==================== design 1
<file path="src/rtl/seg7_display_driver.sv">
// Four-digit multiplexed hex 7-segment driver with a valid/ready input.
// New values are latched into a pending slot and only shown at a frame boundary.
module seg7_display_driver #(
    parameter int REFRESH_DIV        = 100000,
    parameter bit LEADING_ZERO_BLANK = 1'b1,
    parameter bit SEG_ACTIVE_LOW     = 1'b1,
    parameter bit AN_ACTIVE_LOW      = 1'b1
) (
    input  logic        clk,
    input  logic        reset,
    input  logic        clk_enable,
    input  logic [15:0] data_in,
    input  logic        data_valid,
    output logic        data_ready,
    input  logic        blank,
    output logic [6:0]  seg,
    output logic [3:0]  an,
    output logic [15:0] shown_value
);

    localparam int CNT_W = (REFRESH_DIV > 1) ? $clog2(REFRESH_DIV) : 1;
    localparam logic [CNT_W-1:0] CNT_LAST = CNT_W'(REFRESH_DIV - 1);
    localparam logic [6:0] SEG_POL = {7{SEG_ACTIVE_LOW}};
    localparam logic [3:0] AN_POL  = {4{AN_ACTIVE_LOW}};

    typedef enum logic [1:0] {
        ST_BLANK,
        ST_SHOW,
        ST_SHOW_PEND
    } state_t;

    state_t           state_reg;
    logic [CNT_W-1:0] scan_count_reg;
    logic [1:0]       digit_idx_reg;
    logic [15:0]      shown_value_reg;
    logic [15:0]      pending_reg;
    logic             pending_valid_reg;
    logic [6:0]       seg_reg;
    logic [3:0]       an_reg;

    logic        scan_tick;
    logic        frame_boundary;
    logic        accept;
    logic        lit;
    logic        digit_on;
    logic [3:0]  nibble;
    logic [6:0]  hex_seg;
    logic [6:0]  seg_next;
    logic [3:0]  an_next;
    logic [3:0]  an_onehot;
    logic [3:0]  nibbles [4];
    logic [3:0]  digit_nz;

    assign scan_tick      = clk_enable && (scan_count_reg == CNT_LAST);
    assign frame_boundary = scan_tick && (digit_idx_reg == 2'd3);
    assign accept         = data_valid && !pending_valid_reg;
    assign lit            = (state_reg != ST_BLANK);

    assign data_ready  = ~pending_valid_reg;
    assign shown_value = shown_value_reg;
    assign seg         = seg_reg;
    assign an          = an_reg;

    // digit_nz[k] is set when any nibble from k upward is non-zero
    generate
        for (genvar gi = 0; gi < 4; gi++) begin : g_digit
            assign nibbles[gi]  = shown_value_reg[4*gi +: 4];
            assign digit_nz[gi] = |shown_value_reg[15:4*gi];
        end
    endgenerate

    assign nibble    = nibbles[digit_idx_reg];
    assign an_onehot = 4'b0001 << digit_idx_reg;
    assign digit_on  = lit && !blank &&
                       ((digit_idx_reg == 2'd0) || !LEADING_ZERO_BLANK || digit_nz[digit_idx_reg]);

    always_comb begin
        hex_seg = 7'h00;
        case (nibble)
            4'h0: hex_seg = 7'h3F;
            4'h1: hex_seg = 7'h06;
            4'h2: hex_seg = 7'h5B;
            4'h3: hex_seg = 7'h4F;
            4'h4: hex_seg = 7'h66;
            4'h5: hex_seg = 7'h6D;
            4'h6: hex_seg = 7'h7D;
            4'h7: hex_seg = 7'h07;
            4'h8: hex_seg = 7'h7F;
            4'h9: hex_seg = 7'h6F;
            4'hA: hex_seg = 7'h77;
            4'hB: hex_seg = 7'h7C;
            4'hC: hex_seg = 7'h39;
            4'hD: hex_seg = 7'h5E;
            4'hE: hex_seg = 7'h79;
            4'hF: hex_seg = 7'h71;
            default: hex_seg = 7'h00;
        endcase
    end

    assign seg_next = digit_on ? hex_seg : 7'h00;
    assign an_next  = digit_on ? an_onehot : 4'h0;

    always_ff @(posedge clk) begin
        if (reset) begin
            state_reg         <= ST_BLANK;
            scan_count_reg    <= '0;
            digit_idx_reg     <= 2'd0;
            shown_value_reg   <= 16'h0000;
            pending_reg       <= 16'h0000;
            pending_valid_reg <= 1'b0;
            seg_reg           <= SEG_POL;
            an_reg            <= AN_POL;
        end else begin
            if (clk_enable) begin
                if (scan_count_reg == CNT_LAST) begin
                    scan_count_reg <= '0;
                    digit_idx_reg  <= digit_idx_reg + 2'd1;
                end else begin
                    scan_count_reg <= scan_count_reg + 1'b1;
                end
            end

            // A value accepted on the boundary edge itself waits for the next frame
            if (frame_boundary && pending_valid_reg) begin
                shown_value_reg   <= pending_reg;
                pending_valid_reg <= 1'b0;
            end else if (accept) begin
                pending_reg       <= data_in;
                pending_valid_reg <= 1'b1;
            end

            case (state_reg)
                ST_BLANK:     if (frame_boundary && pending_valid_reg) state_reg <= ST_SHOW;
                ST_SHOW:      if (accept) state_reg <= ST_SHOW_PEND;
                ST_SHOW_PEND: if (frame_boundary) state_reg <= ST_SHOW;
                default:      state_reg <= ST_BLANK;
            endcase

            seg_reg <= seg_next ^ SEG_POL;
            an_reg  <= an_next ^ AN_POL;
        end
    end

endmodule

</file>
<file path="config.mk">
export PLATFORM = sky130hd
export DESIGN_NAME = seg7_display_driver
export DESIGN_NICKNAME = d
export VERILOG_FILES = /design/src/rtl/seg7_display_driver.sv
export SDC_FILE = /design/constraint.sdc
export NUM_CORES = 1
export LEC_CHECK = 0
export ABC_AREA = 1
export CAP_MARGIN = 20
export CELL_PAD_IN_SITES_DETAIL_PLACEMENT = 1
export CELL_PAD_IN_SITES_GLOBAL_PLACEMENT = 1
export CORE_UTILIZATION = 25
export CTS_BUF_LIST = sky130_fd_sc_hd__clkbuf_8
export DETAILED_ROUTE_END_ITERATION = 8
export PLACE_DENSITY_LB_ADDON = 0.1
export SETUP_SLACK_MARGIN = 0.05
export SYNTH_ARGS = -nofsm -noshare
export SYNTH_HDL_FRONTEND = slang
export SYNTH_SLANG_ARGS = --single-unit
export TNS_END_PERCENT = 100
</file>
<file path="constraint.sdc">
create_clock -name clk -period 1.6 [get_ports clk]
set_input_delay 0.16 -clock clk [delete_from_list [all_inputs] [get_ports clk]]
set_output_delay 0.16 -clock clk [all_outputs]
set_load 0.01 [all_outputs]
</file>
### Register map, names as in the netlist, design 1

Scale bar: 20 microns. Other sequential cells in the stronger grey, the rest of the logic in the fainter grey.
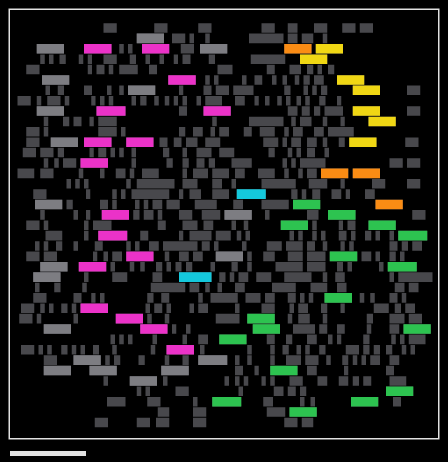
[scan_count_reg] green | placed flops: 17
[shown_value] magenta | placed flops: 16
[digit_idx_reg] cyan | placed flops: 2
[an] orange | placed flops: 4
[seg] yellow | placed flops: 7 | where: north-east
fraction of area in registers: 27.6%
register area: 1310 sq um
final core occ: 40.9%
power in sequential cells: 1.68 mW

==> out/qor.csv <==
metric,value,unit
top layer in use,met4,
Critical Path AT,1860,ps
post-CTS resize count,46,
endpoints failing setup,3,
slack of the critical path,-5.69,ps
crit-path cells,"ha_4, nand2_4, nor2_4, buf_4, buf_6, and2_4, nand3_4, nand2_4, buf_12, nor2_2, o21a_1",
chip width,112,microns
status,finished with violations,
# DRC,3,
synthesis-stage register bit count,65,
Post-CTS Hold Fix Bufs,0,
warnings from Yosys,0,
clk pwr,1.24,mW
vias in the first global route,3222,
row count,39,
Worst Skew,10.3,ps
dpl cells,654,
Tcrit/Tclk final,100,%
gp weighted congestion,0.753,
diodes inserted,0,
CP top delay family,simple AND/OR/NAND/NOR gates,
most numerous logic cell after layout,nor2_1,
layer carrying the most global-route usage,met2,
failing checks,"design-rule violations, negative setup slack",
### Cell density map, design 1

Scale bar: 20 microns. 11 x 11 tiles, from dark purple (low) to yellow (high), 0 to 100% covered.
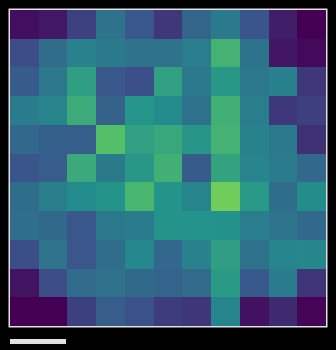
densest ninth of the die: centre
fullest tile: 78%
emptiest ninth of the die: south-west
nearly empty tiles: 3.3%
core box area: 11600 sq um
Initial Util: 26.1%

## cells in the mapped netlist (6+ instances only)
cell	count
dfxtp_1	65
nor2_1	100
ha_1	10
o21ai_0	28
nand3_1	15
nand2_1	98
inv_1	46
buf_2	6
a21oi_1	11
nor3_1	13
## final timing paths
kind / startpoint / endpoint / cells after the start
hold / removal: data_in[14] / pending_reg[14] / 3
setup reg to reg: scan_count_reg[0] / scan_count_reg[7] / 11
setup / recovery: scan_count_reg[0] / scan_count_reg[7] / 11
hold reg to reg: pending_reg[1] / shown_value[1] / 2

==================== design 2
## config.mk

```make
export PLATFORM = sky130hd
export DESIGN_NAME = dmem_arbiter_flat
export DESIGN_NICKNAME = d
export VERILOG_FILES = /design/src/rtl/dmem_arbiter_if.sv /design/src/rtl/dmem_arbiter.sv /design/src/flat_wrapper.sv
export SDC_FILE = /design/constraint.sdc
export NUM_CORES = 1
export LEC_CHECK = 0
export ABC_AREA = 1
export CAP_MARGIN = 20
export CORE_AREA = 5 5 112 114
export DETAILED_ROUTE_END_ITERATION = 7
export DIE_AREA = 0 0 117 119
export SETUP_SLACK_MARGIN = 0.1
export SYNTH_ARGS = -nofsm -noshare
export SYNTH_HDL_FRONTEND = slang
export SYNTH_SLANG_ARGS = --single-unit
export TNS_END_PERCENT = 20
```

## constraint.sdc

```tcl
create_clock -name clk_i -period 2.5 [get_ports clk_i]
set_input_delay 0.5 -clock clk_i [delete_from_list [all_inputs] [get_ports clk_i]]
set_output_delay 0.5 -clock clk_i [all_outputs]
set_load 0.005 [all_outputs]
```

## src/rtl/dmem_arbiter_if.sv

```systemverilog
// rtl/dmem_arbiter_if.sv - two-master data-memory bus plus RAM data port
interface dmem_arbiter_if;
  logic        m0_req_i;
  logic        m0_we_i;
  logic [31:0] m0_addr_i;
  logic [31:0] m0_data_i;
  logic        m0_ack_o;
  logic [31:0] m0_data_o;
  logic        m1_req_i;
  logic        m1_we_i;
  logic        m1_lock_i;
  logic [31:0] m1_addr_i;
  logic [31:0] m1_data_i;
  logic        m1_ack_o;
  logic [31:0] m1_data_o;
  logic        ram_ce_o;
  logic        ram_we_o;
  logic [31:0] ram_addr_o;
  logic [31:0] ram_data_o;
  logic [31:0] ram_data_i;

  modport slave (
    input  m0_req_i, m0_we_i, m0_addr_i, m0_data_i,
    output m0_ack_o, m0_data_o,
    input  m1_req_i, m1_we_i, m1_lock_i, m1_addr_i, m1_data_i,
    output m1_ack_o, m1_data_o,
    output ram_ce_o, ram_we_o, ram_addr_o, ram_data_o,
    input  ram_data_i
  );

  modport master (
    output m0_req_i, m0_we_i, m0_addr_i, m0_data_i,
    input  m0_ack_o, m0_data_o,
    output m1_req_i, m1_we_i, m1_lock_i, m1_addr_i, m1_data_i,
    input  m1_ack_o, m1_data_o,
    input  ram_ce_o, ram_we_o, ram_addr_o, ram_data_o,
    output ram_data_i
  );
endinterface

```

## src/rtl/dmem_arbiter.sv

```systemverilog
// rtl/dmem_arbiter.sv - round-robin arbiter of CPU (M0) and DMA (M1) onto one RAM port
// M1 may hold the port for up to LOCK_MAX locked beats; M0 always gets a bubble after.
module dmem_arbiter #(
  parameter int LOCK_MAX = 16
) (
  input  logic           clk_i,
  input  logic           rst_i,
  dmem_arbiter_if.slave  bus
);
  typedef enum logic [1:0] {IDLE, GNT0, GNT1} state_t;

  localparam logic [7:0] LOCK_LAST = 8'(LOCK_MAX - 1);

  state_t     state;
  state_t     state_nx;
  logic       last_grant;
  logic [7:0] beat_cnt;

  always_ff @(posedge clk_i) begin
    if (rst_i) begin
      state      <= IDLE;
      last_grant <= 1'b1;
      beat_cnt   <= 8'd0;
    end else begin
      state <= state_nx;
      if (state_nx == GNT0) begin
        last_grant <= 1'b0;
      end else if (state_nx == GNT1) begin
        last_grant <= 1'b1;
      end
      if (state == GNT1 && state_nx == GNT1) begin
        beat_cnt <= (beat_cnt == 8'hFF) ? beat_cnt : beat_cnt + 8'd1;
      end else begin
        beat_cnt <= 8'd0;
      end
    end
  end

  always_comb begin
    state_nx       = state;
    bus.m0_ack_o   = 1'b0;
    bus.m0_data_o  = 32'd0;
    bus.m1_ack_o   = 1'b0;
    bus.m1_data_o  = 32'd0;
    bus.ram_ce_o   = 1'b0;
    bus.ram_we_o   = 1'b0;
    bus.ram_addr_o = 32'd0;
    bus.ram_data_o = 32'd0;

    case (state)
      IDLE: begin
        if (bus.m0_req_i && bus.m1_req_i) begin
          state_nx = last_grant ? GNT0 : GNT1;
        end else if (bus.m0_req_i) begin
          state_nx = GNT0;
        end else if (bus.m1_req_i) begin
          state_nx = GNT1;
        end else begin
          state_nx = IDLE;
        end
      end
      GNT0: state_nx = IDLE;
      GNT1: begin
        if (bus.m1_lock_i && bus.m1_req_i && beat_cnt < LOCK_LAST) begin
          state_nx = GNT1;
        end else begin
          state_nx = IDLE;
        end
      end
      default: state_nx = IDLE;
    endcase

    // Reset gates every output in the same cycle so a GNT cycle cannot write.
    if (!rst_i) begin
      case (state)
        GNT0: begin
          bus.ram_ce_o   = 1'b1;
          bus.ram_we_o   = bus.m0_we_i;
          bus.ram_addr_o = bus.m0_addr_i;
          bus.ram_data_o = bus.m0_data_i;
          bus.m0_ack_o   = 1'b1;
          bus.m0_data_o  = bus.ram_data_i;
        end
        GNT1: begin
          bus.ram_ce_o   = 1'b1;
          bus.ram_we_o   = bus.m1_we_i;
          bus.ram_addr_o = bus.m1_addr_i;
          bus.ram_data_o = bus.m1_data_i;
          bus.m1_ack_o   = 1'b1;
          bus.m1_data_o  = bus.ram_data_i;
        end
        default: ;
      endcase
    end
  end

  always_ff @(posedge clk_i) begin
    if (!rst_i) begin
      assert (!(bus.m0_ack_o && bus.m1_ack_o));
      assert (state != IDLE || !bus.ram_ce_o);
      assert (beat_cnt <= LOCK_LAST);
    end
  end
endmodule
```

## src/flat_wrapper.sv

```systemverilog
// flat-port wrapper written by rule: the top's interface ports become plain ports
module dmem_arbiter_flat 
#(
  parameter int LOCK_MAX = 16
)
  (clk_i, rst_i, bus_m0_req_i, bus_m0_we_i, bus_m0_addr_i, bus_m0_data_i, bus_m0_ack_o, bus_m0_data_o, bus_m1_req_i, bus_m1_we_i, bus_m1_lock_i, bus_m1_addr_i, bus_m1_data_i, bus_m1_ack_o, bus_m1_data_o, bus_ram_ce_o, bus_ram_we_o, bus_ram_addr_o, bus_ram_data_o, bus_ram_data_i);
  dmem_arbiter_if bus_i ();
  input  logic clk_i;
  input  logic rst_i;
  input wire logic [$bits(bus_i.m0_req_i)-1:0] bus_m0_req_i;
  input wire logic [$bits(bus_i.m0_we_i)-1:0] bus_m0_we_i;
  input wire logic [$bits(bus_i.m0_addr_i)-1:0] bus_m0_addr_i;
  input wire logic [$bits(bus_i.m0_data_i)-1:0] bus_m0_data_i;
  output wire logic [$bits(bus_i.m0_ack_o)-1:0] bus_m0_ack_o;
  output wire logic [$bits(bus_i.m0_data_o)-1:0] bus_m0_data_o;
  input wire logic [$bits(bus_i.m1_req_i)-1:0] bus_m1_req_i;
  input wire logic [$bits(bus_i.m1_we_i)-1:0] bus_m1_we_i;
  input wire logic [$bits(bus_i.m1_lock_i)-1:0] bus_m1_lock_i;
  input wire logic [$bits(bus_i.m1_addr_i)-1:0] bus_m1_addr_i;
  input wire logic [$bits(bus_i.m1_data_i)-1:0] bus_m1_data_i;
  output wire logic [$bits(bus_i.m1_ack_o)-1:0] bus_m1_ack_o;
  output wire logic [$bits(bus_i.m1_data_o)-1:0] bus_m1_data_o;
  output wire logic [$bits(bus_i.ram_ce_o)-1:0] bus_ram_ce_o;
  output wire logic [$bits(bus_i.ram_we_o)-1:0] bus_ram_we_o;
  output wire logic [$bits(bus_i.ram_addr_o)-1:0] bus_ram_addr_o;
  output wire logic [$bits(bus_i.ram_data_o)-1:0] bus_ram_data_o;
  input wire logic [$bits(bus_i.ram_data_i)-1:0] bus_ram_data_i;
  assign bus_i.m0_req_i = bus_m0_req_i;
  assign bus_i.m0_we_i = bus_m0_we_i;
  assign bus_i.m0_addr_i = bus_m0_addr_i;
  assign bus_i.m0_data_i = bus_m0_data_i;
  assign bus_m0_ack_o = bus_i.m0_ack_o;
  assign bus_m0_data_o = bus_i.m0_data_o;
  assign bus_i.m1_req_i = bus_m1_req_i;
  assign bus_i.m1_we_i = bus_m1_we_i;
  assign bus_i.m1_lock_i = bus_m1_lock_i;
  assign bus_i.m1_addr_i = bus_m1_addr_i;
  assign bus_i.m1_data_i = bus_m1_data_i;
  assign bus_m1_ack_o = bus_i.m1_ack_o;
  assign bus_m1_data_o = bus_i.m1_data_o;
  assign bus_ram_ce_o = bus_i.ram_ce_o;
  assign bus_ram_we_o = bus_i.ram_we_o;
  assign bus_ram_addr_o = bus_i.ram_addr_o;
  assign bus_ram_data_o = bus_i.ram_data_o;
  assign bus_i.ram_data_i = bus_ram_data_i;
  dmem_arbiter #(.LOCK_MAX(LOCK_MAX)) u_core (.clk_i(clk_i), .rst_i(rst_i), .bus(bus_i));
endmodule
```

### Clock wiring as the flow saved it, design 2

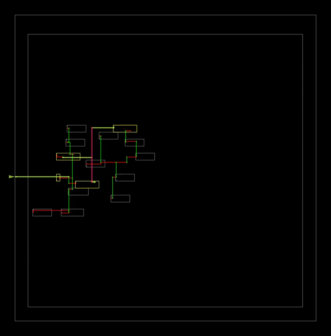
final-layout clock buffer total: 4
Insertion Delay late pin: 240 ps

### Metal layers overlaid, design 2

Two of the layers only.
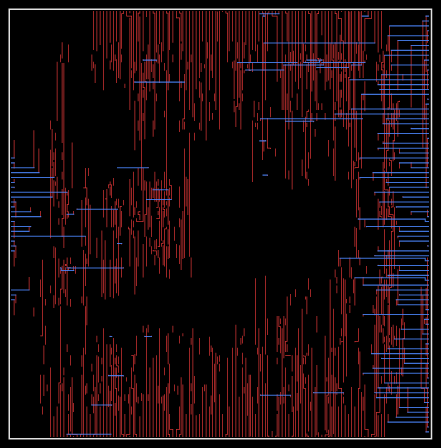
[metal 3] blue | wire length: 1230 microns
[metal 2] red | wire length: 6980 microns
drt wl/cell: 15.7 microns
Total GRT Usage: 16.8%
final wirelength: 13200 microns
via count: 3563

==> out/qor.csv <==
metric,value,unit
Initial Util,17.3,%
diodes inserted,0,
sum of buffers and inverters on the critical path,4,
Die Span Y,119,microns
clock sinks,11,
total power,1.16,mW
dpl cells,835,
met2 usage,31.7,%
Mean Syn Cell Area,4.76,sq um
final slew viol count,0,
Synth Area in Compound Gates,19.9,%
layer carrying the most global-route usage,met2,
status,finished clean,
Yosys chip area,1960,sq um
CTS clock-pin slew for the worst setup and hold paths,40,ps
warnings from Yosys,0,
critical path required time,2000,ps
DPL Wire Length,10400,microns
power in sequential cells,188,uW
Layout area overhead,176,%
vias in the first global route,3423,
Hold Path Depth,2,
Routed met1 length,4830,microns
met3 wire len,1230,microns
fraction of area in registers,4.17,%
unrepaired setup endpoints after global routing,yes,
non-clock buffer count,311,
Critical Path AT,1910,ps
CP top delay family,buffers and inverters,
NumNets Final,873,
### Routed metal per tile, design 2

23 x 24 tiles, from dark purple (low) to yellow (high), scaled to the fullest tile. Values are wire area over tile area, all layers added.
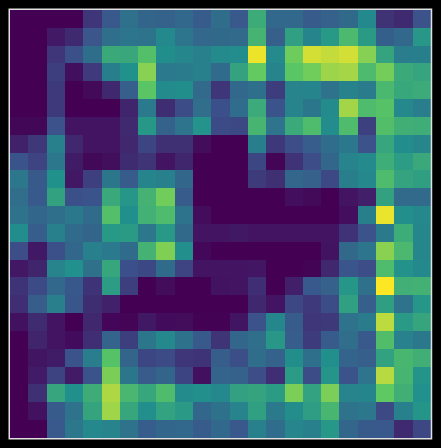
emptiest ninth of the die: centre
densest ninth of the die: north-east
tiles over half the peak: 22%
fullest tile: 0.48

## cells in the mapped netlist
cell,n
o21ai_0,2
nand2_2,2
nand2_1,149
a31oi_1,2
nor2_1,76
inv_2,6
nor2_4,1
buf_2,19
o21ai_1,1
a21oi_1,71
xnor2_1,1
nand2_4,1
clkinv_1,1
inv_1,45
buf_4,6
nand3_1,7
ha_1,6
dfxtp_1,11
o211ai_1,1
clkbuf_1,2
nand4_1,1
## state kept, by name (all words and copies together), names as in the netlist
| name | cells |
|---|---|
| u_core.last_grant | 1 |
| u_core.state | 2 |
| u_core.beat_cnt | 8 |

==================== design 3
### Clock wiring as the flow saved it, design 3

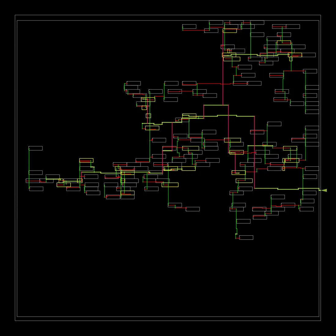
### Cell density map, design 3

Scale bar: 50 microns. 20 x 20 tiles, from dark purple (low) to yellow (high), 0 to 100% covered.
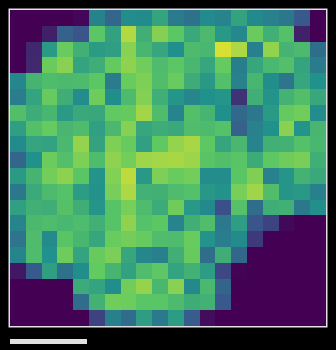
`src/rtl/layer_sequencer_pkg.sv`:
```
// neural_pkg: shared FSM states and descriptor type for the layer sequencer
package neural_pkg;
    localparam int DEF_ADDR_W = 8;

    typedef enum logic [2:0] {
        IDLE,
        CLEAR,
        ACCUM,
        DRAIN,
        WRITE,
        NEXT_LAYER,
        DONE
    } state_t;

    typedef struct packed {
        logic [DEF_ADDR_W-1:0] in_cnt;
        logic [DEF_ADDR_W-1:0] out_cnt;
    } desc_t;
endpackage

```
`src/rtl/layer_sequencer_if.sv`:
```
// layer_sequencer_if: host/config handshake plus datapath control bundle
interface layer_sequencer_if
    import neural_pkg::*;
#(
    parameter int ADDR_W = DEF_ADDR_W,
    parameter int LIDX_W = 2
);
    logic              cfg_we;
    logic [LIDX_W-1:0] cfg_idx;
    logic [ADDR_W-1:0] cfg_in_cnt;
    logic [ADDR_W-1:0] cfg_out_cnt;
    logic [LIDX_W:0]   num_layers;
    logic              start;
    logic              busy;
    logic              done;
    logic              err;
    logic [ADDR_W-1:0] neuro_read_addr;
    logic [ADDR_W-1:0] weight_read_addr;
    logic [ADDR_W-1:0] neuro_write_addr;
    logic              wr_en;
    logic              mac_clear;
    logic              mac_en;

    modport master (
        output cfg_we, cfg_idx, cfg_in_cnt, cfg_out_cnt, num_layers, start,
        input  busy, done, err, neuro_read_addr, weight_read_addr, neuro_write_addr,
        input  wr_en, mac_clear, mac_en
    );

    modport slave (
        input  cfg_we, cfg_idx, cfg_in_cnt, cfg_out_cnt, num_layers, start,
        output busy, done, err, neuro_read_addr, weight_read_addr, neuro_write_addr,
        output wr_en, mac_clear, mac_en
    );
endinterface

```
`src/rtl/layer_sequencer_desc_table.sv`:
```
// layer_desc_table: per-layer descriptor register file with combinational schedule validation
module layer_desc_table
    import neural_pkg::*;
#(
    parameter int ADDR_W     = DEF_ADDR_W,
    parameter int MAX_LAYERS = 4,
    parameter int LIDX_W     = 2
) (
    input  logic              clk,
    input  logic              reset,
    input  logic              we,
    input  logic [LIDX_W-1:0] widx,
    input  logic [ADDR_W-1:0] w_in,
    input  logic [ADDR_W-1:0] w_out,
    input  logic [LIDX_W-1:0] ridx,
    input  logic [LIDX_W:0]   num_layers,
    output desc_t             rdesc,
    output logic              cfg_err
);
    localparam int NW = LIDX_W + 1;
    localparam int SW = 2 * ADDR_W + LIDX_W + 1;
    localparam logic [SW-1:0] LIM = SW'(1) << ADDR_W;

    desc_t tbl [MAX_LAYERS];
    logic [SW-1:0] wsum, isum, fin;
    logic bad;

    always_ff @(posedge clk or negedge reset)
        if (!reset)
            for (int k = 0; k < MAX_LAYERS; k++) tbl[k] <= '0;
        else if (we)
            tbl[widx] <= '{in_cnt: w_in, out_cnt: w_out};

    assign rdesc = tbl[ridx];

    // fin ends up as the last used layer's output base plus its out_cnt
    always_comb begin
        wsum = '0;
        isum = '0;
        fin = '0;
        bad = num_layers == '0 || num_layers > NW'(MAX_LAYERS);
        for (int k = 0; k < MAX_LAYERS; k++)
            if (NW'(k) < num_layers) begin
                bad = bad || tbl[k].in_cnt == '0 || tbl[k].out_cnt == '0;
                wsum = wsum + SW'(tbl[k].in_cnt) * SW'(tbl[k].out_cnt);
                isum = isum + SW'(tbl[k].in_cnt);
                fin = isum + SW'(tbl[k].out_cnt);
            end
        cfg_err = bad || wsum > LIM || fin > LIM;
    end
endmodule

```
`src/rtl/layer_sequencer.sv`:
```
// layer_sequencer: layer-by-layer MAC schedule driving neuron RAM, weight ROM and MAC core
module layer_sequencer
    import neural_pkg::*;
#(
    parameter int ADDR_W     = DEF_ADDR_W,
    parameter int MAX_LAYERS = 4,
    parameter int LIDX_W     = 2
) (
    input logic clk,
    input logic reset,
    layer_sequencer_if.slave bus
);
    state_t state, nxt;
    desc_t cur;
    logic cfg_err, mac_en_q, err_q, last_in, last_out, last_layer;
    logic [LIDX_W-1:0] lay;
    logic [LIDX_W:0] nl;
    logic [ADDR_W-1:0] i, n, in_base, w_ptr, ra_hold, wa_hold, wr_hold, out_addr;

    layer_desc_table #(
        .ADDR_W(ADDR_W),
        .MAX_LAYERS(MAX_LAYERS),
        .LIDX_W(LIDX_W)
    ) u_table (
        .clk(clk),
        .reset(reset),
        .we(bus.cfg_we && state == IDLE),
        .widx(bus.cfg_idx),
        .w_in(bus.cfg_in_cnt),
        .w_out(bus.cfg_out_cnt),
        .ridx(lay),
        .num_layers(bus.num_layers),
        .rdesc(cur),
        .cfg_err(cfg_err)
    );

    assign last_in = i == cur.in_cnt - 1'b1;
    assign last_out = n == cur.out_cnt - 1'b1;
    assign last_layer = {1'b0, lay} + 1'b1 == nl;
    assign out_addr = in_base + cur.in_cnt + n;

    always_ff @(posedge clk or negedge reset)
        if (!reset) state <= IDLE;
        else state <= nxt;

    always_comb begin
        nxt = state;
        case (state)
            IDLE:       nxt = bus.start ? (cfg_err ? DONE : CLEAR) : IDLE;
            CLEAR:      nxt = ACCUM;
            ACCUM:      nxt = last_in ? DRAIN : ACCUM;
            DRAIN:      nxt = WRITE;
            WRITE:      nxt = last_out ? NEXT_LAYER : CLEAR;
            NEXT_LAYER: nxt = last_layer ? DONE : CLEAR;
            default:    nxt = IDLE;
        endcase
        bus.busy = !(state inside {IDLE, DONE});
        bus.done = state == DONE;
        bus.err = err_q;
        bus.mac_clear = state == CLEAR;
        bus.wr_en = state == WRITE;
        bus.mac_en = mac_en_q;
        bus.neuro_read_addr = state == ACCUM ? in_base + i : ra_hold;
        bus.weight_read_addr = state == ACCUM ? w_ptr : wa_hold;
        bus.neuro_write_addr = state == WRITE ? out_addr : wr_hold;
    end

    // hold registers keep the address buses steady outside their active state
    always_ff @(posedge clk or negedge reset)
        if (!reset) begin
            lay <= '0;
            nl <= '0;
            i <= '0;
            n <= '0;
            in_base <= '0;
            w_ptr <= '0;
            ra_hold <= '0;
            wa_hold <= '0;
            wr_hold <= '0;
            err_q <= 1'b0;
            mac_en_q <= 1'b0;
        end else begin
            mac_en_q <= state == ACCUM;
            if (state == IDLE && bus.start) begin
                err_q <= cfg_err;
                nl <= bus.num_layers;
                lay <= '0;
                in_base <= '0;
                w_ptr <= '0;
                n <= '0;
            end
            if (state == CLEAR) i <= '0;
            if (state == ACCUM) begin
                i <= i + 1'b1;
                w_ptr <= w_ptr + 1'b1;
                ra_hold <= in_base + i;
                wa_hold <= w_ptr;
            end
            if (state == WRITE) begin
                n <= n + 1'b1;
                wr_hold <= out_addr;
            end
            if (state == NEXT_LAYER) begin
                lay <= lay + 1'b1;
                in_base <= in_base + cur.in_cnt;
                n <= '0;
            end
        end
endmodule

```
`src/flat_wrapper.sv`:
```
// flat-port wrapper written by rule: the top's interface ports become plain ports
module layer_sequencer_flat import neural_pkg::*;
#(
    parameter int ADDR_W     = DEF_ADDR_W,
    parameter int MAX_LAYERS = 4,
    parameter int LIDX_W     = 2
)
  (clk, reset, bus_cfg_we, bus_cfg_idx, bus_cfg_in_cnt, bus_cfg_out_cnt, bus_num_layers, bus_start, bus_busy, bus_done, bus_err, bus_neuro_read_addr, bus_weight_read_addr, bus_neuro_write_addr, bus_wr_en, bus_mac_clear, bus_mac_en);
  layer_sequencer_if #(.ADDR_W(ADDR_W), .LIDX_W(LIDX_W)) bus_i ();
  input logic clk;
  input logic reset;
  input wire logic [$bits(bus_i.cfg_we)-1:0] bus_cfg_we;
  input wire logic [$bits(bus_i.cfg_idx)-1:0] bus_cfg_idx;
  input wire logic [$bits(bus_i.cfg_in_cnt)-1:0] bus_cfg_in_cnt;
  input wire logic [$bits(bus_i.cfg_out_cnt)-1:0] bus_cfg_out_cnt;
  input wire logic [$bits(bus_i.num_layers)-1:0] bus_num_layers;
  input wire logic [$bits(bus_i.start)-1:0] bus_start;
  output wire logic [$bits(bus_i.busy)-1:0] bus_busy;
  output wire logic [$bits(bus_i.done)-1:0] bus_done;
  output wire logic [$bits(bus_i.err)-1:0] bus_err;
  output wire logic [$bits(bus_i.neuro_read_addr)-1:0] bus_neuro_read_addr;
  output wire logic [$bits(bus_i.weight_read_addr)-1:0] bus_weight_read_addr;
  output wire logic [$bits(bus_i.neuro_write_addr)-1:0] bus_neuro_write_addr;
  output wire logic [$bits(bus_i.wr_en)-1:0] bus_wr_en;
  output wire logic [$bits(bus_i.mac_clear)-1:0] bus_mac_clear;
  output wire logic [$bits(bus_i.mac_en)-1:0] bus_mac_en;
  assign bus_i.cfg_we = bus_cfg_we;
  assign bus_i.cfg_idx = bus_cfg_idx;
  assign bus_i.cfg_in_cnt = bus_cfg_in_cnt;
  assign bus_i.cfg_out_cnt = bus_cfg_out_cnt;
  assign bus_i.num_layers = bus_num_layers;
  assign bus_i.start = bus_start;
  assign bus_busy = bus_i.busy;
  assign bus_done = bus_i.done;
  assign bus_err = bus_i.err;
  assign bus_neuro_read_addr = bus_i.neuro_read_addr;
  assign bus_weight_read_addr = bus_i.weight_read_addr;
  assign bus_neuro_write_addr = bus_i.neuro_write_addr;
  assign bus_wr_en = bus_i.wr_en;
  assign bus_mac_clear = bus_i.mac_clear;
  assign bus_mac_en = bus_i.mac_en;
  layer_sequencer #(.ADDR_W(ADDR_W), .MAX_LAYERS(MAX_LAYERS), .LIDX_W(LIDX_W)) u_core (.clk(clk), .reset(reset), .bus(bus_i));
endmodule
```
`config.mk`:
```
export PLATFORM = sky130hd
export DESIGN_NAME = layer_sequencer_flat
export DESIGN_NICKNAME = d
export VERILOG_FILES = /design/src/rtl/layer_sequencer_pkg.sv /design/src/rtl/layer_sequencer_if.sv /design/src/rtl/layer_sequencer_desc_table.sv /design/src/rtl/layer_sequencer.sv /design/src/flat_wrapper.sv
export SDC_FILE = /design/constraint.sdc
export NUM_CORES = 1
export LEC_CHECK = 0
export ABC_CLOCK_PERIOD_IN_PS = 29300
export CAP_MARGIN = 15
export CORE_UTILIZATION = 50
export DETAILED_ROUTE_END_ITERATION = 8
export PLACE_DENSITY_LB_ADDON = 0.3
export SLEW_MARGIN = 15
export SYNTH_ARGS = -nofsm -noshare
export SYNTH_HDL_FRONTEND = slang
export SYNTH_SLANG_ARGS = --single-unit
```
`constraint.sdc`:
```
create_clock -name clk -period 29.3 [get_ports clk]
set_input_delay 7.325 -clock clk [delete_from_list [all_inputs] [get_ports clk]]
set_output_delay 7.325 -clock clk [all_outputs]
set_load 0.005 [all_outputs]
```
==> out/qor.csv <==
metric,value,unit
met3 wire len,5080,microns
status,finished clean,
dpl cells,2879,
critical path required time,29600,ps
Mean Syn Cell Area,8.62,sq um
H-tree depth,4,
clock sinks,130,
chip width,205,microns
register area,3250,sq um
yosys xor share,4.13,%
Root Buffer,clkbuf_16,
Tcrit/Tclk final,68.0,%
buffering overhead,2.99,%
FMAX,50.2,MHz
logic area,15600,sq um
Comb area share,70.5,%
port buffer count,54,
Synth Flop Type,dfrtp_1,
Tmin final,19930,ps
Non-clk invs,355,
initial antenna violation count,0,
Finished Cell Area,22200,sq um
DRT iter0 DRCs,1552,
About 'Clock wiring as the flow saved it' of design 3:
total CTS buffers: 17

About 'Cell density map' of design 3:
densest ninth of the die: centre
fullest tile: 94%
emptiest ninth of the die: south-east
tiles over 75% full: 18%
final core occ: 55.2%
Initial Util: 51.2%
core box area: 40200 sq um

==> cells by family (layout without fill, tap and decap cells) <==
logic type               after synthesis  count (layout)
XOR/XNOR                              97              97
AND-OR/OR-AND                        426             426
multiplexers                          95              95
adder cells (fa/ha/maj)              444             444
AND/OR/NAND/NOR                      739             739
flip-flops                           130             130
buffers and inverters                458             456

==================== design 4
### Metal layers overlaid, design 4

Two of the layers only.
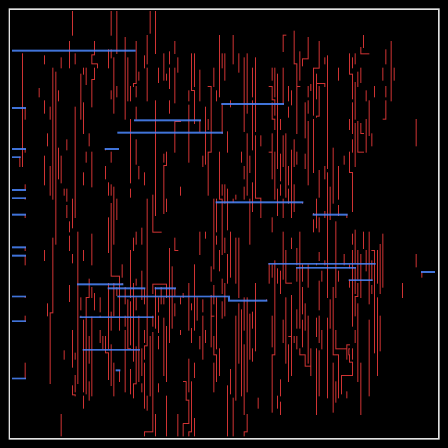
### Routed metal per tile, design 4

14 x 14 tiles, from dark purple (low) to yellow (high), scaled to the fullest tile. Values are wire area over tile area, all layers added.
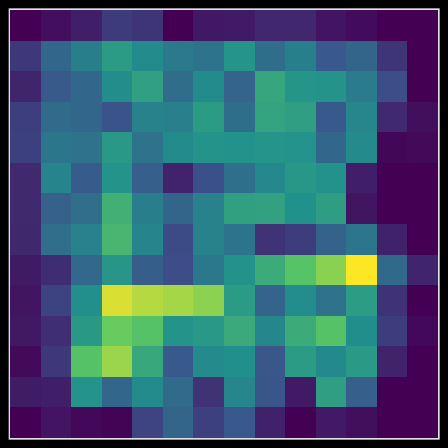
### Cell density map, design 4

Scale bar: 20 microns. 7 x 7 tiles, from dark purple (low) to yellow (high), 0 to 100% covered.
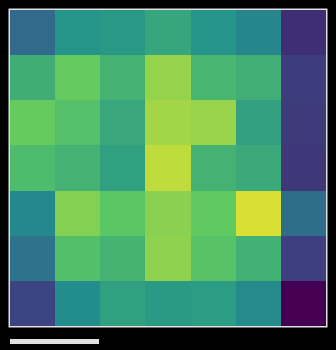
<file path="config.mk">
export PLATFORM = sky130hd
export DESIGN_NAME = uart_tx_frame
export DESIGN_NICKNAME = d
export VERILOG_FILES = /design/src/rtl/uart_pkg.sv /design/src/rtl/uart_tx_frame_baud.sv /design/src/rtl/uart_tx_frame.sv
export SDC_FILE = /design/constraint.sdc
export NUM_CORES = 1
export LEC_CHECK = 0
export ABC_AREA = 1
export CAP_MARGIN = 20
export CORE_UTILIZATION = 52
export DETAILED_ROUTE_END_ITERATION = 12
export GPL_TIMING_DRIVEN = 0
export PLACE_DENSITY_LB_ADDON = 0.25
export SYNTH_ARGS = -nofsm -noshare
export SYNTH_HDL_FRONTEND = slang
export SYNTH_HIERARCHICAL = 1
export SYNTH_SLANG_ARGS = --single-unit
</file>
<file path="constraint.sdc">
create_clock -name clk -period 2.9 [get_ports clk]
set_input_delay 0.725 -clock clk [delete_from_list [all_inputs] [get_ports clk]]
set_output_delay 0.725 -clock clk [all_outputs]
set_load 0.005 [all_outputs]
</file>
<file path="src/rtl/uart_pkg.sv">
// Shared types and constants for the UART transmit path.
package uart_pkg;

  typedef enum logic [2:0] {
    IDLE,
    START,
    DATA,
    PARITY,
    STOP
  } tx_state_t;

  localparam logic [1:0] PAR_NONE = 2'd0;
  localparam logic [1:0] PAR_EVEN = 2'd1;
  localparam logic [1:0] PAR_ODD  = 2'd2;

endpackage

</file>
<file path="src/rtl/uart_tx_frame_baud.sv">
// Bit-period timer: loads a divisor, counts down, and flags the last cycle of each bit.
module uart_baud_tick #(
  parameter int unsigned BAUD_W = 13
) (
  input  logic              clk,
  input  logic              rst,
  input  logic              load,
  input  logic [BAUD_W-1:0] div,
  output logic              bit_end
);

  logic [BAUD_W-1:0] cnt;

  // Reload on a new frame or when the current bit period expires.
  always_ff @(posedge clk) begin
    if (rst) begin
      cnt <= '0;
    end else if (load || (cnt == '0)) begin
      cnt <= div;
    end else begin
      cnt <= cnt - BAUD_W'(1);
    end
  end

  assign bit_end = (cnt == '0);

endmodule

</file>
<file path="src/rtl/uart_tx_frame.sv">
// Parametrised UART transmitter: start, DATA_W bits LSB first, optional parity, 1/2 stop bits.
// Parity support is compiled in only when UART_TX_PARITY_EN is defined.
module uart_tx_frame
  import uart_pkg::*;
#(
  parameter int unsigned DATA_W = 8,
  parameter int unsigned BAUD_W = 13
) (
  input  logic              clk,
  input  logic              rst,
  input  logic              trmt,
  input  logic [DATA_W-1:0] tx_data,
  input  logic [BAUD_W-1:0] baud_div,
  input  logic [1:0]        parity_mode,
  input  logic              two_stop,
  output logic              TX,
  output logic              ACK_TRMT,
  output logic              tx_done,
  output logic              busy
);

  localparam int unsigned CNT_W = $clog2(DATA_W + 1);

  tx_state_t         state;
  logic [DATA_W-1:0] sh_q;
  logic [BAUD_W-1:0] div_q;
  logic [BAUD_W-1:0] tick_div;
  logic [CNT_W-1:0]  bit_cnt;
  logic              two_q;
  logic              stop_q;
  logic              last_stop;
  logic              accept;
  logic              bit_end;

`ifdef UART_TX_PARITY_EN
  logic              par_en_q;
  logic              par_bit_q;
`else
  logic              unused_parity;
  assign unused_parity = ^parity_mode;
`endif

  // Done and accept are decoded from registered state so a new frame can start with no gap.
  assign last_stop = ~two_q | stop_q;
  assign tx_done   = (state == STOP) & bit_end & last_stop;
  assign accept    = trmt & ((state == IDLE) | tx_done);
  assign ACK_TRMT  = accept;
  assign tick_div  = accept ? baud_div : div_q;

  uart_baud_tick #(.BAUD_W(BAUD_W)) u_tick (
    .clk     (clk),
    .rst     (rst),
    .load    (accept),
    .div     (tick_div),
    .bit_end (bit_end)
  );

  always_ff @(posedge clk) begin
    if (rst) begin
      state   <= IDLE;
      TX      <= 1'b1;
      busy    <= 1'b0;
      sh_q    <= '0;
      div_q   <= '0;
      bit_cnt <= '0;
      two_q   <= 1'b0;
      stop_q  <= 1'b0;
`ifdef UART_TX_PARITY_EN
      par_en_q  <= 1'b0;
      par_bit_q <= 1'b0;
`endif
    end else if (accept) begin
      state   <= START;
      TX      <= 1'b0;
      busy    <= 1'b1;
      sh_q    <= tx_data;
      div_q   <= baud_div;
      bit_cnt <= '0;
      two_q   <= two_stop;
      stop_q  <= 1'b0;
`ifdef UART_TX_PARITY_EN
      par_en_q  <= (parity_mode == PAR_EVEN) | (parity_mode == PAR_ODD);
      par_bit_q <= (parity_mode == PAR_ODD) ? ~^tx_data : ^tx_data;
`endif
    end else if (bit_end) begin
      case (state)
        START: begin
          state   <= DATA;
          TX      <= sh_q[0];
          sh_q    <= sh_q >> 1;
          bit_cnt <= '0;
        end
        DATA: begin
          if (bit_cnt == CNT_W'(DATA_W - 1)) begin
`ifdef UART_TX_PARITY_EN
            if (par_en_q) begin
              state <= PARITY;
              TX    <= par_bit_q;
            end else begin
              state <= STOP;
              TX    <= 1'b1;
            end
`else
            state <= STOP;
            TX    <= 1'b1;
`endif
          end else begin
            TX      <= sh_q[0];
            sh_q    <= sh_q >> 1;
            bit_cnt <= bit_cnt + CNT_W'(1);
          end
        end
`ifdef UART_TX_PARITY_EN
        PARITY: begin
          state <= STOP;
          TX    <= 1'b1;
        end
`endif
        STOP: begin
          if (last_stop) begin
            state <= IDLE;
            busy  <= 1'b0;
          end else begin
            stop_q <= 1'b1;
          end
        end
        default: ;
      endcase
    end
  end

endmodule

</file>
==> out/qor.csv <==
metric,value,unit
chip width,71.0,microns
most frequent cells after synthesis,"nand2_1, inv_1, nor2_1, dfxtp_1, nand3_1",
gp weighted congestion,0.809,
largest class,logic gates,
Log Warnings,29,
routed length on met2,2260,microns
PD cells,556,nW/um^2
status,finished clean,
total power,1.64,mW
WHS Endpoint,sh_q[0],
final slew viol count,0,
diodes inserted,0,
NumNets Final,446,
warnings from Yosys,6,
ys cells,378,
"EDFF count, synth",0,
synthesized area,2480,sq um
dpl cells,457,
CTS tree,built,
synth unique cells,31,
met3 wire len,198,microns
MI comb cells,256,
"Cell Area, Placed",2810,sq um
Hold Path Depth,2,
register area,901,sq um
logic area,1260,sq um
Startpoint Class,register,
Worst Skew,9.53,ps
yosys xor share,1.41,%
vias in the first global route,2118,
buffering overhead,13.0,%
Synth Flop Type,dfxtp_1,
layer carrying the most global-route usage,met2,
Notes on 'Metal layers overlaid' of design 4 above:
[metal 2] red | wire length: 2260 microns
[metal 3] blue | wire length: 198 microns
via count: 2250
Total GRT Usage: 21.9%

Notes on 'Routed metal per tile' of design 4 above:
nearly empty tiles: 11%
mean over tiles: 0.15
fullest tile: 0.47
tiles over half the peak: 25%
drt wl/cell: 10.6 microns
final wirelength: 4960 microns

Notes on 'Cell density map' of design 4 above:
fullest tile: 94%
nearly empty tiles: 2.0%
densest ninth of the die: centre
mean over tiles: 57%
tiles over 75% full: 22%
final core occ: 65.9%
core box area: 4470 sq um
Initial Util: 55.3%

-- power groups by stage --
stage / clock network, mW / registers (mW) / logic [mW]
2_1_floorplan: 0 / 0.735 / 0.381
3_3_place_gp: 0 / 0.742 / 0.482
3_5_place_dp: 0 / 0.745 / 0.491
4_1_cts: 0.412 / 0.731 / 0.507
5_1_grt: 0.430 / 0.740 / 0.588
6_report: 0.397 / 0.731 / 0.511
-- timing repair --
action	4_1_cts	5_1_grt
setup buffers	3	1
gates resized	5	2
pin swaps	3	1
endpoints found under the setup margin	2	1

==================== design 5
`config.mk`:
```
export PLATFORM = sky130hd
export DESIGN_NAME = glb_acc
export DESIGN_NICKNAME = d
export VERILOG_FILES = /design/src/rtl/glb_pkg.sv /design/src/rtl/glb_sat_add.sv /design/src/rtl/glb_acc.sv
export SDC_FILE = /design/constraint.sdc
export NUM_CORES = 1
export LEC_CHECK = 0
export ABC_AREA = 1
export CAP_MARGIN = 20
export CORE_MARGIN = 8
export CORE_UTILIZATION = 40
export DETAILED_ROUTE_END_ITERATION = 10
export SETUP_SLACK_MARGIN = 0.05
export SYNTH_ARGS = -nofsm -noshare
export SYNTH_HDL_FRONTEND = slang
export SYNTH_HIERARCHICAL = 1
export SYNTH_SLANG_ARGS = --single-unit
```
`constraint.sdc`:
```
create_clock -name w_clk -period 6.46 [get_ports w_clk]
set_input_delay 0.969 -clock w_clk [delete_from_list [all_inputs] [get_ports w_clk]]
set_output_delay 0.969 -clock w_clk [all_outputs]
set_load 0.01 [all_outputs]
```
`src/rtl/glb_pkg.sv`:
```
// glb_pkg: shared encodings for the glb_acc partial-sum buffer.
package glb_pkg;

   // Request opcodes carried on w_op
   typedef enum logic [1:0] {
      GLB_OP_READ  = 2'b00,
      GLB_OP_WRITE = 2'b01,
      GLB_OP_ACCUM = 2'b10,
      GLB_OP_RSVD  = 2'b11
   } glb_op_e;

   // Buffer controller states
   typedef enum logic {
      GLB_ST_IDLE  = 1'b0,
      GLB_ST_CLEAR = 1'b1
   } glb_state_e;

endpackage

```
`src/rtl/glb_sat_add.sv`:
```
// glb_sat_add: combinational signed DATA_W adder with overflow detect.
// Optional macro GLB_ACC_SAT_EN: clamp the sum to the signed range on overflow;
// otherwise the wrapped two's-complement sum is returned.
module glb_sat_add #(
   parameter int DATA_W = 16
) (
   input  logic [DATA_W-1:0] a_i,
   input  logic [DATA_W-1:0] b_i,
   output logic [DATA_W-1:0] sum_o,
   output logic              ovf_o
);

   logic [DATA_W-1:0] raw;

   assign raw = a_i + b_i;

   // Overflow: operands agree in sign but the result does not
   assign ovf_o = (a_i[DATA_W-1] == b_i[DATA_W-1]) && (raw[DATA_W-1] != a_i[DATA_W-1]);

`ifdef GLB_ACC_SAT_EN
   localparam logic [DATA_W-1:0] SMAX = {1'b0, {(DATA_W-1){1'b1}}};
   localparam logic [DATA_W-1:0] SMIN = {1'b1, {(DATA_W-1){1'b0}}};

   // Negative operands can only overflow towards the minimum, and vice versa
   always_comb begin
      sum_o = raw;
      if (ovf_o) sum_o = a_i[DATA_W-1] ? SMIN : SMAX;
   end
`else
   assign sum_o = raw;
`endif

endmodule

```
`src/rtl/glb_acc.sv`:
```
// glb_acc: global buffer for PE-array partial sums. Read / write / signed
// accumulate over a valid/ready port, registered reads, and a DEPTH-cycle
// clear sweep run after reset or on w_clear.
// Optional macro GLB_ACC_SAT_EN selects saturating accumulate (see glb_sat_add).
module glb_acc
   import glb_pkg::*;
#(
   parameter  int DATA_W = 16,
   parameter  int DEPTH  = 64,
   localparam int ADDR_W = $clog2(DEPTH)
) (
   input  logic              w_clk,
   input  logic              w_rst,
   input  logic              w_req_valid,
   output logic              r_req_ready,
   input  logic [1:0]        w_op,
   input  logic [ADDR_W-1:0] w_addr,
   input  logic [DATA_W-1:0] w_data_in,
   output logic              r_rd_valid,
   output logic [DATA_W-1:0] r_rd_data,
   input  logic              w_clear,
   output logic              r_busy,
   output logic              r_acc_ovf
);

   logic [DATA_W-1:0] mem [DEPTH];

   glb_state_e        state_q;
   logic [ADDR_W-1:0] clr_ptr_q;
   logic              rd_valid_q;
   logic [DATA_W-1:0] rd_data_q;
   logic              acc_ovf_q;

   glb_op_e           op;
   logic              accept;
   logic              is_read;
   logic              is_accum;
   logic              wr_en;
   logic [DATA_W-1:0] rd_word;
   logic [DATA_W-1:0] acc_sum;
   logic              acc_ovf;
   logic [DATA_W-1:0] wr_data;

   assign op          = glb_op_e'(w_op);
   assign r_req_ready = (state_q == GLB_ST_IDLE) && !w_clear;
   assign accept      = w_req_valid && r_req_ready;
   assign is_read     = accept && (op == GLB_OP_READ);
   assign is_accum    = accept && (op == GLB_OP_ACCUM);
   assign wr_en       = accept && ((op == GLB_OP_WRITE) || (op == GLB_OP_ACCUM));

   // Combinational read port feeds both the read register and the accumulator,
   // so back-to-back ACCUMs see the value written on the previous edge.
   assign rd_word = mem[w_addr];

   glb_sat_add #(.DATA_W(DATA_W)) u_add (
      .a_i   (rd_word),
      .b_i   (w_data_in),
      .sum_o (acc_sum),
      .ovf_o (acc_ovf)
   );

   assign wr_data = (op == GLB_OP_ACCUM) ? acc_sum : w_data_in;

   // Storage: zeroed one word per cycle by the sweep, otherwise request writes.
   // Writes are suppressed while reset is asserted.
   always_ff @(posedge w_clk) begin
      if (!w_rst) begin
         if (state_q == GLB_ST_CLEAR) mem[clr_ptr_q] <= '0;
         else if (wr_en)              mem[w_addr]    <= wr_data;
      end
   end

   // Controller FSM plus registered read strobe/data and sticky overflow
   always_ff @(posedge w_clk) begin
      if (w_rst) begin
         state_q    <= GLB_ST_CLEAR;
         clr_ptr_q  <= '0;
         rd_valid_q <= 1'b0;
         rd_data_q  <= '0;
         acc_ovf_q  <= 1'b0;
      end else begin
         rd_valid_q <= is_read;
         if (is_read) rd_data_q <= rd_word;
         case (state_q)
            GLB_ST_IDLE: begin
               if (w_clear) begin
                  state_q   <= GLB_ST_CLEAR;
                  clr_ptr_q <= '0;
                  acc_ovf_q <= 1'b0;
               end else if (is_accum && acc_ovf) begin
                  acc_ovf_q <= 1'b1;
               end
            end
            GLB_ST_CLEAR: begin
               clr_ptr_q <= clr_ptr_q + 1'b1;
               if (clr_ptr_q == ADDR_W'(DEPTH - 1)) state_q <= GLB_ST_IDLE;
            end
            default: state_q <= GLB_ST_IDLE;
         endcase
      end
   end

   assign r_busy     = (state_q == GLB_ST_CLEAR);
   assign r_rd_valid = rd_valid_q;
   assign r_rd_data  = rd_data_q;
   assign r_acc_ovf  = acc_ovf_q;

endmodule

```
==> out/qor.csv <==
metric,value,unit
slack of the critical path,1700,ps
crit path capture type,register,
Worst path most repeated cell,nand2_1,
Synth Instances,3903,
status,finished clean,
Tcrit/Tclk final,73.7,%
Post-synth area hogs,"edfxtp_1, nand2_1, nand3_1",
Basic Gates by Area,23.9,%
most frequent cells after synthesis,"nand2_1, edfxtp_1, nand3_1, clkbuf_1, nor2_1",
WHS Endpoint,r_acc_ovf,
CP top delay family,simple AND/OR/NAND/NOR gates,
Via density,5.42,
Hold Path Depth,2,
met3 wire len,11100,microns
Filler cells,9770,
final hold slack,455,ps
I/O pins,48,
Critical Path AT,5130,ps
-- cell type report --
cell class / count / area (sq um) / share of cell area [%]
clock inverters: 62 / 499 / 0.999
diodes: 2 / 5.00 / 0.0100
clock buffers: 137 / 2940 / 5.89
repair buffers: 190 / 1850 / 3.70
inverters: 82 / 327 / 0.654
flip-flops and latches: 1049 / 31300 / 62.5
multi-input cells: 2539 / 11300 / 22.7
well taps: 1414 / 1770 / 3.54
-- logic make-up after synthesis --
| logic type | count (synthesis) |
|---|---|
| compound gates | 56 |
| xor+xnor | 7 |
| fa+ha+maj | 19 |
| buf+inv | 315 |
| flops | 1049 |
| simple gates | 2457 |
### Routed metal per tile, design 5

35 x 35 tiles, from dark purple (low) to yellow (high), scaled to the fullest tile. Values are wire area over tile area, all layers added.
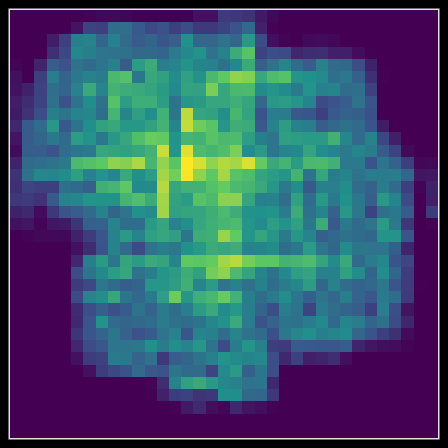
densest ninth of the die: centre
fullest tile: 0.58
tiles over half the peak: 23%
nearly empty tiles: 29%
drt wl/cell: 22.7 microns
via count: 29700
Total GRT Usage: 20.2%
final wirelength: 125000 microns

### Metal layers overlaid, design 5

Two of the layers only.
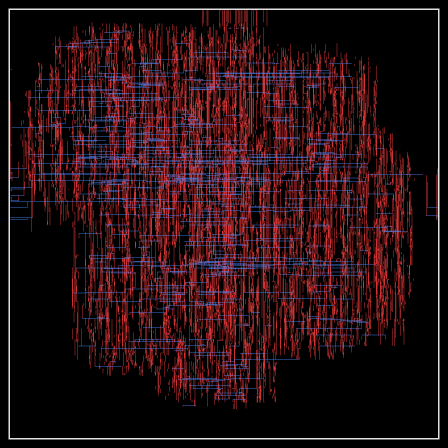
[metal 2] red | wire length: 57.2 mm
[metal 3] blue | wire length: 11100 microns


==================== design 6
### Metal layers overlaid, design 6

Two of the layers only.
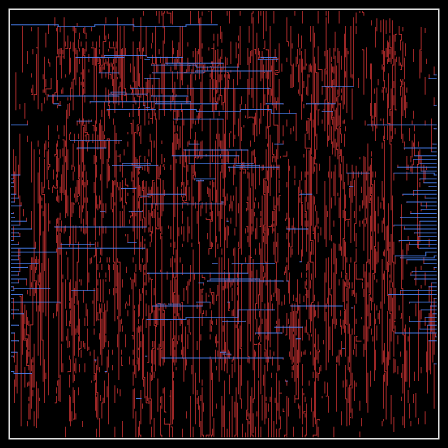
### Routed metal per tile, design 6

30 x 30 tiles, from dark purple (low) to yellow (high), scaled to the fullest tile. Values are wire area over tile area, all layers added.
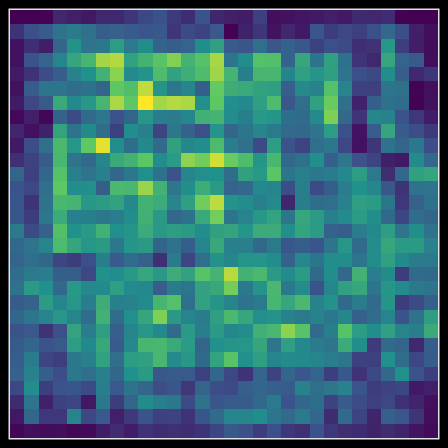
**src/rtl/cpu_pkg.sv**
```systemverilog
// cpu_pkg: shared branch funct3 codes, resolve-stage state encoding and reset PC.
package cpu_pkg;
  localparam logic [2:0] F3_BEQ  = 3'b000;
  localparam logic [2:0] F3_BNE  = 3'b001;
  localparam logic [2:0] F3_BLT  = 3'b100;
  localparam logic [2:0] F3_BGE  = 3'b101;
  localparam logic [2:0] F3_BLTU = 3'b110;
  localparam logic [2:0] F3_BGEU = 3'b111;
  localparam logic [31:0] RESET_PC_DEF = 32'h0000_0000;
  typedef enum logic [1:0] {ST_RUN, ST_FLUSH, ST_TRAP} state_t;
endpackage

```
**src/rtl/br_cond_dec.sv**
```systemverilog
// br_cond_dec: funct3 plus comparator flags to branch condition and compare mode.
module br_cond_dec
  import cpu_pkg::*;
(
  input  logic [2:0] funct3,
  input  logic       br_eq,
  input  logic       br_lt,
  output logic       cond,
  output logic       br_un
);
  always_comb begin
    br_un = (funct3 == F3_BLT) || (funct3 == F3_BGE);
    cond  = (funct3 == F3_BEQ) ? br_eq :
            (funct3 == F3_BNE) ? !br_eq :
            (funct3 == F3_BLT || funct3 == F3_BLTU) ? br_lt :
            (funct3 == F3_BGE || funct3 == F3_BGEU) ? !br_lt : 1'b0;
  end
endmodule

```
**src/rtl/br_resolve.sv**
```systemverilog
// br_resolve: branch resolution, fetch PC register, post-redirect flush and misaligned-target trap.
// Optional BR_RESOLVE_STATS_EN adds conditional-branch taken/total counters.
module br_resolve
  import cpu_pkg::*;
#(
  parameter int DATA_WIDTH = 32,
  parameter logic [DATA_WIDTH-1:0] RESET_PC = RESET_PC_DEF,
  parameter int FLUSH_CYCLES = 2
) (
  input  logic                  clk,
  input  logic                  rst,
  input  logic                  stall,
  input  logic                  valid_in,
  input  logic                  is_branch,
  input  logic                  is_jal,
  input  logic                  is_jalr,
  input  logic [2:0]            funct3,
  input  logic [DATA_WIDTH-1:0] pc_ex,
  input  logic [DATA_WIDTH-1:0] imm,
  input  logic [DATA_WIDTH-1:0] rs1_data,
  input  logic                  BrEq,
  input  logic                  BrLt,
  output logic                  BrUn,
  output logic [DATA_WIDTH-1:0] pc_out,
  output logic                  redirect,
  output logic                  flush,
  output logic                  trap,
  output logic [DATA_WIDTH-1:0] trap_pc,
  input  logic                  trap_ack
`ifdef BR_RESOLVE_STATS_EN
  ,
  output logic [31:0]           br_taken_cnt,
  output logic [31:0]           br_total_cnt
`endif
);
  localparam logic [2:0] CNT_INIT = 3'(FLUSH_CYCLES - 1);
  localparam logic [DATA_WIDTH-1:0] STEP = DATA_WIDTH'(4);
  state_t state;
  logic [2:0] cnt;
  logic cond, active, taken;
  logic [DATA_WIDTH-1:0] target;
  br_cond_dec u_dec (
    .funct3(funct3),
    .br_eq (BrEq),
    .br_lt (BrLt),
    .cond  (cond),
    .br_un (BrUn)
  );
  always_comb begin
    active   = valid_in && !stall && state == ST_RUN;
    taken    = active && (is_jal || is_jalr || (is_branch && cond));
    target   = is_jalr ? ((rs1_data + imm) & ~DATA_WIDTH'(1)) : (pc_ex + imm);
    redirect = taken && target[1:0] == 2'b00;
  end
  // trap_ack is serviced ahead of the stall check so a stalled pipe can still leave TRAP
  always_ff @(posedge clk or posedge rst) begin
    if (rst) begin
      pc_out  <= RESET_PC;
      flush   <= 1'b0;
      trap    <= 1'b0;
      trap_pc <= '0;
      state   <= ST_RUN;
      cnt     <= '0;
    end else if (state == ST_TRAP) begin
      if (trap_ack) begin
        trap   <= 1'b0;
        pc_out <= RESET_PC;
        state  <= ST_RUN;
      end
    end else if (!stall) begin
      if (state == ST_FLUSH) begin
        pc_out <= pc_out + STEP;
        if (cnt == 3'd0) begin
          flush <= 1'b0;
          state <= ST_RUN;
        end else begin
          cnt <= cnt - 3'd1;
        end
      end else if (redirect) begin
        pc_out <= target;
        flush  <= 1'b1;
        cnt    <= CNT_INIT;
        state  <= (FLUSH_CYCLES == 1) ? ST_RUN : ST_FLUSH;
      end else if (taken) begin
        flush   <= 1'b0;
        trap    <= 1'b1;
        trap_pc <= pc_ex;
        state   <= ST_TRAP;
      end else begin
        pc_out <= pc_out + STEP;
        flush  <= 1'b0;
      end
    end
  end
`ifdef BR_RESOLVE_STATS_EN
  always_ff @(posedge clk or posedge rst) begin
    if (rst) begin
      br_taken_cnt <= '0;
      br_total_cnt <= '0;
    end else if (active && is_branch) begin
      br_total_cnt <= br_total_cnt + 32'd1;
      br_taken_cnt <= br_taken_cnt + {31'd0, cond};
    end
  end
`endif
endmodule

```
**config.mk**
```make
export PLATFORM = sky130hd
export DESIGN_NAME = br_resolve
export DESIGN_NICKNAME = d
export VERILOG_FILES = /design/src/rtl/cpu_pkg.sv /design/src/rtl/br_cond_dec.sv /design/src/rtl/br_resolve.sv
export SDC_FILE = /design/constraint.sdc
export NUM_CORES = 1
export LEC_CHECK = 0
export ABC_AREA = 1
export CAP_MARGIN = 20
export CORE_UTILIZATION = 40
export DETAILED_ROUTE_END_ITERATION = 6
export GPL_TIMING_DRIVEN = 0
export HOLD_SLACK_MARGIN = 0.15
export SKIP_LAST_GASP = 1
export SLEW_MARGIN = 20
export SYNTH_ARGS = -nofsm -noshare
export SYNTH_HDL_FRONTEND = slang
export SYNTH_SLANG_ARGS = --single-unit
```
**constraint.sdc**
```tcl
create_clock -name clk -period 5.6 [get_ports clk]
set_input_delay 1.4 -clock clk [delete_from_list [all_inputs] [get_ports clk]]
set_output_delay 1.4 -clock clk [all_outputs]
set_load 0.05 [all_outputs]
```
==> out/qor.csv <==
metric,value,unit
FMAX,190,MHz
met3 wire len,1710,microns
Nets at Floorplan,1714,
first-pass detailed-route iteration total,5,
peak supply drop,227,uV
buffering overhead,17.0,%
synthesis-stage register bit count,71,
dpl cells,1992,
final-layout clock buffer total,9,
clock tree buffer depth,2,
layer carrying the most global-route usage,met2,
largest class,logic gates,
Post-DRT Antenna Nets,0,
setup_tns,0,ps
Levels on crit path,9,
Basic Gates by Area,40.7,%
Tmin final,5260,ps
"EDFF count, synth",0,
max_cap viols,0,
crit path capture type,output pin,
register area,1780,sq um
core box area,21800,sq um
vias in the first global route,9258,
Critical Path AT,3860,ps
Area leader share,24.0,%
total combinational power,2.61,mW
final slew viol count,0,
Root Buffer,clkbuf_16,
Layout area overhead,27.6,%
Clk pwr share,15.7,%
non-clock buffer count,198,
Adders+Majority by Area,9.88,%
status,finished clean,
Notes on 'Metal layers overlaid' of design 6 above:
[metal 2] red | wire length: 14100 microns
[metal 3] blue | wire length: 1710 microns
Total GRT Usage: 28.8%
final wirelength: 31900 microns
drt wl/cell: 15.9 microns
via count: 9850

Notes on 'Routed metal per tile' of design 6 above:
emptiest ninth of the die: north-east
densest ninth of the die: centre
nearly empty tiles: 1.3%
tiles over half the peak: 26%
fullest tile: 0.57
mean over tiles: 0.22

==> layout by cell type (no fill, tap or decap), drive strengths merged, types with 3 or more instances in the layout <==
master / instances
nand2: 574
inv: 285
clkdlybuf4s50: 175
nor2: 120
nand3: 110
a21oi: 84
o21ai: 80
dfrtp: 71
ha: 67
xor2: 24
clkbuf: 21
nand4: 19
nor3: 17
xnor2: 12
buf: 11
o21bai: 9
nand3b: 8
or2: 8
clkinv: 7
nor4: 4
o211ai: 3
mux2: 3
o22ai: 3

==================== design 7
--- src/rtl/cpu_pkg.sv ---
// cpu_pkg: PC-mode encodings, instruction field layout and opcodes shared by the fetch unit and the controller
package cpu_pkg;
  localparam logic [1:0] PC_INCREMENT = 2'b00;
  localparam logic [1:0] PC_OFFSET = 2'b01;
  localparam logic [1:0] PC_ABSOLUTE = 2'b10;
  localparam logic [1:0] PC_HOLD = 2'b11;
  localparam int OPCODE_LSB = 12;
  localparam int RDEST_LSB = 8;
  localparam int OPEXT_LSB = 4;
  localparam int RSRC_LSB = 0;
  localparam int IMM8_LSB = 0;
  localparam int FIELD_W = 4;
  localparam int IMM8_W = 8;
  localparam logic [3:0] OP_REG = 4'h0;
  localparam logic [3:0] OP_ADDI = 4'h5;
  localparam logic [3:0] OP_LOAD_STORE = 4'h4;
  localparam logic [3:0] OP_BCOND = 4'hc;
  localparam logic [3:0] OP_MOVI = 4'hd;
  typedef enum logic {IDLE, REQ} fetch_state_t;
endpackage

--- src/rtl/pc_next_logic.sv ---
// pc_next_logic: next-PC mux (increment, signed offset, absolute) and JAL link address
module pc_next_logic import cpu_pkg::*; #(
  parameter int ADDR_WIDTH = 16
) (
  input  logic [ADDR_WIDTH-1:0] pc,
  input  logic [1:0]            pc_addr_mode,
  input  logic [IMM8_W-1:0]     imm8,
  input  logic [ADDR_WIDTH-1:0] jump_target,
  output logic [ADDR_WIDTH-1:0] pc_next,
  output logic [ADDR_WIDTH-1:0] link_addr
);
  logic [ADDR_WIDTH-1:0] offset;
  assign offset = {{(ADDR_WIDTH-IMM8_W){imm8[IMM8_W-1]}}, imm8};
  assign link_addr = pc + ADDR_WIDTH'(1);
  always_comb begin
    pc_next = pc_addr_mode == PC_INCREMENT ? link_addr :
              pc_addr_mode == PC_OFFSET    ? pc + offset :
              pc_addr_mode == PC_ABSOLUTE  ? jump_target : pc;
  end
endmodule

--- src/rtl/instr_fetch_unit.sv ---
// instr_fetch_unit: PC register, request/ack instruction fetch FSM and instruction register with field decode
module instr_fetch_unit import cpu_pkg::*; #(
  parameter int                    ADDR_WIDTH = 16,
  parameter int                    DATA_WIDTH = 16,
  parameter logic [ADDR_WIDTH-1:0] RESET_PC   = 16'h0000
) (
  input  logic                  clk,
  input  logic                  reset,
  input  logic                  next_instr,
  input  logic                  pc_en,
  input  logic [1:0]            pc_addr_mode,
  input  logic [ADDR_WIDTH-1:0] jump_target,
  input  logic [DATA_WIDTH-1:0] mem_rdata,
  input  logic                  mem_ack,
  output logic                  mem_req,
  output logic [ADDR_WIDTH-1:0] mem_addr,
  output logic [DATA_WIDTH-1:0] instr,
  output logic                  instr_valid,
  output logic                  busy,
  output logic [3:0]            opcode,
  output logic [3:0]            rdest,
  output logic [3:0]            opcode_ext,
  output logic [3:0]            rsrc,
  output logic [7:0]            imm8,
  output logic [ADDR_WIDTH-1:0] pc,
  output logic [ADDR_WIDTH-1:0] link_addr
);
  fetch_state_t state, state_next;
  logic [ADDR_WIDTH-1:0] pc_next;
  pc_next_logic #(.ADDR_WIDTH(ADDR_WIDTH)) u_pc_next (
    .pc(pc),
    .pc_addr_mode(pc_addr_mode),
    .imm8(imm8),
    .jump_target(jump_target),
    .pc_next(pc_next),
    .link_addr(link_addr)
  );
  // PC only moves in IDLE so the address stays stable for the whole request
  always_ff @(posedge clk) begin
    if (reset) begin
      state <= IDLE;
      pc <= RESET_PC;
      instr <= '0;
      instr_valid <= 1'b0;
    end else begin
      state <= state_next;
      if (state == IDLE && pc_en) pc <= pc_next;
      if (state == REQ && mem_ack) instr <= mem_rdata;
      instr_valid <= state == REQ && mem_ack;
    end
  end
  always_comb begin
    state_next = state;
    mem_req = 1'b0;
    busy = 1'b0;
    state_next = state == IDLE ? (next_instr ? REQ : IDLE) : (mem_ack ? IDLE : REQ);
    mem_req = state == REQ;
    busy = state == REQ;
  end
  assign mem_addr = pc;
  assign opcode = instr[OPCODE_LSB +: FIELD_W];
  assign rdest = instr[RDEST_LSB +: FIELD_W];
  assign opcode_ext = instr[OPEXT_LSB +: FIELD_W];
  assign rsrc = instr[RSRC_LSB +: FIELD_W];
  assign imm8 = instr[IMM8_LSB +: IMM8_W];
endmodule

--- config.mk ---
export PLATFORM = sky130hd
export DESIGN_NAME = instr_fetch_unit
export DESIGN_NICKNAME = d
export VERILOG_FILES = /design/src/rtl/cpu_pkg.sv /design/src/rtl/pc_next_logic.sv /design/src/rtl/instr_fetch_unit.sv
export SDC_FILE = /design/constraint.sdc
export NUM_CORES = 1
export LEC_CHECK = 0
export CAP_MARGIN = 25
export CORE_MARGIN = 3
export CORE_UTILIZATION = 42
export CTS_BUF_LIST = sky130_fd_sc_hd__clkbuf_4 sky130_fd_sc_hd__clkbuf_8
export CTS_CLUSTER_SIZE = 28
export DETAILED_ROUTE_END_ITERATION = 8
export HOLD_SLACK_MARGIN = 0.1
export PLACE_DENSITY = 0.83
export SETUP_SLACK_MARGIN = 0.02
export SLEW_MARGIN = 20
export SYNTH_ARGS = -nofsm -noshare
export SYNTH_HDL_FRONTEND = slang
export SYNTH_SLANG_ARGS = --single-unit
--- constraint.sdc ---
create_clock -name clk -period 3.3 [get_ports clk]
set_input_delay 0.66 -clock clk [delete_from_list [all_inputs] [get_ports clk]]
set_output_delay 0.66 -clock clk [all_outputs]
set_load 0.03 [all_outputs]
### Clock wiring as the flow saved it, design 7

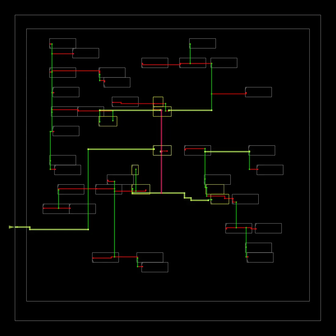
clock sinks: 34
final-layout clock buffer total: 6
clk pwr: 326 uW

### Metal layers overlaid, design 7

Two of the layers only.
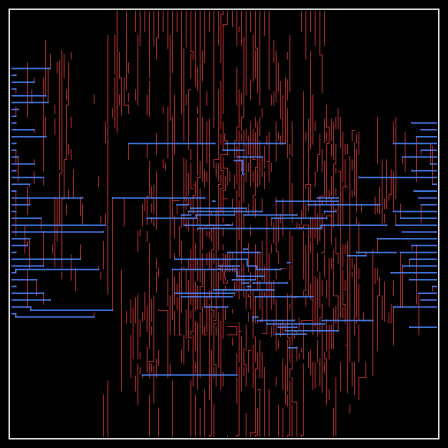
[metal 2] red | wire length: 3980 microns
[metal 3] blue | wire length: 799 microns
Total GRT Usage: 22.5%
final wirelength: 8370 microns
via count: 2723
drt wl/cell: 17.5 microns

==> out/qor.csv <==
metric,value,unit
Nets at Floorplan,368,
pin count of the biggest net entering global routing,24,
Post-CTS Setup Bufs,0,
r2r setup slk,470,ps
WS Path Type,register to output pin,
Tmin final,3130,ps
slack of the critical path,168,ps
Mean Syn Cell Area,8.50,sq um
CTS clock-pin slew for the worst setup and hold paths,70,ps
CP endpoint,link_addr[15],
first-pass GRT wire length,13400,microns
Hold Path Depth,1,
Via density,5.70,
unrepaired setup endpoints after global routing,no,
setup_tns,0,ps
Filler cells,525,
sw frac,36.8,%
FF-to-FF Start,mem_addr[0],
total CTS buffers,5,
Critical Path AT,2470,ps
max_cap viols,0,
"Cell Area, Placed",3740,sq um
final core occ,63.7,%
warnings from Yosys,0,
Sw Pwr,477,uW
final slew viol count,0,
status,finished clean,
"EDFF count, synth",0,
most frequent cells after synthesis,"buf_4, dfxtp_1, a21oi_1, nor2_1, nand2_1",
CP Max Fanout,8,
vias in the first global route,2702,
-- cell type report --
cell class | instances | area [sq um] | area share [%]
well taps | 75 | 93.8 | 2.45
inverters | 6 | 22.5 | 0.587
repair buffers | 136 | 1350 | 35.1
flip-flops and latches | 34 | 681 | 17.7
clock buffers | 6 | 82.6 | 2.15
multi-input cells | 219 | 1600 | 41.7
clock inverters | 2 | 12.5 | 0.326
-- per-layer routing --
layer	global-route usage, %	vias up	part of all wire, %
met1	29.6	1276	42
met3	5.92	7	9.5
li1	-	1279	-
met4	4.32	0	0.56
met5	0	-	0
met2	37.3	161	47

==================== design 8
`src/rtl/norm_div.sv`:
```
// Bilateral-filter normalisation: weighted pixel sum / weight sum, one quotient bit per clock,
// round-half-up and saturation to pixel range, tag carried alongside the result.
module norm_div #(
  parameter int NUM_W = 27,
  parameter int DEN_W = 20,
  parameter int Q_W   = 8,
  parameter int TAG_W = 8
) (
  input  logic             clk,
  input  logic             rst_n,
  input  logic             in_valid,
  output logic             in_ready,
  input  logic [NUM_W-1:0] in_num,
  input  logic [DEN_W-1:0] in_den,
  input  logic [TAG_W-1:0] in_tag,
  output logic             out_valid,
  input  logic             out_ready,
  output logic [Q_W-1:0]   out_pix,
  output logic [TAG_W-1:0] out_tag,
  output logic             out_div0
);

  localparam int ITER  = NUM_W + 1;
  localparam int CNT_W = $clog2(ITER);

  typedef enum logic [1:0] {IDLE, DIV, DONE} state_t;

  state_t           state, state_nx;
  logic [NUM_W:0]   d2;
  logic [NUM_W:0]   q2;
  logic [DEN_W-1:0] den;
  logic [DEN_W:0]   rem;
  logic [CNT_W-1:0] cnt;
  logic [TAG_W-1:0] tag_hold;

  logic             accept;
  logic [DEN_W:0]   rem_sh;
  logic             qbit;
  logic [DEN_W:0]   rem_nx;
  logic [NUM_W:0]   q2_nx;

  function automatic logic [NUM_W:0] round_half_up(input logic [NUM_W:0] q2v);
    logic [NUM_W+1:0] s;
    s = {1'b0, q2v} + {{(NUM_W+1){1'b0}}, 1'b1};
    return s[NUM_W+1:1];
  endfunction

  function automatic logic [Q_W-1:0] saturate(input logic [NUM_W:0] q);
    logic [NUM_W:0] lim;
    lim = {{(NUM_W+1-Q_W){1'b0}}, {Q_W{1'b1}}};
    if (q > lim) return {Q_W{1'b1}};
    else         return q[Q_W-1:0];
  endfunction

  assign in_ready  = (state == IDLE);
  assign out_valid = (state == DONE);
  assign accept    = in_valid && in_ready;

  // Remainder stays below den, so its low DEN_W bits hold it and the shift never overflows.
  assign rem_sh = {rem[DEN_W-1:0], d2[NUM_W]};
  assign qbit   = (rem_sh >= {1'b0, den});
  assign rem_nx = qbit ? (rem_sh - {1'b0, den}) : rem_sh;
  assign q2_nx  = {q2[NUM_W-1:0], qbit};

  always_ff @(posedge clk or negedge rst_n) begin
    if (!rst_n) state <= IDLE;
    else        state <= state_nx;
  end

  always_comb begin
    state_nx = state;
    case (state)
      IDLE: if (accept) state_nx = (in_den == '0) ? DONE : DIV;
      DIV:  if (cnt == '0) state_nx = DONE;
      DONE: if (out_ready) state_nx = IDLE;
      default: state_nx = IDLE;
    endcase
  end

  always_ff @(posedge clk or negedge rst_n) begin
    if (!rst_n) begin
      d2       <= '0;
      q2       <= '0;
      den      <= '0;
      rem      <= '0;
      cnt      <= '0;
      tag_hold <= '0;
      out_pix  <= '0;
      out_tag  <= '0;
      out_div0 <= 1'b0;
    end else if (accept) begin
      tag_hold <= in_tag;
      if (in_den == '0) begin
        out_pix  <= '0;
        out_div0 <= 1'b1;
        out_tag  <= in_tag;
      end else begin
        d2  <= {in_num, 1'b0};
        den <= in_den;
        rem <= '0;
        q2  <= '0;
        cnt <= CNT_W'(ITER - 1);
      end
    end else if (state == DIV) begin
      d2  <= {d2[NUM_W-1:0], 1'b0};
      rem <= rem_nx;
      q2  <= q2_nx;
      cnt <= cnt - 1'b1;
      // Last iteration: result taken straight from the combinational quotient.
      if (cnt == '0) begin
        out_pix  <= saturate(round_half_up(q2_nx));
        out_div0 <= 1'b0;
        out_tag  <= tag_hold;
      end
    end
  end

endmodule

```
`config.mk`:
```
export PLATFORM = sky130hd
export DESIGN_NAME = norm_div
export DESIGN_NICKNAME = d
export VERILOG_FILES = /design/src/rtl/norm_div.sv
export SDC_FILE = /design/constraint.sdc
export NUM_CORES = 1
export LEC_CHECK = 0
export CORE_AREA = 2 2 115 117
export CTS_BUF_LIST = sky130_fd_sc_hd__clkbuf_8
export DETAILED_ROUTE_END_ITERATION = 10
export DIE_AREA = 0 0 117 119
export GPL_TIMING_DRIVEN = 0
export PLACE_DENSITY = 0.78
export SLEW_MARGIN = 5
export SYNTH_ARGS = -nofsm -noshare
export SYNTH_HDL_FRONTEND = slang
export SYNTH_SLANG_ARGS = --single-unit
export TNS_END_PERCENT = 20
```
`constraint.sdc`:
```
create_clock -name clk -period 7.3 [get_ports clk]
set_clock_uncertainty 0.05 [all_clocks]
set_input_delay 1.46 -clock clk [delete_from_list [all_inputs] [get_ports clk]]
set_output_delay 1.46 -clock clk [all_outputs]
set_load 0.005 [all_outputs]
```
==> out/qor.csv <==
metric,value,unit
clk pwr,578,uW
gp weighted congestion,0.939,
setup_tns,0,ps
Finished Cell Area,8280,sq um
DPL Wire Length,13000,microns
warnings from Yosys,0,
Non-clk invs,37,
CTS clock-pin slew for the worst setup and hold paths,70,ps
CP Max Fanout,10,
Mux cell area share,7.02,%
Pleak,3.53,nW
CP top delay family,simple AND/OR/NAND/NOR gates,
post-CTS resize count,0,
Routed met1 length,7480,microns
critical path required time,7560,ps
CTS tree,built,
buffering overhead,11.7,%
M1 GR Usage,34.8,%
DRT iter0 DRCs,423,
Comb pwr share,55.0,%
Crit path largest cell delay,540,ps
initial antenna violation count,0,
max_cap viols,0,
total power,4.09,mW
Filler cells,1080,
status,finished clean,
Tmin final,5530,ps
I/O pins,78,
final non-filler cell total,1048,
Post-DRT Antenna Nets,0,
sum of buffers and inverters on the critical path,3,
Die Span Y,119,microns
Mean Syn Cell Area,9.02,sq um
unrepaired setup endpoints after global routing,no,
Reg power frac,30.9,%
Layout area overhead,20.0,%
sw frac,44.5,%
==> worst reg2reg max path, cell delays in order (launching register included) <==
cell and delay, ps:
dfrtp_1 400, ha_1 290, clkbuf_1 270, nand4_1 240, nor2_1 290, a21oi_1 130
o21a_1 170, and2_1 190, inv_2 150, clkbuf_1 540, ha_1 370, nand4_1 140
or3_4 380, or2_0 240, nor2_1 170, mux2_2 350, o2bb2ai_1 210, o2111ai_2 190
nor4_4 490, a21oi_1 140
### Clock wiring as the flow saved it, design 8

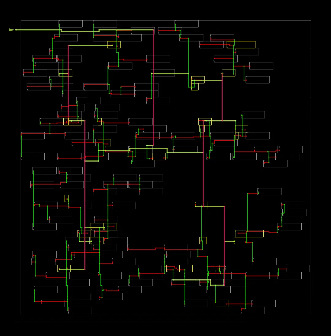
clock sinks: 126
total CTS buffers: 17
final-layout clock buffer total: 19
Insertion Delay late pin: 450 ps
flop count: 126

### Register map, names as in the netlist, design 8

Scale bar: 20 microns. Other sequential cells in the stronger grey, the rest of the logic in the fainter grey.
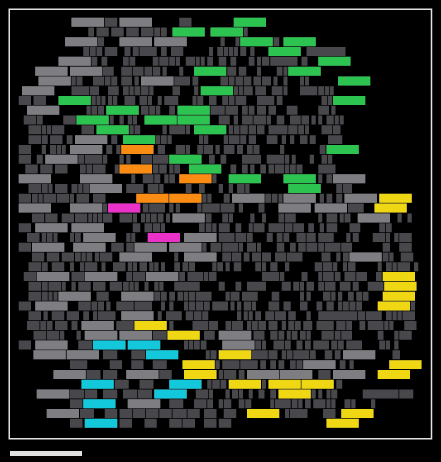
[state] magenta | placed flops: 2
[tag_hold] cyan | placed flops: 8 | where: south-west
[q2] green | placed flops: 27
[cnt] orange | placed flops: 5
[den] yellow | placed flops: 20
not coloured: 64
fraction of area in registers: 38.1%
power in sequential cells: 1.26 mW

### Routed metal per tile, design 8

23 x 24 tiles, from dark purple (low) to yellow (high), scaled to the fullest tile. Values are wire area over tile area, all layers added.
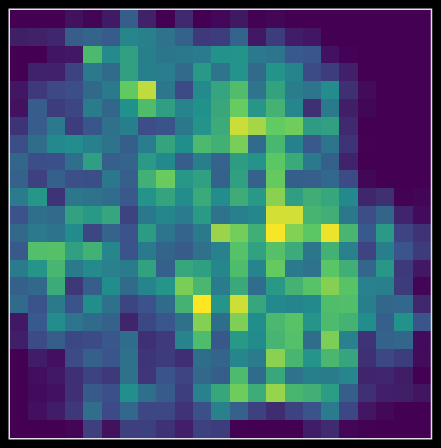
densest ninth of the die: centre
emptiest ninth of the die: north-east
tiles over half the peak: 25%
mean over tiles: 0.21
fullest tile: 0.62
nearly empty tiles: 14%
drt wl/cell: 16.9 microns
Total GRT Usage: 27.0%
via count: 6107


==================== design 9
### Cell density map, design 9

Scale bar: 20 microns. 8 x 8 tiles, from dark purple (low) to yellow (high), 0 to 100% covered.
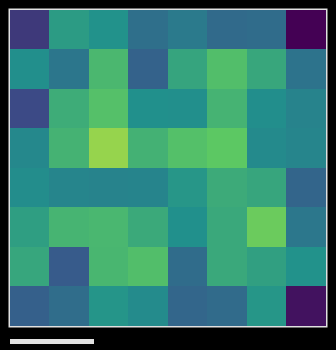
### Routed metal per tile, design 9

15 x 15 tiles, from dark purple (low) to yellow (high), scaled to the fullest tile. Values are wire area over tile area, all layers added.
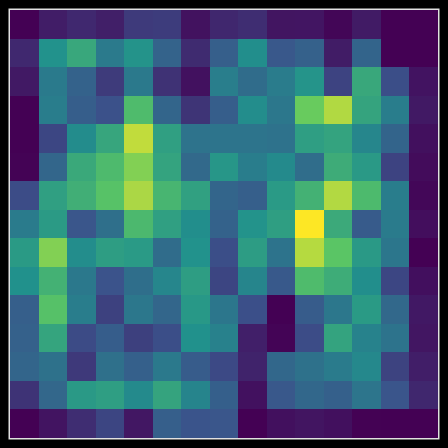
### Register map, names as in the netlist, design 9

Scale bar: 20 microns. Other sequential cells in the stronger grey, the rest of the logic in the fainter grey.
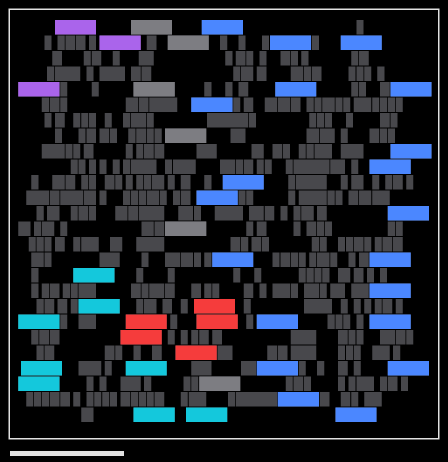
`config.mk`:
```
export PLATFORM = sky130hd
export DESIGN_NAME = ps2_kbd_ctrl
export DESIGN_NICKNAME = d
export VERILOG_FILES = /design/src/rtl/ps2_pkg.sv /design/src/rtl/ps2_timeout.sv /design/src/rtl/ps2_kbd_ctrl.sv
export SDC_FILE = /design/constraint.sdc
export NUM_CORES = 1
export LEC_CHECK = 0
export ABC_AREA = 1
export CORE_MARGIN = 1
export CORE_UTILIZATION = 50
export DETAILED_ROUTE_END_ITERATION = 10
export DONT_BUFFER_PORTS = 1
export REMOVE_ABC_BUFFERS = 1
export SYNTH_ARGS = -nofsm -noshare
export SYNTH_HDL_FRONTEND = slang
export SYNTH_HIERARCHICAL = 1
export SYNTH_SLANG_ARGS = --single-unit
```
`constraint.sdc`:
```
create_clock -name clk -period 2.4 [get_ports clk]
set_clock_uncertainty 0.1 [all_clocks]
set_input_delay 0.24 -clock clk [delete_from_list [all_inputs] [get_ports clk]]
set_output_delay 0.24 -clock clk [all_outputs]
set_load 0.02 [all_outputs]
```
`src/rtl/ps2_pkg.sv`:
```
// Shared PS/2 keyboard command/response bytes and controller state encoding.
// Imported by the controller top and its timeout sub-module.
package ps2_pkg;

  localparam logic [7:0] CMD_RESET    = 8'hFF;
  localparam logic [7:0] CMD_SET_LED  = 8'hED;
  localparam logic [7:0] RSP_ACK      = 8'hFA;
  localparam logic [7:0] RSP_RESEND   = 8'hFE;
  localparam logic [7:0] RSP_BAT_OK   = 8'hAA;
  localparam logic [7:0] RSP_BAT_FAIL = 8'hFC;

  typedef enum logic [2:0] {
    SEND_RST,
    WAIT_ACK,
    WAIT_BAT,
    IDLE,
    SEND_ED,
    SEND_LED,
    ERROR
  } ps2_state_t;

  // Bytes the controller may consume as replies rather than forward as scan codes.
  function automatic logic is_response(input logic [7:0] b);
    return (b == RSP_ACK) || (b == RSP_RESEND) || (b == RSP_BAT_OK) || (b == RSP_BAT_FAIL);
  endfunction

endpackage

```
`src/rtl/ps2_timeout.sv`:
```
// Response-wait timer: load to TIMEOUT_CYC, count down while enabled, saturate at zero.
// zero is combinational from the count.
module ps2_timeout #(
  parameter int TIMEOUT_CYC = 1000000
) (
  input  logic clk,
  input  logic rst,
  input  logic load,
  input  logic en,
  output logic zero
);

  localparam int TW = $clog2(TIMEOUT_CYC + 1);

  logic [TW-1:0] count;

  always_ff @(posedge clk) begin
    if (rst)
      count <= '0;
    else if (load)
      count <= TW'(TIMEOUT_CYC);
    else if (en && (count != '0))
      count <= count - TW'(1);
  end

  assign zero = (count == '0);

endmodule

```
`src/rtl/ps2_kbd_ctrl.sv`:
```
// PS/2 keyboard controller: reset/BAT handshake, LED writes with resend/timeout retry,
// and scan-code forwarding of every byte not consumed as a command reply.
module ps2_kbd_ctrl
  import ps2_pkg::*;
#(
  parameter int TIMEOUT_CYC = 1000000,
  parameter int MAX_RETRY   = 3
) (
  input  logic       clk,
  input  logic       rst,
  input  logic [7:0] host_rx_data,
  input  logic       host_rx_ready,
  input  logic       host_tx_ready,
  output logic [7:0] host_tx_data,
  output logic       host_tx_req,
  input  logic [2:0] led_state,
  input  logic       led_update,
  output logic [7:0] scan_code,
  output logic       scan_valid,
  output logic       kbd_ready,
  output logic       kbd_error
);

  localparam int RW = $clog2(MAX_RETRY + 2);

  ps2_state_t    state, state_nxt;
  logic [RW-1:0] retry, retry_nxt;
  logic          led_pending, led_pending_nxt;
  logic          tx_req_nxt;
  logic [7:0]    tx_data_nxt;
  logic          tmr_load, tmr_en, tmr_zero;
  logic          retry_full;
  logic          rx_ack, rx_resend, rx_bat_ok, rx_bat_fail;
  logic          forward;

  ps2_timeout #(.TIMEOUT_CYC(TIMEOUT_CYC)) u_timeout (
    .clk  (clk),
    .rst  (rst),
    .load (tmr_load),
    .en   (tmr_en),
    .zero (tmr_zero)
  );

  assign rx_ack      = host_rx_ready && (host_rx_data == RSP_ACK);
  assign rx_resend   = host_rx_ready && (host_rx_data == RSP_RESEND);
  assign rx_bat_ok   = host_rx_ready && (host_rx_data == RSP_BAT_OK);
  assign rx_bat_fail = host_rx_ready && (host_rx_data == RSP_BAT_FAIL);
  assign retry_full  = (retry == RW'(MAX_RETRY));
  assign tmr_en      = (state == WAIT_ACK) || (state == WAIT_BAT);

  assign forward = host_rx_ready && (state != ERROR) &&
                   ((state == IDLE) || !is_response(host_rx_data));

  always_comb begin
    state_nxt       = state;
    retry_nxt       = retry;
    led_pending_nxt = led_pending | led_update;
    tx_req_nxt      = 1'b0;
    tx_data_nxt     = host_tx_data;
    tmr_load        = 1'b0;
    case (state)
      SEND_RST: begin
        tx_data_nxt = CMD_RESET;
        tx_req_nxt  = 1'b1;
        tmr_load    = 1'b1;
        state_nxt   = WAIT_ACK;
      end
      SEND_ED: begin
        tx_data_nxt = CMD_SET_LED;
        tx_req_nxt  = 1'b1;
        tmr_load    = 1'b1;
        retry_nxt   = '0;
        state_nxt   = WAIT_ACK;
      end
      SEND_LED: begin
        tx_data_nxt = {5'b0, led_state[2], led_state[1], led_state[0]};
        tx_req_nxt  = 1'b1;
        tmr_load    = 1'b1;
        retry_nxt   = '0;
        state_nxt   = WAIT_ACK;
      end
      WAIT_ACK: begin
        // The byte still on host_tx_data identifies which step is being acknowledged.
        if (rx_ack) begin
          if (host_tx_data == CMD_RESET) begin
            state_nxt = WAIT_BAT;
            tmr_load  = 1'b1;
          end else if (host_tx_data == CMD_SET_LED) begin
            state_nxt = SEND_LED;
          end else begin
            state_nxt = IDLE;
          end
        end else if (rx_resend || tmr_zero) begin
          if (retry_full) begin
            state_nxt = ERROR;
          end else begin
            retry_nxt  = retry + RW'(1);
            tx_req_nxt = 1'b1;
            tmr_load   = 1'b1;
          end
        end
      end
      WAIT_BAT: begin
        if (rx_bat_ok)
          state_nxt = IDLE;
        else if (rx_bat_fail)
          state_nxt = ERROR;
        else if (tmr_zero) begin
          if (retry_full)
            state_nxt = ERROR;
          else begin
            retry_nxt = retry + RW'(1);
            state_nxt = SEND_RST;
          end
        end
      end
      IDLE: begin
        retry_nxt = '0;
        // Pulses arriving now merge: led_state is sampled later, on SEND_LED entry.
        if (led_pending) begin
          led_pending_nxt = 1'b0;
          state_nxt       = SEND_ED;
        end
      end
      ERROR: begin
        led_pending_nxt = led_pending;
      end
      default: state_nxt = SEND_RST;
    endcase
  end

  always_ff @(posedge clk) begin
    if (rst) begin
      state        <= SEND_RST;
      retry        <= '0;
      led_pending  <= 1'b0;
      host_tx_req  <= 1'b0;
      host_tx_data <= CMD_RESET;
      scan_code    <= 8'h00;
      scan_valid   <= 1'b0;
    end else begin
      state        <= state_nxt;
      retry        <= retry_nxt;
      led_pending  <= led_pending_nxt;
      host_tx_req  <= tx_req_nxt;
      host_tx_data <= tx_data_nxt;
      scan_valid   <= forward;
      if (forward)
        scan_code <= host_rx_data;
    end
  end

  // The device's line-level ACK can only follow one of our own requests.
  always_ff @(posedge clk) begin
    if (!rst && host_tx_ready)
      assert (state == WAIT_ACK);
  end

  assign kbd_ready = (state == IDLE);
  assign kbd_error = (state == ERROR);

endmodule
```
==> out/qor.csv <==
metric,value,unit
status,finished clean,
endpoints failing setup,0,
gp weighted congestion,0.900,
unrepaired setup endpoints after global routing,no,
M1 GR Usage,25.0,%
Root Buffer,clkbuf_8,
DPL Wire Length,4440,microns
via count,2466,
max reg flops,20,
Sw Pwr,2.04,mW
I/O pins,36,
DRT iter0 DRCs,121,
Clk pwr share,11.6,%
Largest Register,u_timeout/count,
Mean Syn Cell Area,6.41,sq um
Basic Gates by Area,44.0,%
hold_sp,rst,
layout cell share with drive strength beyond 1,13.8,%
NumNets Final,445,
Post-CTS Setup Bufs,0,
most frequent cells in the layout,"nand2_1, nor2_1, inv_1, nand3_1, dfxtp_1",
synthesis-stage register bit count,42,
Comb pwr share,60.5,%
Area leader share,31.5,%
Synth Instances,417,
Critical Path AT,2290,ps
chip width,75.1,microns
dpl cells,485,
layer carrying the most global-route usage,met2,
final slew viol count,0,
Log Warnings,27,
top-count cell post-synth,nand2_1,
Filler cells,530,
## Picture notes: 'Cell density map' of design 9
fullest tile: 84%
nearly empty tiles: 1.6%
tiles over 75% full: 3.1%
mean over tiles: 50%
final core occ: 56.1%
Initial Util: 52.0%
core box area: 5140 sq um

## Picture notes: 'Routed metal per tile' of design 9
densest ninth of the die: west
fullest tile: 0.46
tiles over half the peak: 27%
nearly empty tiles: 8.0%
mean over tiles: 0.16
Total GRT Usage: 22.4%
drt wl/cell: 11.6 microns

## Picture notes: 'Register map, names as in the netlist' of design 9
[retry] purple | placed flops: 3
[host_tx_data] red | placed flops: 5 | where: south
[u_timeout/count] blue | placed flops: 20
[scan_code] cyan | placed flops: 8 | where: south-west
fraction of area in registers: 29.1%
register area: 841 sq um

[final cells by class]
| type | count | area [sq um] | share of cell area, % |
|---|---|---|---|
| Clock buffer | 5 | 68.8 | 2.39 |
| Clock inverter | 3 | 21.3 | 0.737 |
| Sequential cell | 42 | 841 | 29.1 |
| Multi-Input combinational cell | 305 | 1530 | 52.9 |
| Timing Repair Buffer | 13 | 118 | 4.08 |
| Tap cell | 70 | 87.6 | 3.04 |
| Inverter | 58 | 224 | 7.76 |

==================== design 10
### Clock wiring as the flow saved it, design 10

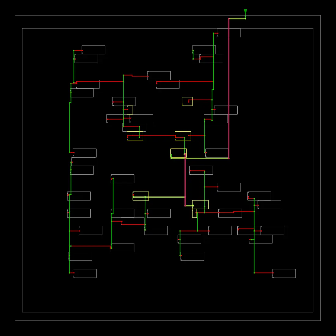
### Register map, names as in the netlist, design 10

Scale bar: 20 microns. Other sequential cells in the stronger grey, the rest of the logic in the fainter grey.
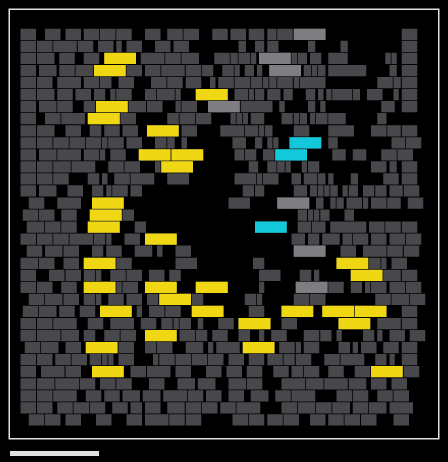
==> src/rtl/noc_pkg.sv <==
// Shared types and helpers for the router output-port slice.
package noc_pkg;

    localparam int unsigned N_PORTS = 5;
    localparam int unsigned FLIT_W  = 32;
    localparam int unsigned IDX_W   = 3;

    typedef logic [IDX_W-1:0]   port_idx_t;
    typedef logic [N_PORTS-1:0] port_vec_t;

    typedef enum logic {
        IDLE   = 1'b0,
        LOCKED = 1'b1
    } state_e;

    // Exactly one bit set.
    function automatic logic is_onehot(input port_vec_t v);
        return (v != '0) && ((v & (v - port_vec_t'(1))) == '0);
    endfunction

    // Index of the set bit; only meaningful for a one-hot input.
    function automatic port_idx_t onehot_to_idx(input port_vec_t v);
        port_idx_t idx;
        idx = '0;
        for (int i = 0; i < int'(N_PORTS); i++) begin
            if (v[i]) idx = port_idx_t'(i);
        end
        return idx;
    endfunction

endpackage

==> src/rtl/noc_credit_counter.sv <==
// Downstream credit tracker: one credit per free slot in the next router's buffer.
module noc_credit_counter #(
    parameter  int unsigned CREDITS = 4,
    localparam int unsigned CW      = $clog2(CREDITS + 1)
) (
    input  logic          i_clk,
    input  logic          i_rst,
    input  logic          i_dec,
    input  logic          i_inc,
    output logic [CW-1:0] o_credits,
    output logic          o_avail,
    output logic          o_overflow
);

    logic [CW-1:0] r_credits;
    logic          w_full;

    assign w_full     = (r_credits == CW'(CREDITS));
    assign o_credits  = r_credits;
    assign o_avail    = (r_credits != '0);
    assign o_overflow = i_inc && !i_dec && w_full;

    // A simultaneous send and return cancel; an extra return saturates.
    always_ff @(posedge i_clk) begin
        if (i_rst) begin
            r_credits <= CW'(CREDITS);
        end else if (i_dec && !i_inc) begin
            r_credits <= r_credits - CW'(1);
        end else if (i_inc && !i_dec && !w_full) begin
            r_credits <= r_credits + CW'(1);
        end
    end

endmodule

==> src/rtl/noc_output_port.sv <==
// Router output port: feeds the 5-input arbiter, holds a wormhole lock per packet,
// and drives a registered link gated by downstream credits.
module noc_output_port
    import noc_pkg::*;
#(
    parameter int unsigned FLIT_W  = noc_pkg::FLIT_W,
    parameter int unsigned CREDITS = 4,
    parameter int unsigned N_IN    = noc_pkg::N_PORTS
) (
    input  logic                   i_clk,
    input  logic                   i_rst,
    input  logic [N_IN-1:0]        i_in_valid,
    input  logic [N_IN-1:0]        i_in_head,
    input  logic [N_IN-1:0]        i_in_tail,
    input  logic [N_IN*FLIT_W-1:0] i_in_flit,
    output logic [N_IN-1:0]        o_in_pop,
    output logic [N_IN-1:0]        o_arb_req,
    input  logic [N_IN-1:0]        i_arb_grant,
    output logic                   o_out_valid,
    output logic [FLIT_W-1:0]      o_out_flit,
    output logic                   o_out_tail,
    input  logic                   i_credit_in,
    output logic                   o_err
);

    localparam int unsigned CW = $clog2(CREDITS + 1);

    state_e        r_state;
    state_e        w_state_next;
    port_idx_t     r_owner;
    port_idx_t     w_sel;
    logic          w_send;
    logic          w_grant_bad;
    logic          w_avail;
    logic          w_overflow;
    logic [CW-1:0] w_credits;
    logic          w_unused;

    noc_credit_counter #(
        .CREDITS (CREDITS)
    ) u_credit (
        .i_clk      (i_clk),
        .i_rst      (i_rst),
        .i_dec      (w_send),
        .i_inc      (i_credit_in),
        .o_credits  (w_credits),
        .o_avail    (w_avail),
        .o_overflow (w_overflow)
    );

    // The count itself is only observed through o_avail here.
    assign w_unused = ^w_credits;

    always_ff @(posedge i_clk) begin
        if (i_rst) begin
            r_state <= IDLE;
        end else begin
            r_state <= w_state_next;
        end
    end

    // Single-flit packets never take the lock; the tail flit releases it.
    always_comb begin
        w_state_next = r_state;
        case (r_state)
            IDLE:    if (w_send && !i_in_tail[w_sel])  w_state_next = LOCKED;
            LOCKED:  if (w_send && i_in_tail[r_owner]) w_state_next = IDLE;
            default: w_state_next = IDLE;
        endcase
    end

    // Request only when a transfer could complete, so arbiter priority moves on real sends.
    always_comb begin
        o_arb_req   = '0;
        o_in_pop    = '0;
        w_send      = 1'b0;
        w_sel       = r_owner;
        w_grant_bad = 1'b0;
        if (!i_rst) begin
            case (r_state)
                IDLE: begin
                    if (w_avail) o_arb_req = i_in_valid & i_in_head;
                    w_sel = onehot_to_idx(i_arb_grant);
                    if (is_onehot(i_arb_grant) && ((i_arb_grant & ~o_arb_req) == '0)) begin
                        w_send = 1'b1;
                    end else if (i_arb_grant != '0) begin
                        w_grant_bad = 1'b1;
                    end
                end
                LOCKED:  w_send = i_in_valid[r_owner] && w_avail;
                default: w_send = 1'b0;
            endcase
            if (w_send) o_in_pop = port_vec_t'(1) << w_sel;
        end
    end

    // Link register: data and tail hold across idle cycles, errors are sticky.
    always_ff @(posedge i_clk) begin
        if (i_rst) begin
            r_owner     <= '0;
            o_out_valid <= 1'b0;
            o_out_flit  <= '0;
            o_out_tail  <= 1'b0;
            o_err       <= 1'b0;
        end else begin
            o_out_valid <= w_send;
            if (w_send) begin
                o_out_flit <= i_in_flit[w_sel*FLIT_W +: FLIT_W];
                o_out_tail <= i_in_tail[w_sel];
            end
            if (w_send && (r_state == IDLE)) r_owner <= w_sel;
            o_err <= o_err | w_grant_bad | w_overflow;
        end
    end

endmodule

==> config.mk <==
export PLATFORM = sky130hd
export DESIGN_NAME = noc_output_port
export DESIGN_NICKNAME = d
export VERILOG_FILES = /design/src/rtl/noc_pkg.sv /design/src/rtl/noc_credit_counter.sv /design/src/rtl/noc_output_port.sv
export SDC_FILE = /design/constraint.sdc
export NUM_CORES = 1
export LEC_CHECK = 0
export CORE_MARGIN = 2
export CORE_UTILIZATION = 39
export DETAILED_ROUTE_END_ITERATION = 16
export MAX_ROUTING_LAYER = met4
export PLACE_DENSITY = 0.89
export SYNTH_ARGS = -nofsm -noshare
export SYNTH_HDL_FRONTEND = slang
export SYNTH_HIERARCHICAL = 1
export SYNTH_SLANG_ARGS = --single-unit
==> constraint.sdc <==
create_clock -name i_clk -period 4.8 [get_ports i_clk]
set_input_delay 0.72 -clock i_clk [delete_from_list [all_inputs] [get_ports i_clk]]
set_output_delay 0.72 -clock i_clk [all_outputs]
set_load 0.03 [all_outputs]
==> out/qor.csv <==
metric,value,unit
"Hold Vio Cnt, Final",0,
crit-path cells,"clkdlybuf4s50_1, or3_4, a21oi_1, a211oi_2, or3_1, nor4_1, clkdlybuf4s50_1",
sequential fraction of the synthesis area,25.1,%
buffering overhead,40.8,%
Startpoint Class,input pin,
max reg flops,32,
Pleak,2.08,nW
Log Warnings,26,
initial antenna violation count,0,
Tmin final,4250,ps
vias in the first global route,3967,
WHS Endpoint,o_out_flit[5],
crit path capture type,output pin,
Post-CTS Hold Fix Bufs,0,
Die Span Y,96.6,microns
Synth Instances,354,
CTS clock-pin slew for the worst setup and hold paths,80,ps
status,finished clean,
Mean Syn Cell Area,9.45,sq um
Critical Path AT,3530,ps
gp weighted congestion,0.933,
endpoints failing setup,0,
Via density,5.74,
sw frac,29.6,%
FF-to-FF Start,u_credit/o_credits[2],
DRT iter0 DRCs,133,
total combinational power,435,uW
final global-route overflow total,0,
About 'Clock wiring as the flow saved it' of design 10:
Worst Skew: 3.85 ps
total CTS buffers: 5
Insertion Delay late pin: 280 ps
clk pwr: 224 uW

About 'Register map, names as in the netlist' of design 10:
[o_out_flit] yellow | placed flops: 32
[r_owner] cyan | placed flops: 3
not coloured: 7
register area: 841 sq um
final core occ: 68.9%
fraction of area in registers: 14.8%

[logic make-up after synthesis]
| kind of cell | synth area share, % |
|---|---|
| AOI/OAI and AO/OA | 23.9 |
| xor gates and xnor gates | 0.262 |
| adders and majority gates | 0.598 |
| buffers and inverters | 6.88 |
| DFF | 25.1 |
| muxes | 26.9 |
| and+or+nand+nor | 16.3 |
[metal layers]
metal	share of wire, %	vias up	global-route usage (%)
met5	0	-	-
met4	3.3	0	10.2
met3	7.4	39	5.13
met2	51	208	45.6
met1	38	1781	28.4
li1	-	1804	-

==================== design 11
--- src/rtl/csd_pkg.sv ---
// Shared definitions for the CSD coefficient encoder: digit codes,
// FSM state encodings and the default coefficient width.
package csd_pkg;

  localparam int CSD_COEF_W_DEF = 12;

  // Digit codes as consumed by the CSD multiplier
  localparam logic [1:0] CSD_ZERO = 2'b00;
  localparam logic [1:0] CSD_POS  = 2'b01;
  localparam logic [1:0] CSD_NEG  = 2'b10;

  // Encoder FSM states (legacy-compatible plain constants)
  typedef logic [1:0] csd_state_t;
  localparam csd_state_t ST_IDLE = 2'b00;
  localparam csd_state_t ST_ENC  = 2'b01;
  localparam csd_state_t ST_DONE = 2'b10;

endpackage

--- src/rtl/csd_encoder_if.sv ---
// Coefficient-in / CSD-word-out handshake bundle for csd_encoder.
// Optional feature macro: CSD_ENC_NZCNT_EN adds the nz_count signal.
// master = coefficient source / CSD consumer side, slave = encoder.
interface csd_encoder_if #(parameter int COEF_W = csd_pkg::CSD_COEF_W_DEF);
  logic [COEF_W-1:0]   coef_in;
  logic                coef_valid;
  logic                coef_ready;
  logic [2*COEF_W-1:0] csd_out;
  logic                csd_valid;
  logic                csd_ready;
`ifdef CSD_ENC_NZCNT_EN
  logic [3:0]          nz_count;

  modport master (output coef_in, coef_valid, csd_ready,
                  input  coef_ready, csd_out, csd_valid, nz_count);
  modport slave  (input  coef_in, coef_valid, csd_ready,
                  output coef_ready, csd_out, csd_valid, nz_count);
`else
  modport master (output coef_in, coef_valid, csd_ready,
                  input  coef_ready, csd_out, csd_valid);
  modport slave  (input  coef_in, coef_valid, csd_ready,
                  output coef_ready, csd_out, csd_valid);
`endif
endinterface

--- src/rtl/csd_digit_cell.sv ---
// One CSD recoding step: from x(i), x(i+1) and incoming carry c(i) produce
// digit d(i) and carry c(i+1). With is_msb_i the digit is c(i) - x(i).
module csd_digit_cell
  import csd_pkg::*;
(
  input  logic       x_i,
  input  logic       x_nxt_i,
  input  logic       c_i,
  input  logic       is_msb_i,
  output logic [1:0] digit_o,
  output logic       c_o
);

  // Recode one digit; x(i)+c(i)==1 is the only case yielding a nonzero digit
  always_comb begin
    digit_o = CSD_ZERO;
    c_o     = 1'b0;
    if (is_msb_i) begin
      case ({c_i, x_i})
        2'b10:   digit_o = CSD_POS;
        2'b01:   digit_o = CSD_NEG;
        default: digit_o = CSD_ZERO;
      endcase
    end else begin
      c_o = (x_i & x_nxt_i) | (x_i & c_i) | (x_nxt_i & c_i);
      if (x_i ^ c_i) begin
        digit_o = x_nxt_i ? CSD_NEG : CSD_POS;
      end else begin
        digit_o = CSD_ZERO;
      end
    end
  end

endmodule

--- src/rtl/csd_encoder.sv ---
// Sequential canonical-signed-digit encoder, one digit per clock, LSB first.
// Optional feature macro: CSD_ENC_NZCNT_EN adds the nonzero-digit counter.
module csd_encoder
  import csd_pkg::*;
#(
  parameter int COEF_W = CSD_COEF_W_DEF
) (
  input  logic          clk,
  input  logic          rst_n,
  csd_encoder_if.slave  bus
);

  localparam int IDX_W = $clog2(COEF_W);

  csd_state_t          state_q, state_d;
  logic [COEF_W-1:0]   x_q, x_d;        // captured coefficient, shifted right per digit
  logic                carry_q, carry_d;
  logic [IDX_W-1:0]    idx_q, idx_d;
  logic [2*COEF_W-1:0] work_q, work_d;  // digits enter at the top, shift down
  logic [2*COEF_W-1:0] csd_q, csd_d;
  logic                ready_q, ready_d;
  logic                valid_q, valid_d;
  logic [1:0]          digit_s;
  logic                carry_s;
  logic                is_msb_s;
  logic [2*COEF_W-1:0] work_shift_s;
`ifdef CSD_ENC_NZCNT_EN
  logic [3:0]          nz_cnt_q, nz_cnt_d;
  logic [3:0]          nz_out_q, nz_out_d;
  logic [3:0]          nz_inc_s;
`endif

  assign is_msb_s     = (idx_q == IDX_W'(COEF_W - 1));
  assign work_shift_s = {digit_s, work_q[2*COEF_W-1:2]};
`ifdef CSD_ENC_NZCNT_EN
  assign nz_inc_s     = nz_cnt_q + {3'b000, (digit_s != CSD_ZERO)};
`endif

  csd_digit_cell u_cell (
    .x_i      (x_q[0]),
    .x_nxt_i  (x_q[1]),
    .c_i      (carry_q),
    .is_msb_i (is_msb_s),
    .digit_o  (digit_s),
    .c_o      (carry_s)
  );

  // Next-state logic: capture in IDLE, one digit per cycle in ENC, hold in DONE
  always_comb begin
    state_d = state_q;
    x_d     = x_q;
    carry_d = carry_q;
    idx_d   = idx_q;
    work_d  = work_q;
    csd_d   = csd_q;
`ifdef CSD_ENC_NZCNT_EN
    nz_cnt_d = nz_cnt_q;
    nz_out_d = nz_out_q;
`endif
    case (state_q)
      ST_IDLE: begin
        if (bus.coef_valid) begin
          x_d     = bus.coef_in;
          carry_d = 1'b0;
          idx_d   = '0;
          work_d  = '0;
`ifdef CSD_ENC_NZCNT_EN
          nz_cnt_d = 4'd0;
`endif
          state_d = ST_ENC;
        end else begin
          state_d = ST_IDLE;
        end
      end
      ST_ENC: begin
        work_d  = work_shift_s;
        x_d     = {1'b0, x_q[COEF_W-1:1]};
        carry_d = carry_s;
`ifdef CSD_ENC_NZCNT_EN
        nz_cnt_d = nz_inc_s;
`endif
        if (is_msb_s) begin
          csd_d   = work_shift_s;
`ifdef CSD_ENC_NZCNT_EN
          nz_out_d = nz_inc_s;
`endif
          idx_d   = '0;
          state_d = ST_DONE;
        end else begin
          idx_d   = idx_q + IDX_W'(1);
          state_d = ST_ENC;
        end
      end
      ST_DONE: begin
        if (bus.csd_ready) begin
          state_d = ST_IDLE;
        end else begin
          state_d = ST_DONE;
        end
      end
      default: begin
        state_d = ST_IDLE;
      end
    endcase
    ready_d = (state_d == ST_IDLE);
    valid_d = (state_d == ST_DONE);
  end

  // State and datapath registers; reset aborts any conversion in flight
  always_ff @(posedge clk or negedge rst_n) begin
    if (!rst_n) begin
      state_q <= ST_IDLE;
      x_q     <= '0;
      carry_q <= 1'b0;
      idx_q   <= '0;
      work_q  <= '0;
      csd_q   <= '0;
      ready_q <= 1'b1;
      valid_q <= 1'b0;
`ifdef CSD_ENC_NZCNT_EN
      nz_cnt_q <= 4'd0;
      nz_out_q <= 4'd0;
`endif
    end else begin
      state_q <= state_d;
      x_q     <= x_d;
      carry_q <= carry_d;
      idx_q   <= idx_d;
      work_q  <= work_d;
      csd_q   <= csd_d;
      ready_q <= ready_d;
      valid_q <= valid_d;
`ifdef CSD_ENC_NZCNT_EN
      nz_cnt_q <= nz_cnt_d;
      nz_out_q <= nz_out_d;
`endif
    end
  end

  assign bus.coef_ready = ready_q;
  assign bus.csd_valid  = valid_q;
  assign bus.csd_out    = csd_q;
`ifdef CSD_ENC_NZCNT_EN
  assign bus.nz_count   = nz_out_q;
`endif

endmodule

--- src/flat_wrapper.sv ---
// flat-port wrapper written by rule: the top's interface ports become plain ports
module csd_encoder_flat import csd_pkg::*;
#(
  parameter int COEF_W = CSD_COEF_W_DEF
)
  (clk, rst_n, bus_coef_in, bus_coef_valid, bus_csd_ready, bus_coef_ready, bus_csd_out, bus_csd_valid);
  csd_encoder_if #(.COEF_W(COEF_W)) bus_i ();
  input  logic clk;
  input  logic rst_n;
  input wire logic [$bits(bus_i.coef_in)-1:0] bus_coef_in;
  input wire logic [$bits(bus_i.coef_valid)-1:0] bus_coef_valid;
  input wire logic [$bits(bus_i.csd_ready)-1:0] bus_csd_ready;
  output wire logic [$bits(bus_i.coef_ready)-1:0] bus_coef_ready;
  output wire logic [$bits(bus_i.csd_out)-1:0] bus_csd_out;
  output wire logic [$bits(bus_i.csd_valid)-1:0] bus_csd_valid;
  assign bus_i.coef_in = bus_coef_in;
  assign bus_i.coef_valid = bus_coef_valid;
  assign bus_i.csd_ready = bus_csd_ready;
  assign bus_coef_ready = bus_i.coef_ready;
  assign bus_csd_out = bus_i.csd_out;
  assign bus_csd_valid = bus_i.csd_valid;
  csd_encoder #(.COEF_W(COEF_W)) u_core (.clk(clk), .rst_n(rst_n), .bus(bus_i));
endmodule
--- config.mk ---
export PLATFORM = sky130hd
export DESIGN_NAME = csd_encoder_flat
export DESIGN_NICKNAME = d
export VERILOG_FILES = /design/src/rtl/csd_pkg.sv /design/src/rtl/csd_encoder_if.sv /design/src/rtl/csd_digit_cell.sv /design/src/rtl/csd_encoder.sv /design/src/flat_wrapper.sv
export SDC_FILE = /design/constraint.sdc
export NUM_CORES = 1
export LEC_CHECK = 0
export CAP_MARGIN = 20
export CORE_MARGIN = 2
export CORE_UTILIZATION = 50
export CTS_BUF_LIST = sky130_fd_sc_hd__clkbuf_4
export DETAILED_ROUTE_END_ITERATION = 12
export DONT_BUFFER_PORTS = 1
export GPL_TIMING_DRIVEN = 0
export HOLD_SLACK_MARGIN = 0.15
export SLEW_MARGIN = 10
export SYNTH_ARGS = -nofsm -noshare
export SYNTH_HDL_FRONTEND = slang
export SYNTH_SLANG_ARGS = --single-unit
--- constraint.sdc ---
create_clock -name clk -period 2.05 [get_ports clk]
set_input_delay 0.205 -clock clk [delete_from_list [all_inputs] [get_ports clk]]
set_output_delay 0.205 -clock clk [all_outputs]
set_load 0.005 [all_outputs]
### Clock wiring as the flow saved it, design 11

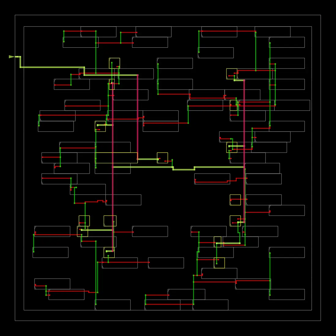
Insertion Delay late pin: 410 ps
clk pwr: 857 uW

### Metal layers overlaid, design 11

Two of the layers only.
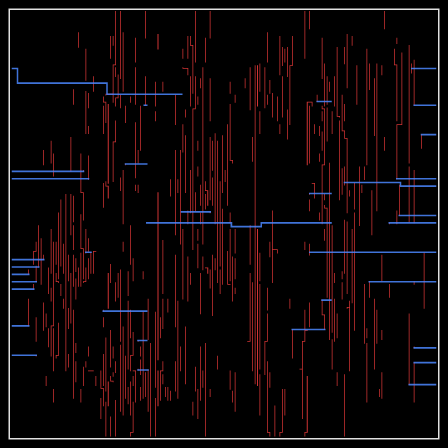
[metal 3] blue | wire length: 262 microns
[metal 2] red | wire length: 2500 microns
final wirelength: 5260 microns
Total GRT Usage: 18.5%
via count: 1724

==> out/qor.csv <==
metric,value,unit
status,finished clean,
Non-clk invs,3,
unrepaired setup endpoints after global routing,no,
"Hold Vio Cnt, Final",0,
Startpoint Class,register,
crit path max-delay cell type,dfrtp_1,
sw frac,33.8,%
die area,6260,sq um
diodes inserted,0,
synthesis-stage register bit count,67,
most frequent cells in the layout,"dfrtp_1, a22o_1, nand2_1, mux2_4, dlygate4sd3_1",
Critical Path AT,1970,ps
Via density,5.60,
worst hold path type,input pin to register,
synthesized area,2820,sq um
top-count cell post-synth,dfrtp_1,
Max-Slew Margin vs Limit,74.0,%
final hold slack,185,ps
Basic Gates by Area,7.71,%
Int Power,2.81,mW
layout cell share with drive strength beyond 1,25.4,%
FMAX,600,MHz
"Cell Area, Placed",2910,sq um
gp weighted congestion,0.768,
fraction of area in registers,52.0,%
Post-synth area hogs,"dfrtp_1, mux2_4, a22o_1",
Nets at Floorplan,224,
Async SR Flop Fraction,100,%
r2r setup slk,380,ps
Synth logic family,AND-OR/OR-AND gates,
sum of buffers and inverters on the critical path,1,
routing usage on met3,5.11,%
warnings from Yosys,0,
## power by group through the flow
stage	combinational [mW]	clock, mW	sequential [mW]
final	1.23	0.857	2.16
after global routing	1.38	0.936	2.23
after CTS	1.24	0.876	2.16
after detailed placement	1.18	0	2.19
after global placement	1.13	0	2.17
after floorplan	0.992	0	2.07
## state kept, by name, indices dropped and copies added (netlist names)
name                   count
u_core.bus.coef_ready      1
u_core.x_q                12
u_core.carry_q             1
u_core.bus.csd_valid       1
u_core.idx_q               4
u_core.bus.csd_out        24
u_core.work_q             22
u_core.state_q             2

==================== design 12
`src/rtl/watch_pkg.sv`:
```
// Shared types and constants for the watch time-keeping datapath.
package watch_pkg;

    typedef logic [3:0] bcd_t;

    localparam bcd_t DIGIT_MAX9 = 4'd9;
    localparam bcd_t DIGIT_MAX5 = 4'd5;

    localparam int HOUR24_MAX = 23;
    localparam int HOUR12_MAX = 12;
    localparam int HOUR12_MIN = 1;

    typedef struct packed {
        bcd_t h1;
        bcd_t h0;
        bcd_t m1;
        bcd_t m0;
        bcd_t s1;
        bcd_t s0;
    } bcd_time_t;

    localparam bcd_time_t RESET_TIME_12 = bcd_time_t'(24'h12_0000);

    function automatic int bcd_pair_val(input bcd_t hi, input bcd_t lo);
        return 10 * int'(hi) + int'(lo);
    endfunction

endpackage

```
`src/rtl/bcd_digit_counter.sv`:
```
// One BCD digit counting 0..MAX with clear, parallel load and terminal-count carry.
module bcd_digit_counter
    import watch_pkg::*;
#(
    parameter bcd_t MAX = DIGIT_MAX9
) (
    input  logic clk,
    input  logic reset,
    input  logic en,
    input  logic clr,
    input  logic ld,
    input  bcd_t ld_val,
    output bcd_t q,
    output logic tc
);

    bcd_t q_q, q_d;

    // Wrapping on >= MAX keeps the digit in range even from an unexpected value.
    always_comb begin
        q_d = q_q;
        if (clr)
            q_d = '0;
        else if (ld)
            q_d = ld_val;
        else if (en)
            q_d = (q_q >= MAX) ? '0 : q_q + 4'd1;
    end

    always_ff @(posedge clk or posedge reset) begin
        if (reset)
            q_q <= '0;
        else
            q_q <= q_d;
    end

    assign q  = q_q;
    assign tc = (q_q == MAX);

endmodule

```
`src/rtl/watch_time_keeper.sv`:
```
// Real-time BCD clock: prescaled second advance, chained digit counters,
// 12/24-hour wrap with AM/PM, and validated loading of hour/minute digits.
module watch_time_keeper
    import watch_pkg::*;
#(
    parameter int TICKS_PER_SEC = 1000,
    parameter bit MODE24        = 1'b1
) (
    input  logic       clk,
    input  logic       reset,
    input  logic       run,
    input  logic       load,
    input  logic [3:0] ld_h1,
    input  logic [3:0] ld_h0,
    input  logic [3:0] ld_m1,
    input  logic [3:0] ld_m0,
    output logic [3:0] h1,
    output logic [3:0] h0,
    output logic [3:0] m1,
    output logic [3:0] m0,
    output logic [3:0] s1,
    output logic [3:0] s0,
    output logic       pm,
    output logic       sec_tick,
    output logic       min_tick,
    output logic       day_tick,
    output logic       load_err
);

    localparam int            PW        = (TICKS_PER_SEC > 1) ? $clog2(TICKS_PER_SEC) : 1;
    localparam logic [PW-1:0] PCNT_LAST = PW'(TICKS_PER_SEC - 1);

    function automatic logic load_ok(input bcd_t dh1, input bcd_t dh0,
                                     input bcd_t dm1, input bcd_t dm0);
        int hr;
        hr = bcd_pair_val(dh1, dh0);
        if (dh1 > DIGIT_MAX9 || dh0 > DIGIT_MAX9 || dm1 > DIGIT_MAX5 || dm0 > DIGIT_MAX9)
            return 1'b0;
        if (MODE24)
            return hr <= HOUR24_MAX;
        return (hr >= HOUR12_MIN) && (hr <= HOUR12_MAX);
    endfunction

    logic [PW-1:0] pcnt_q, pcnt_d;
    logic          ld_valid, ld_bad, at_tc, adv;
    logic          s0_tc, s1_tc, m0_tc, m1_tc, min_wrap, hour_en;
    bcd_t          h1_q, h1_d, h0_q, h0_d;
    logic          pm_q, pm_d, day_d;
    logic          sec_q, min_q, day_q, err_q;

    assign ld_valid = load && load_ok(ld_h1, ld_h0, ld_m1, ld_m0);
    assign ld_bad   = load && !ld_valid;
    assign at_tc    = run && (pcnt_q == PCNT_LAST);
    // Any load, accepted or not, swallows a coincident second advance.
    assign adv      = at_tc && !load;
    assign min_wrap = adv && s0_tc && s1_tc;
    assign hour_en  = min_wrap && m0_tc && m1_tc;

    always_comb begin
        pcnt_d = pcnt_q;
        if (ld_valid)
            pcnt_d = '0;
        else if (!load && run)
            pcnt_d = at_tc ? '0 : pcnt_q + 1'b1;
    end

    bcd_digit_counter #(.MAX(DIGIT_MAX9)) u_s0 (
        .clk(clk), .reset(reset), .en(adv), .clr(ld_valid), .ld(1'b0),
        .ld_val('0), .q(s0), .tc(s0_tc)
    );
    bcd_digit_counter #(.MAX(DIGIT_MAX5)) u_s1 (
        .clk(clk), .reset(reset), .en(adv && s0_tc), .clr(ld_valid), .ld(1'b0),
        .ld_val('0), .q(s1), .tc(s1_tc)
    );
    bcd_digit_counter #(.MAX(DIGIT_MAX9)) u_m0 (
        .clk(clk), .reset(reset), .en(min_wrap), .clr(1'b0), .ld(ld_valid),
        .ld_val(ld_m0), .q(m0), .tc(m0_tc)
    );
    bcd_digit_counter #(.MAX(DIGIT_MAX5)) u_m1 (
        .clk(clk), .reset(reset), .en(min_wrap && m0_tc), .clr(1'b0), .ld(ld_valid),
        .ld_val(ld_m1), .q(m1), .tc(m1_tc)
    );

    // Hour pair wraps non-uniformly, so it is handled here rather than by digit counters.
    always_comb begin
        h1_d  = h1_q;
        h0_d  = h0_q;
        pm_d  = pm_q;
        day_d = 1'b0;
        if (ld_valid) begin
            h1_d = ld_h1;
            h0_d = ld_h0;
        end else if (hour_en) begin
            if (MODE24 && bcd_pair_val(h1_q, h0_q) >= HOUR24_MAX) begin
                h1_d  = 4'd0;
                h0_d  = 4'd0;
                day_d = 1'b1;
            end else if (!MODE24 && bcd_pair_val(h1_q, h0_q) == HOUR12_MAX) begin
                h1_d = 4'd0;
                h0_d = 4'd1;
            end else if (!MODE24 && bcd_pair_val(h1_q, h0_q) == HOUR12_MAX - 1) begin
                h1_d  = 4'd1;
                h0_d  = 4'd2;
                pm_d  = !pm_q;
                day_d = pm_q;
            end else if (h0_q >= DIGIT_MAX9) begin
                h1_d = h1_q + 4'd1;
                h0_d = 4'd0;
            end else begin
                h0_d = h0_q + 4'd1;
            end
        end
    end

    always_ff @(posedge clk or posedge reset) begin
        if (reset) begin
            pcnt_q <= '0;
            h1_q   <= MODE24 ? 4'd0 : RESET_TIME_12.h1;
            h0_q   <= MODE24 ? 4'd0 : RESET_TIME_12.h0;
            pm_q   <= 1'b0;
            sec_q  <= 1'b0;
            min_q  <= 1'b0;
            day_q  <= 1'b0;
            err_q  <= 1'b0;
        end else begin
            pcnt_q <= pcnt_d;
            h1_q   <= h1_d;
            h0_q   <= h0_d;
            pm_q   <= pm_d;
            sec_q  <= adv;
            min_q  <= min_wrap;
            day_q  <= day_d;
            err_q  <= ld_bad;
        end
    end

    assign h1       = h1_q;
    assign h0       = h0_q;
    assign pm       = pm_q;
    assign sec_tick = sec_q;
    assign min_tick = min_q;
    assign day_tick = day_q;
    assign load_err = err_q;

endmodule

```
`config.mk`:
```
export PLATFORM = sky130hd
export DESIGN_NAME = watch_time_keeper
export DESIGN_NICKNAME = d
export VERILOG_FILES = /design/src/rtl/watch_pkg.sv /design/src/rtl/bcd_digit_counter.sv /design/src/rtl/watch_time_keeper.sv
export SDC_FILE = /design/constraint.sdc
export NUM_CORES = 1
export LEC_CHECK = 0
export ABC_AREA = 1
export CAP_MARGIN = 30
export CORE_MARGIN = 1.5
export CORE_UTILIZATION = 35
export DETAILED_ROUTE_END_ITERATION = 6
export HOLD_SLACK_MARGIN = 0.03
export PLACE_DENSITY_LB_ADDON = 0.08
export SLEW_MARGIN = 20
export SYNTH_ARGS = -nofsm -noshare
export SYNTH_HDL_FRONTEND = slang
export SYNTH_SLANG_ARGS = --single-unit
```
`constraint.sdc`:
```
create_clock -name clk -period 4.71 [get_ports clk]
set_clock_uncertainty 0.05 [all_clocks]
set_input_delay 0.471 -clock clk [delete_from_list [all_inputs] [get_ports clk]]
set_output_delay 0.471 -clock clk [all_outputs]
set_load 0.005 [all_outputs]
```
### Cell density map, design 12

Scale bar: 20 microns. 10 x 10 tiles, from dark purple (low) to yellow (high), 0 to 100% covered.
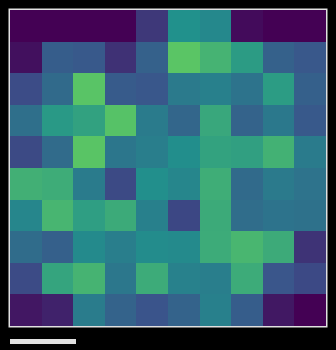
mean over tiles: 39%
nearly empty tiles: 7.0%
fullest tile: 73%
emptiest ninth of the die: north-west
densest ninth of the die: west
Initial Util: 36.2%
core box area: 8260 sq um
final core occ: 44.1%

### Routed metal per tile, design 12

19 x 19 tiles, from dark purple (low) to yellow (high), scaled to the fullest tile. Values are wire area over tile area, all layers added.
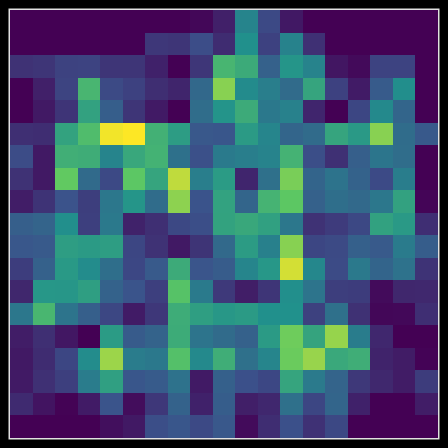
nearly empty tiles: 15%
densest ninth of the die: centre
mean over tiles: 0.11
fullest tile: 0.37
Total GRT Usage: 15.7%
drt wl/cell: 11.8 microns
via count: 2606
final wirelength: 6530 microns

==> out/qor.csv <==
metric,value,unit
synth unique cells,35,
max reg flops,10,
first-pass GRT wire length,11300,microns
Mux cell area share,0,%
Via density,4.73,
vias in the first global route,2483,
Basic Gates by Area,33.2,%
Post-synth area hogs,"dfrtp_1, ha_1, nand2_1",
CP Max Fanout,35,
status,finished clean,
Synth logic family,simple AND/OR/NAND/NOR gates,
Levels on crit path,13,
Hold Path Depth,2,
CP endpoint,h1[0],
logic area,1800,sq um
sw frac,39.0,%
top layer in use,met4,
final global-route overflow total,0,
### Clock wiring as the flow saved it, design 12

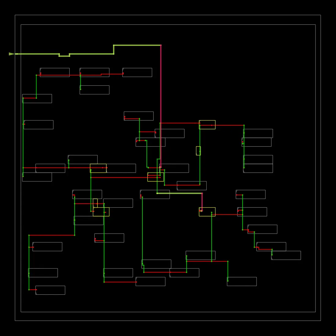
total CTS buffers: 5
clk pwr: 212 uW
clock sinks: 38

==> area by class of cell <==
cell class / instances / share of cell area [%]
sequential: 38 / 26.1
inverter: 56 / 5.77
timing repair buffer: 48 / 13.1
clock buffer: 7 / 2.09
multi-input combinational: 297 / 49.3
tap: 105 / 3.61
==> power groups by stage <==
stage / Clock, mW / Sequential, mW / Combinational [mW]
3_5_place_dp: 0 / 0.536 / 0.567
6_report: 0.212 / 0.530 / 0.562
5_1_grt: 0.241 / 0.547 / 0.649
2_1_floorplan: 0 / 0.516 / 0.350
4_1_cts: 0.226 / 0.531 / 0.571
3_3_place_gp: 0 / 0.538 / 0.563


==> screenshots <==
Register map, names as in the netlist.
(a)
Scale bar: 20 microns. Other sequential cells in the stronger grey, the rest of the logic in the fainter grey.
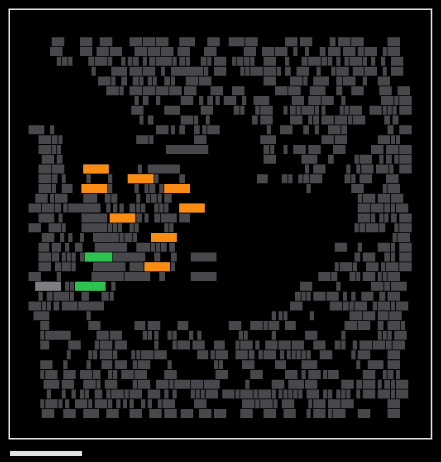
(b)
Scale bar: 20 microns. Other sequential cells in the stronger grey, the rest of the logic in the fainter grey.
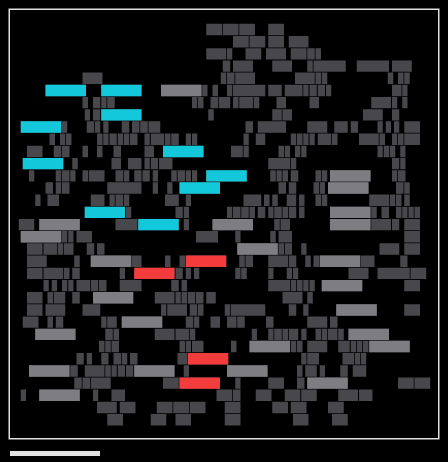
(c)
Scale bar: 50 microns. Other sequential cells in the stronger grey, the rest of the logic in the fainter grey.
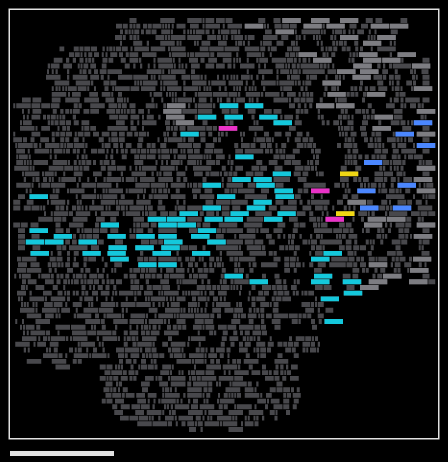
(d)
Scale bar: 50 microns. Other sequential cells in the stronger grey, the rest of the logic in the fainter grey.
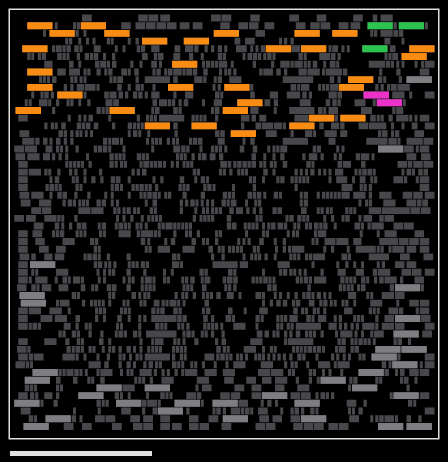
(e)
Scale bar: 20 microns. Other sequential cells in the stronger grey, the rest of the logic in the fainter grey.
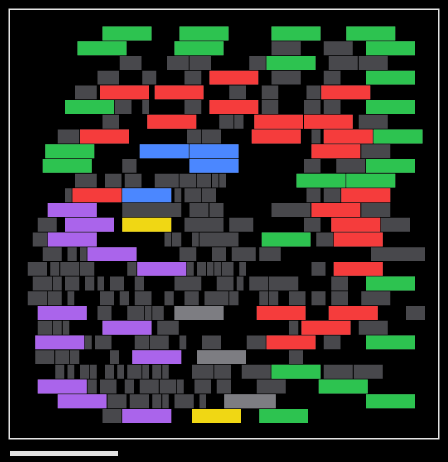
(f)
Scale bar: 20 microns. Other sequential cells in the stronger grey, the rest of the logic in the fainter grey.
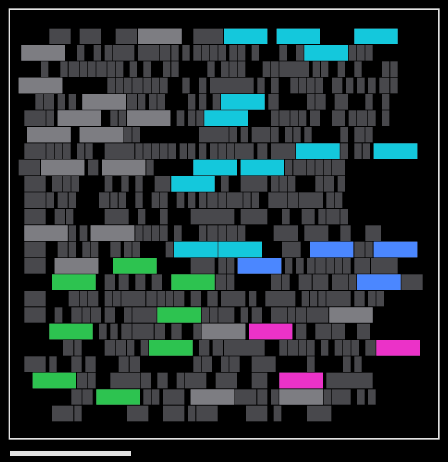
(e) comes from design 11.
(d) comes from design 6.
(f) comes from design 4.
(b) comes from design 12.
(c) comes from design 3.
(a) comes from design 2.
- largest die: (c)


==> notes/layouts.md <==
Pictures saved along the way, in no particular order.

Metal layers overlaid.
Two of the layers only.
image #1
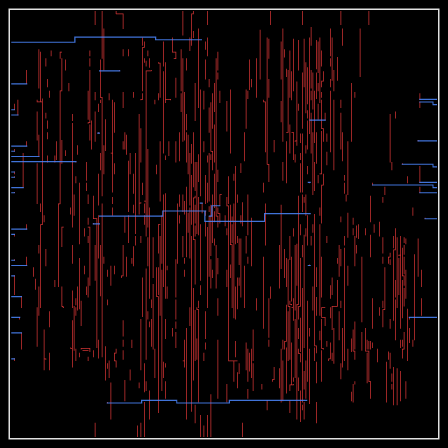
image #2
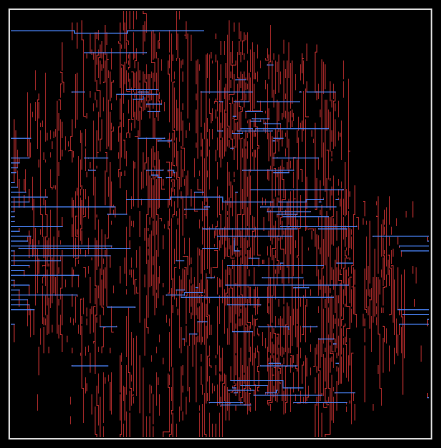
image #3
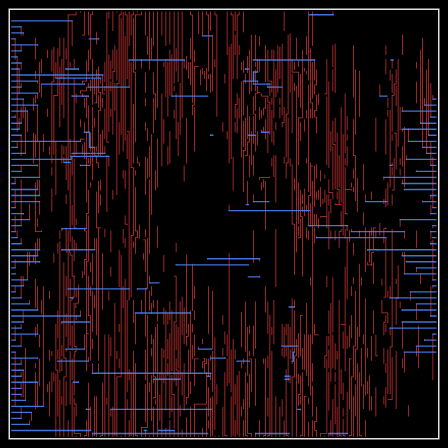
image #4
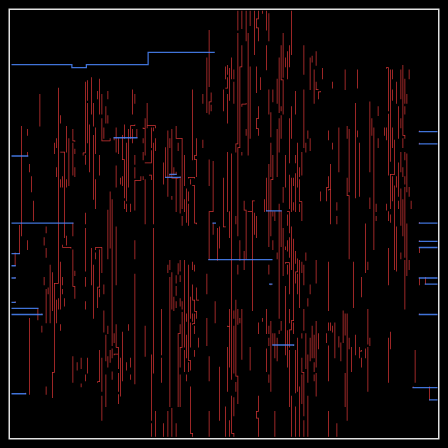
image #5
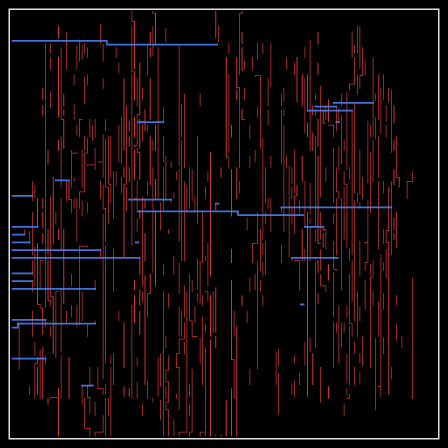
image #6
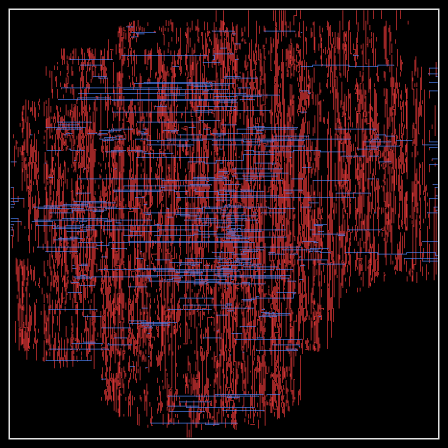
The one with the most wire is image #6.
Image #6 comes from design 3.
Image #4 comes from design 12.
Image #3 comes from design 10.
Image #2 comes from design 8.
Image #1 comes from design 1.
Image #5 comes from design 9.

Power figures rest on the tool's default switching activity, not on a simulated workload.
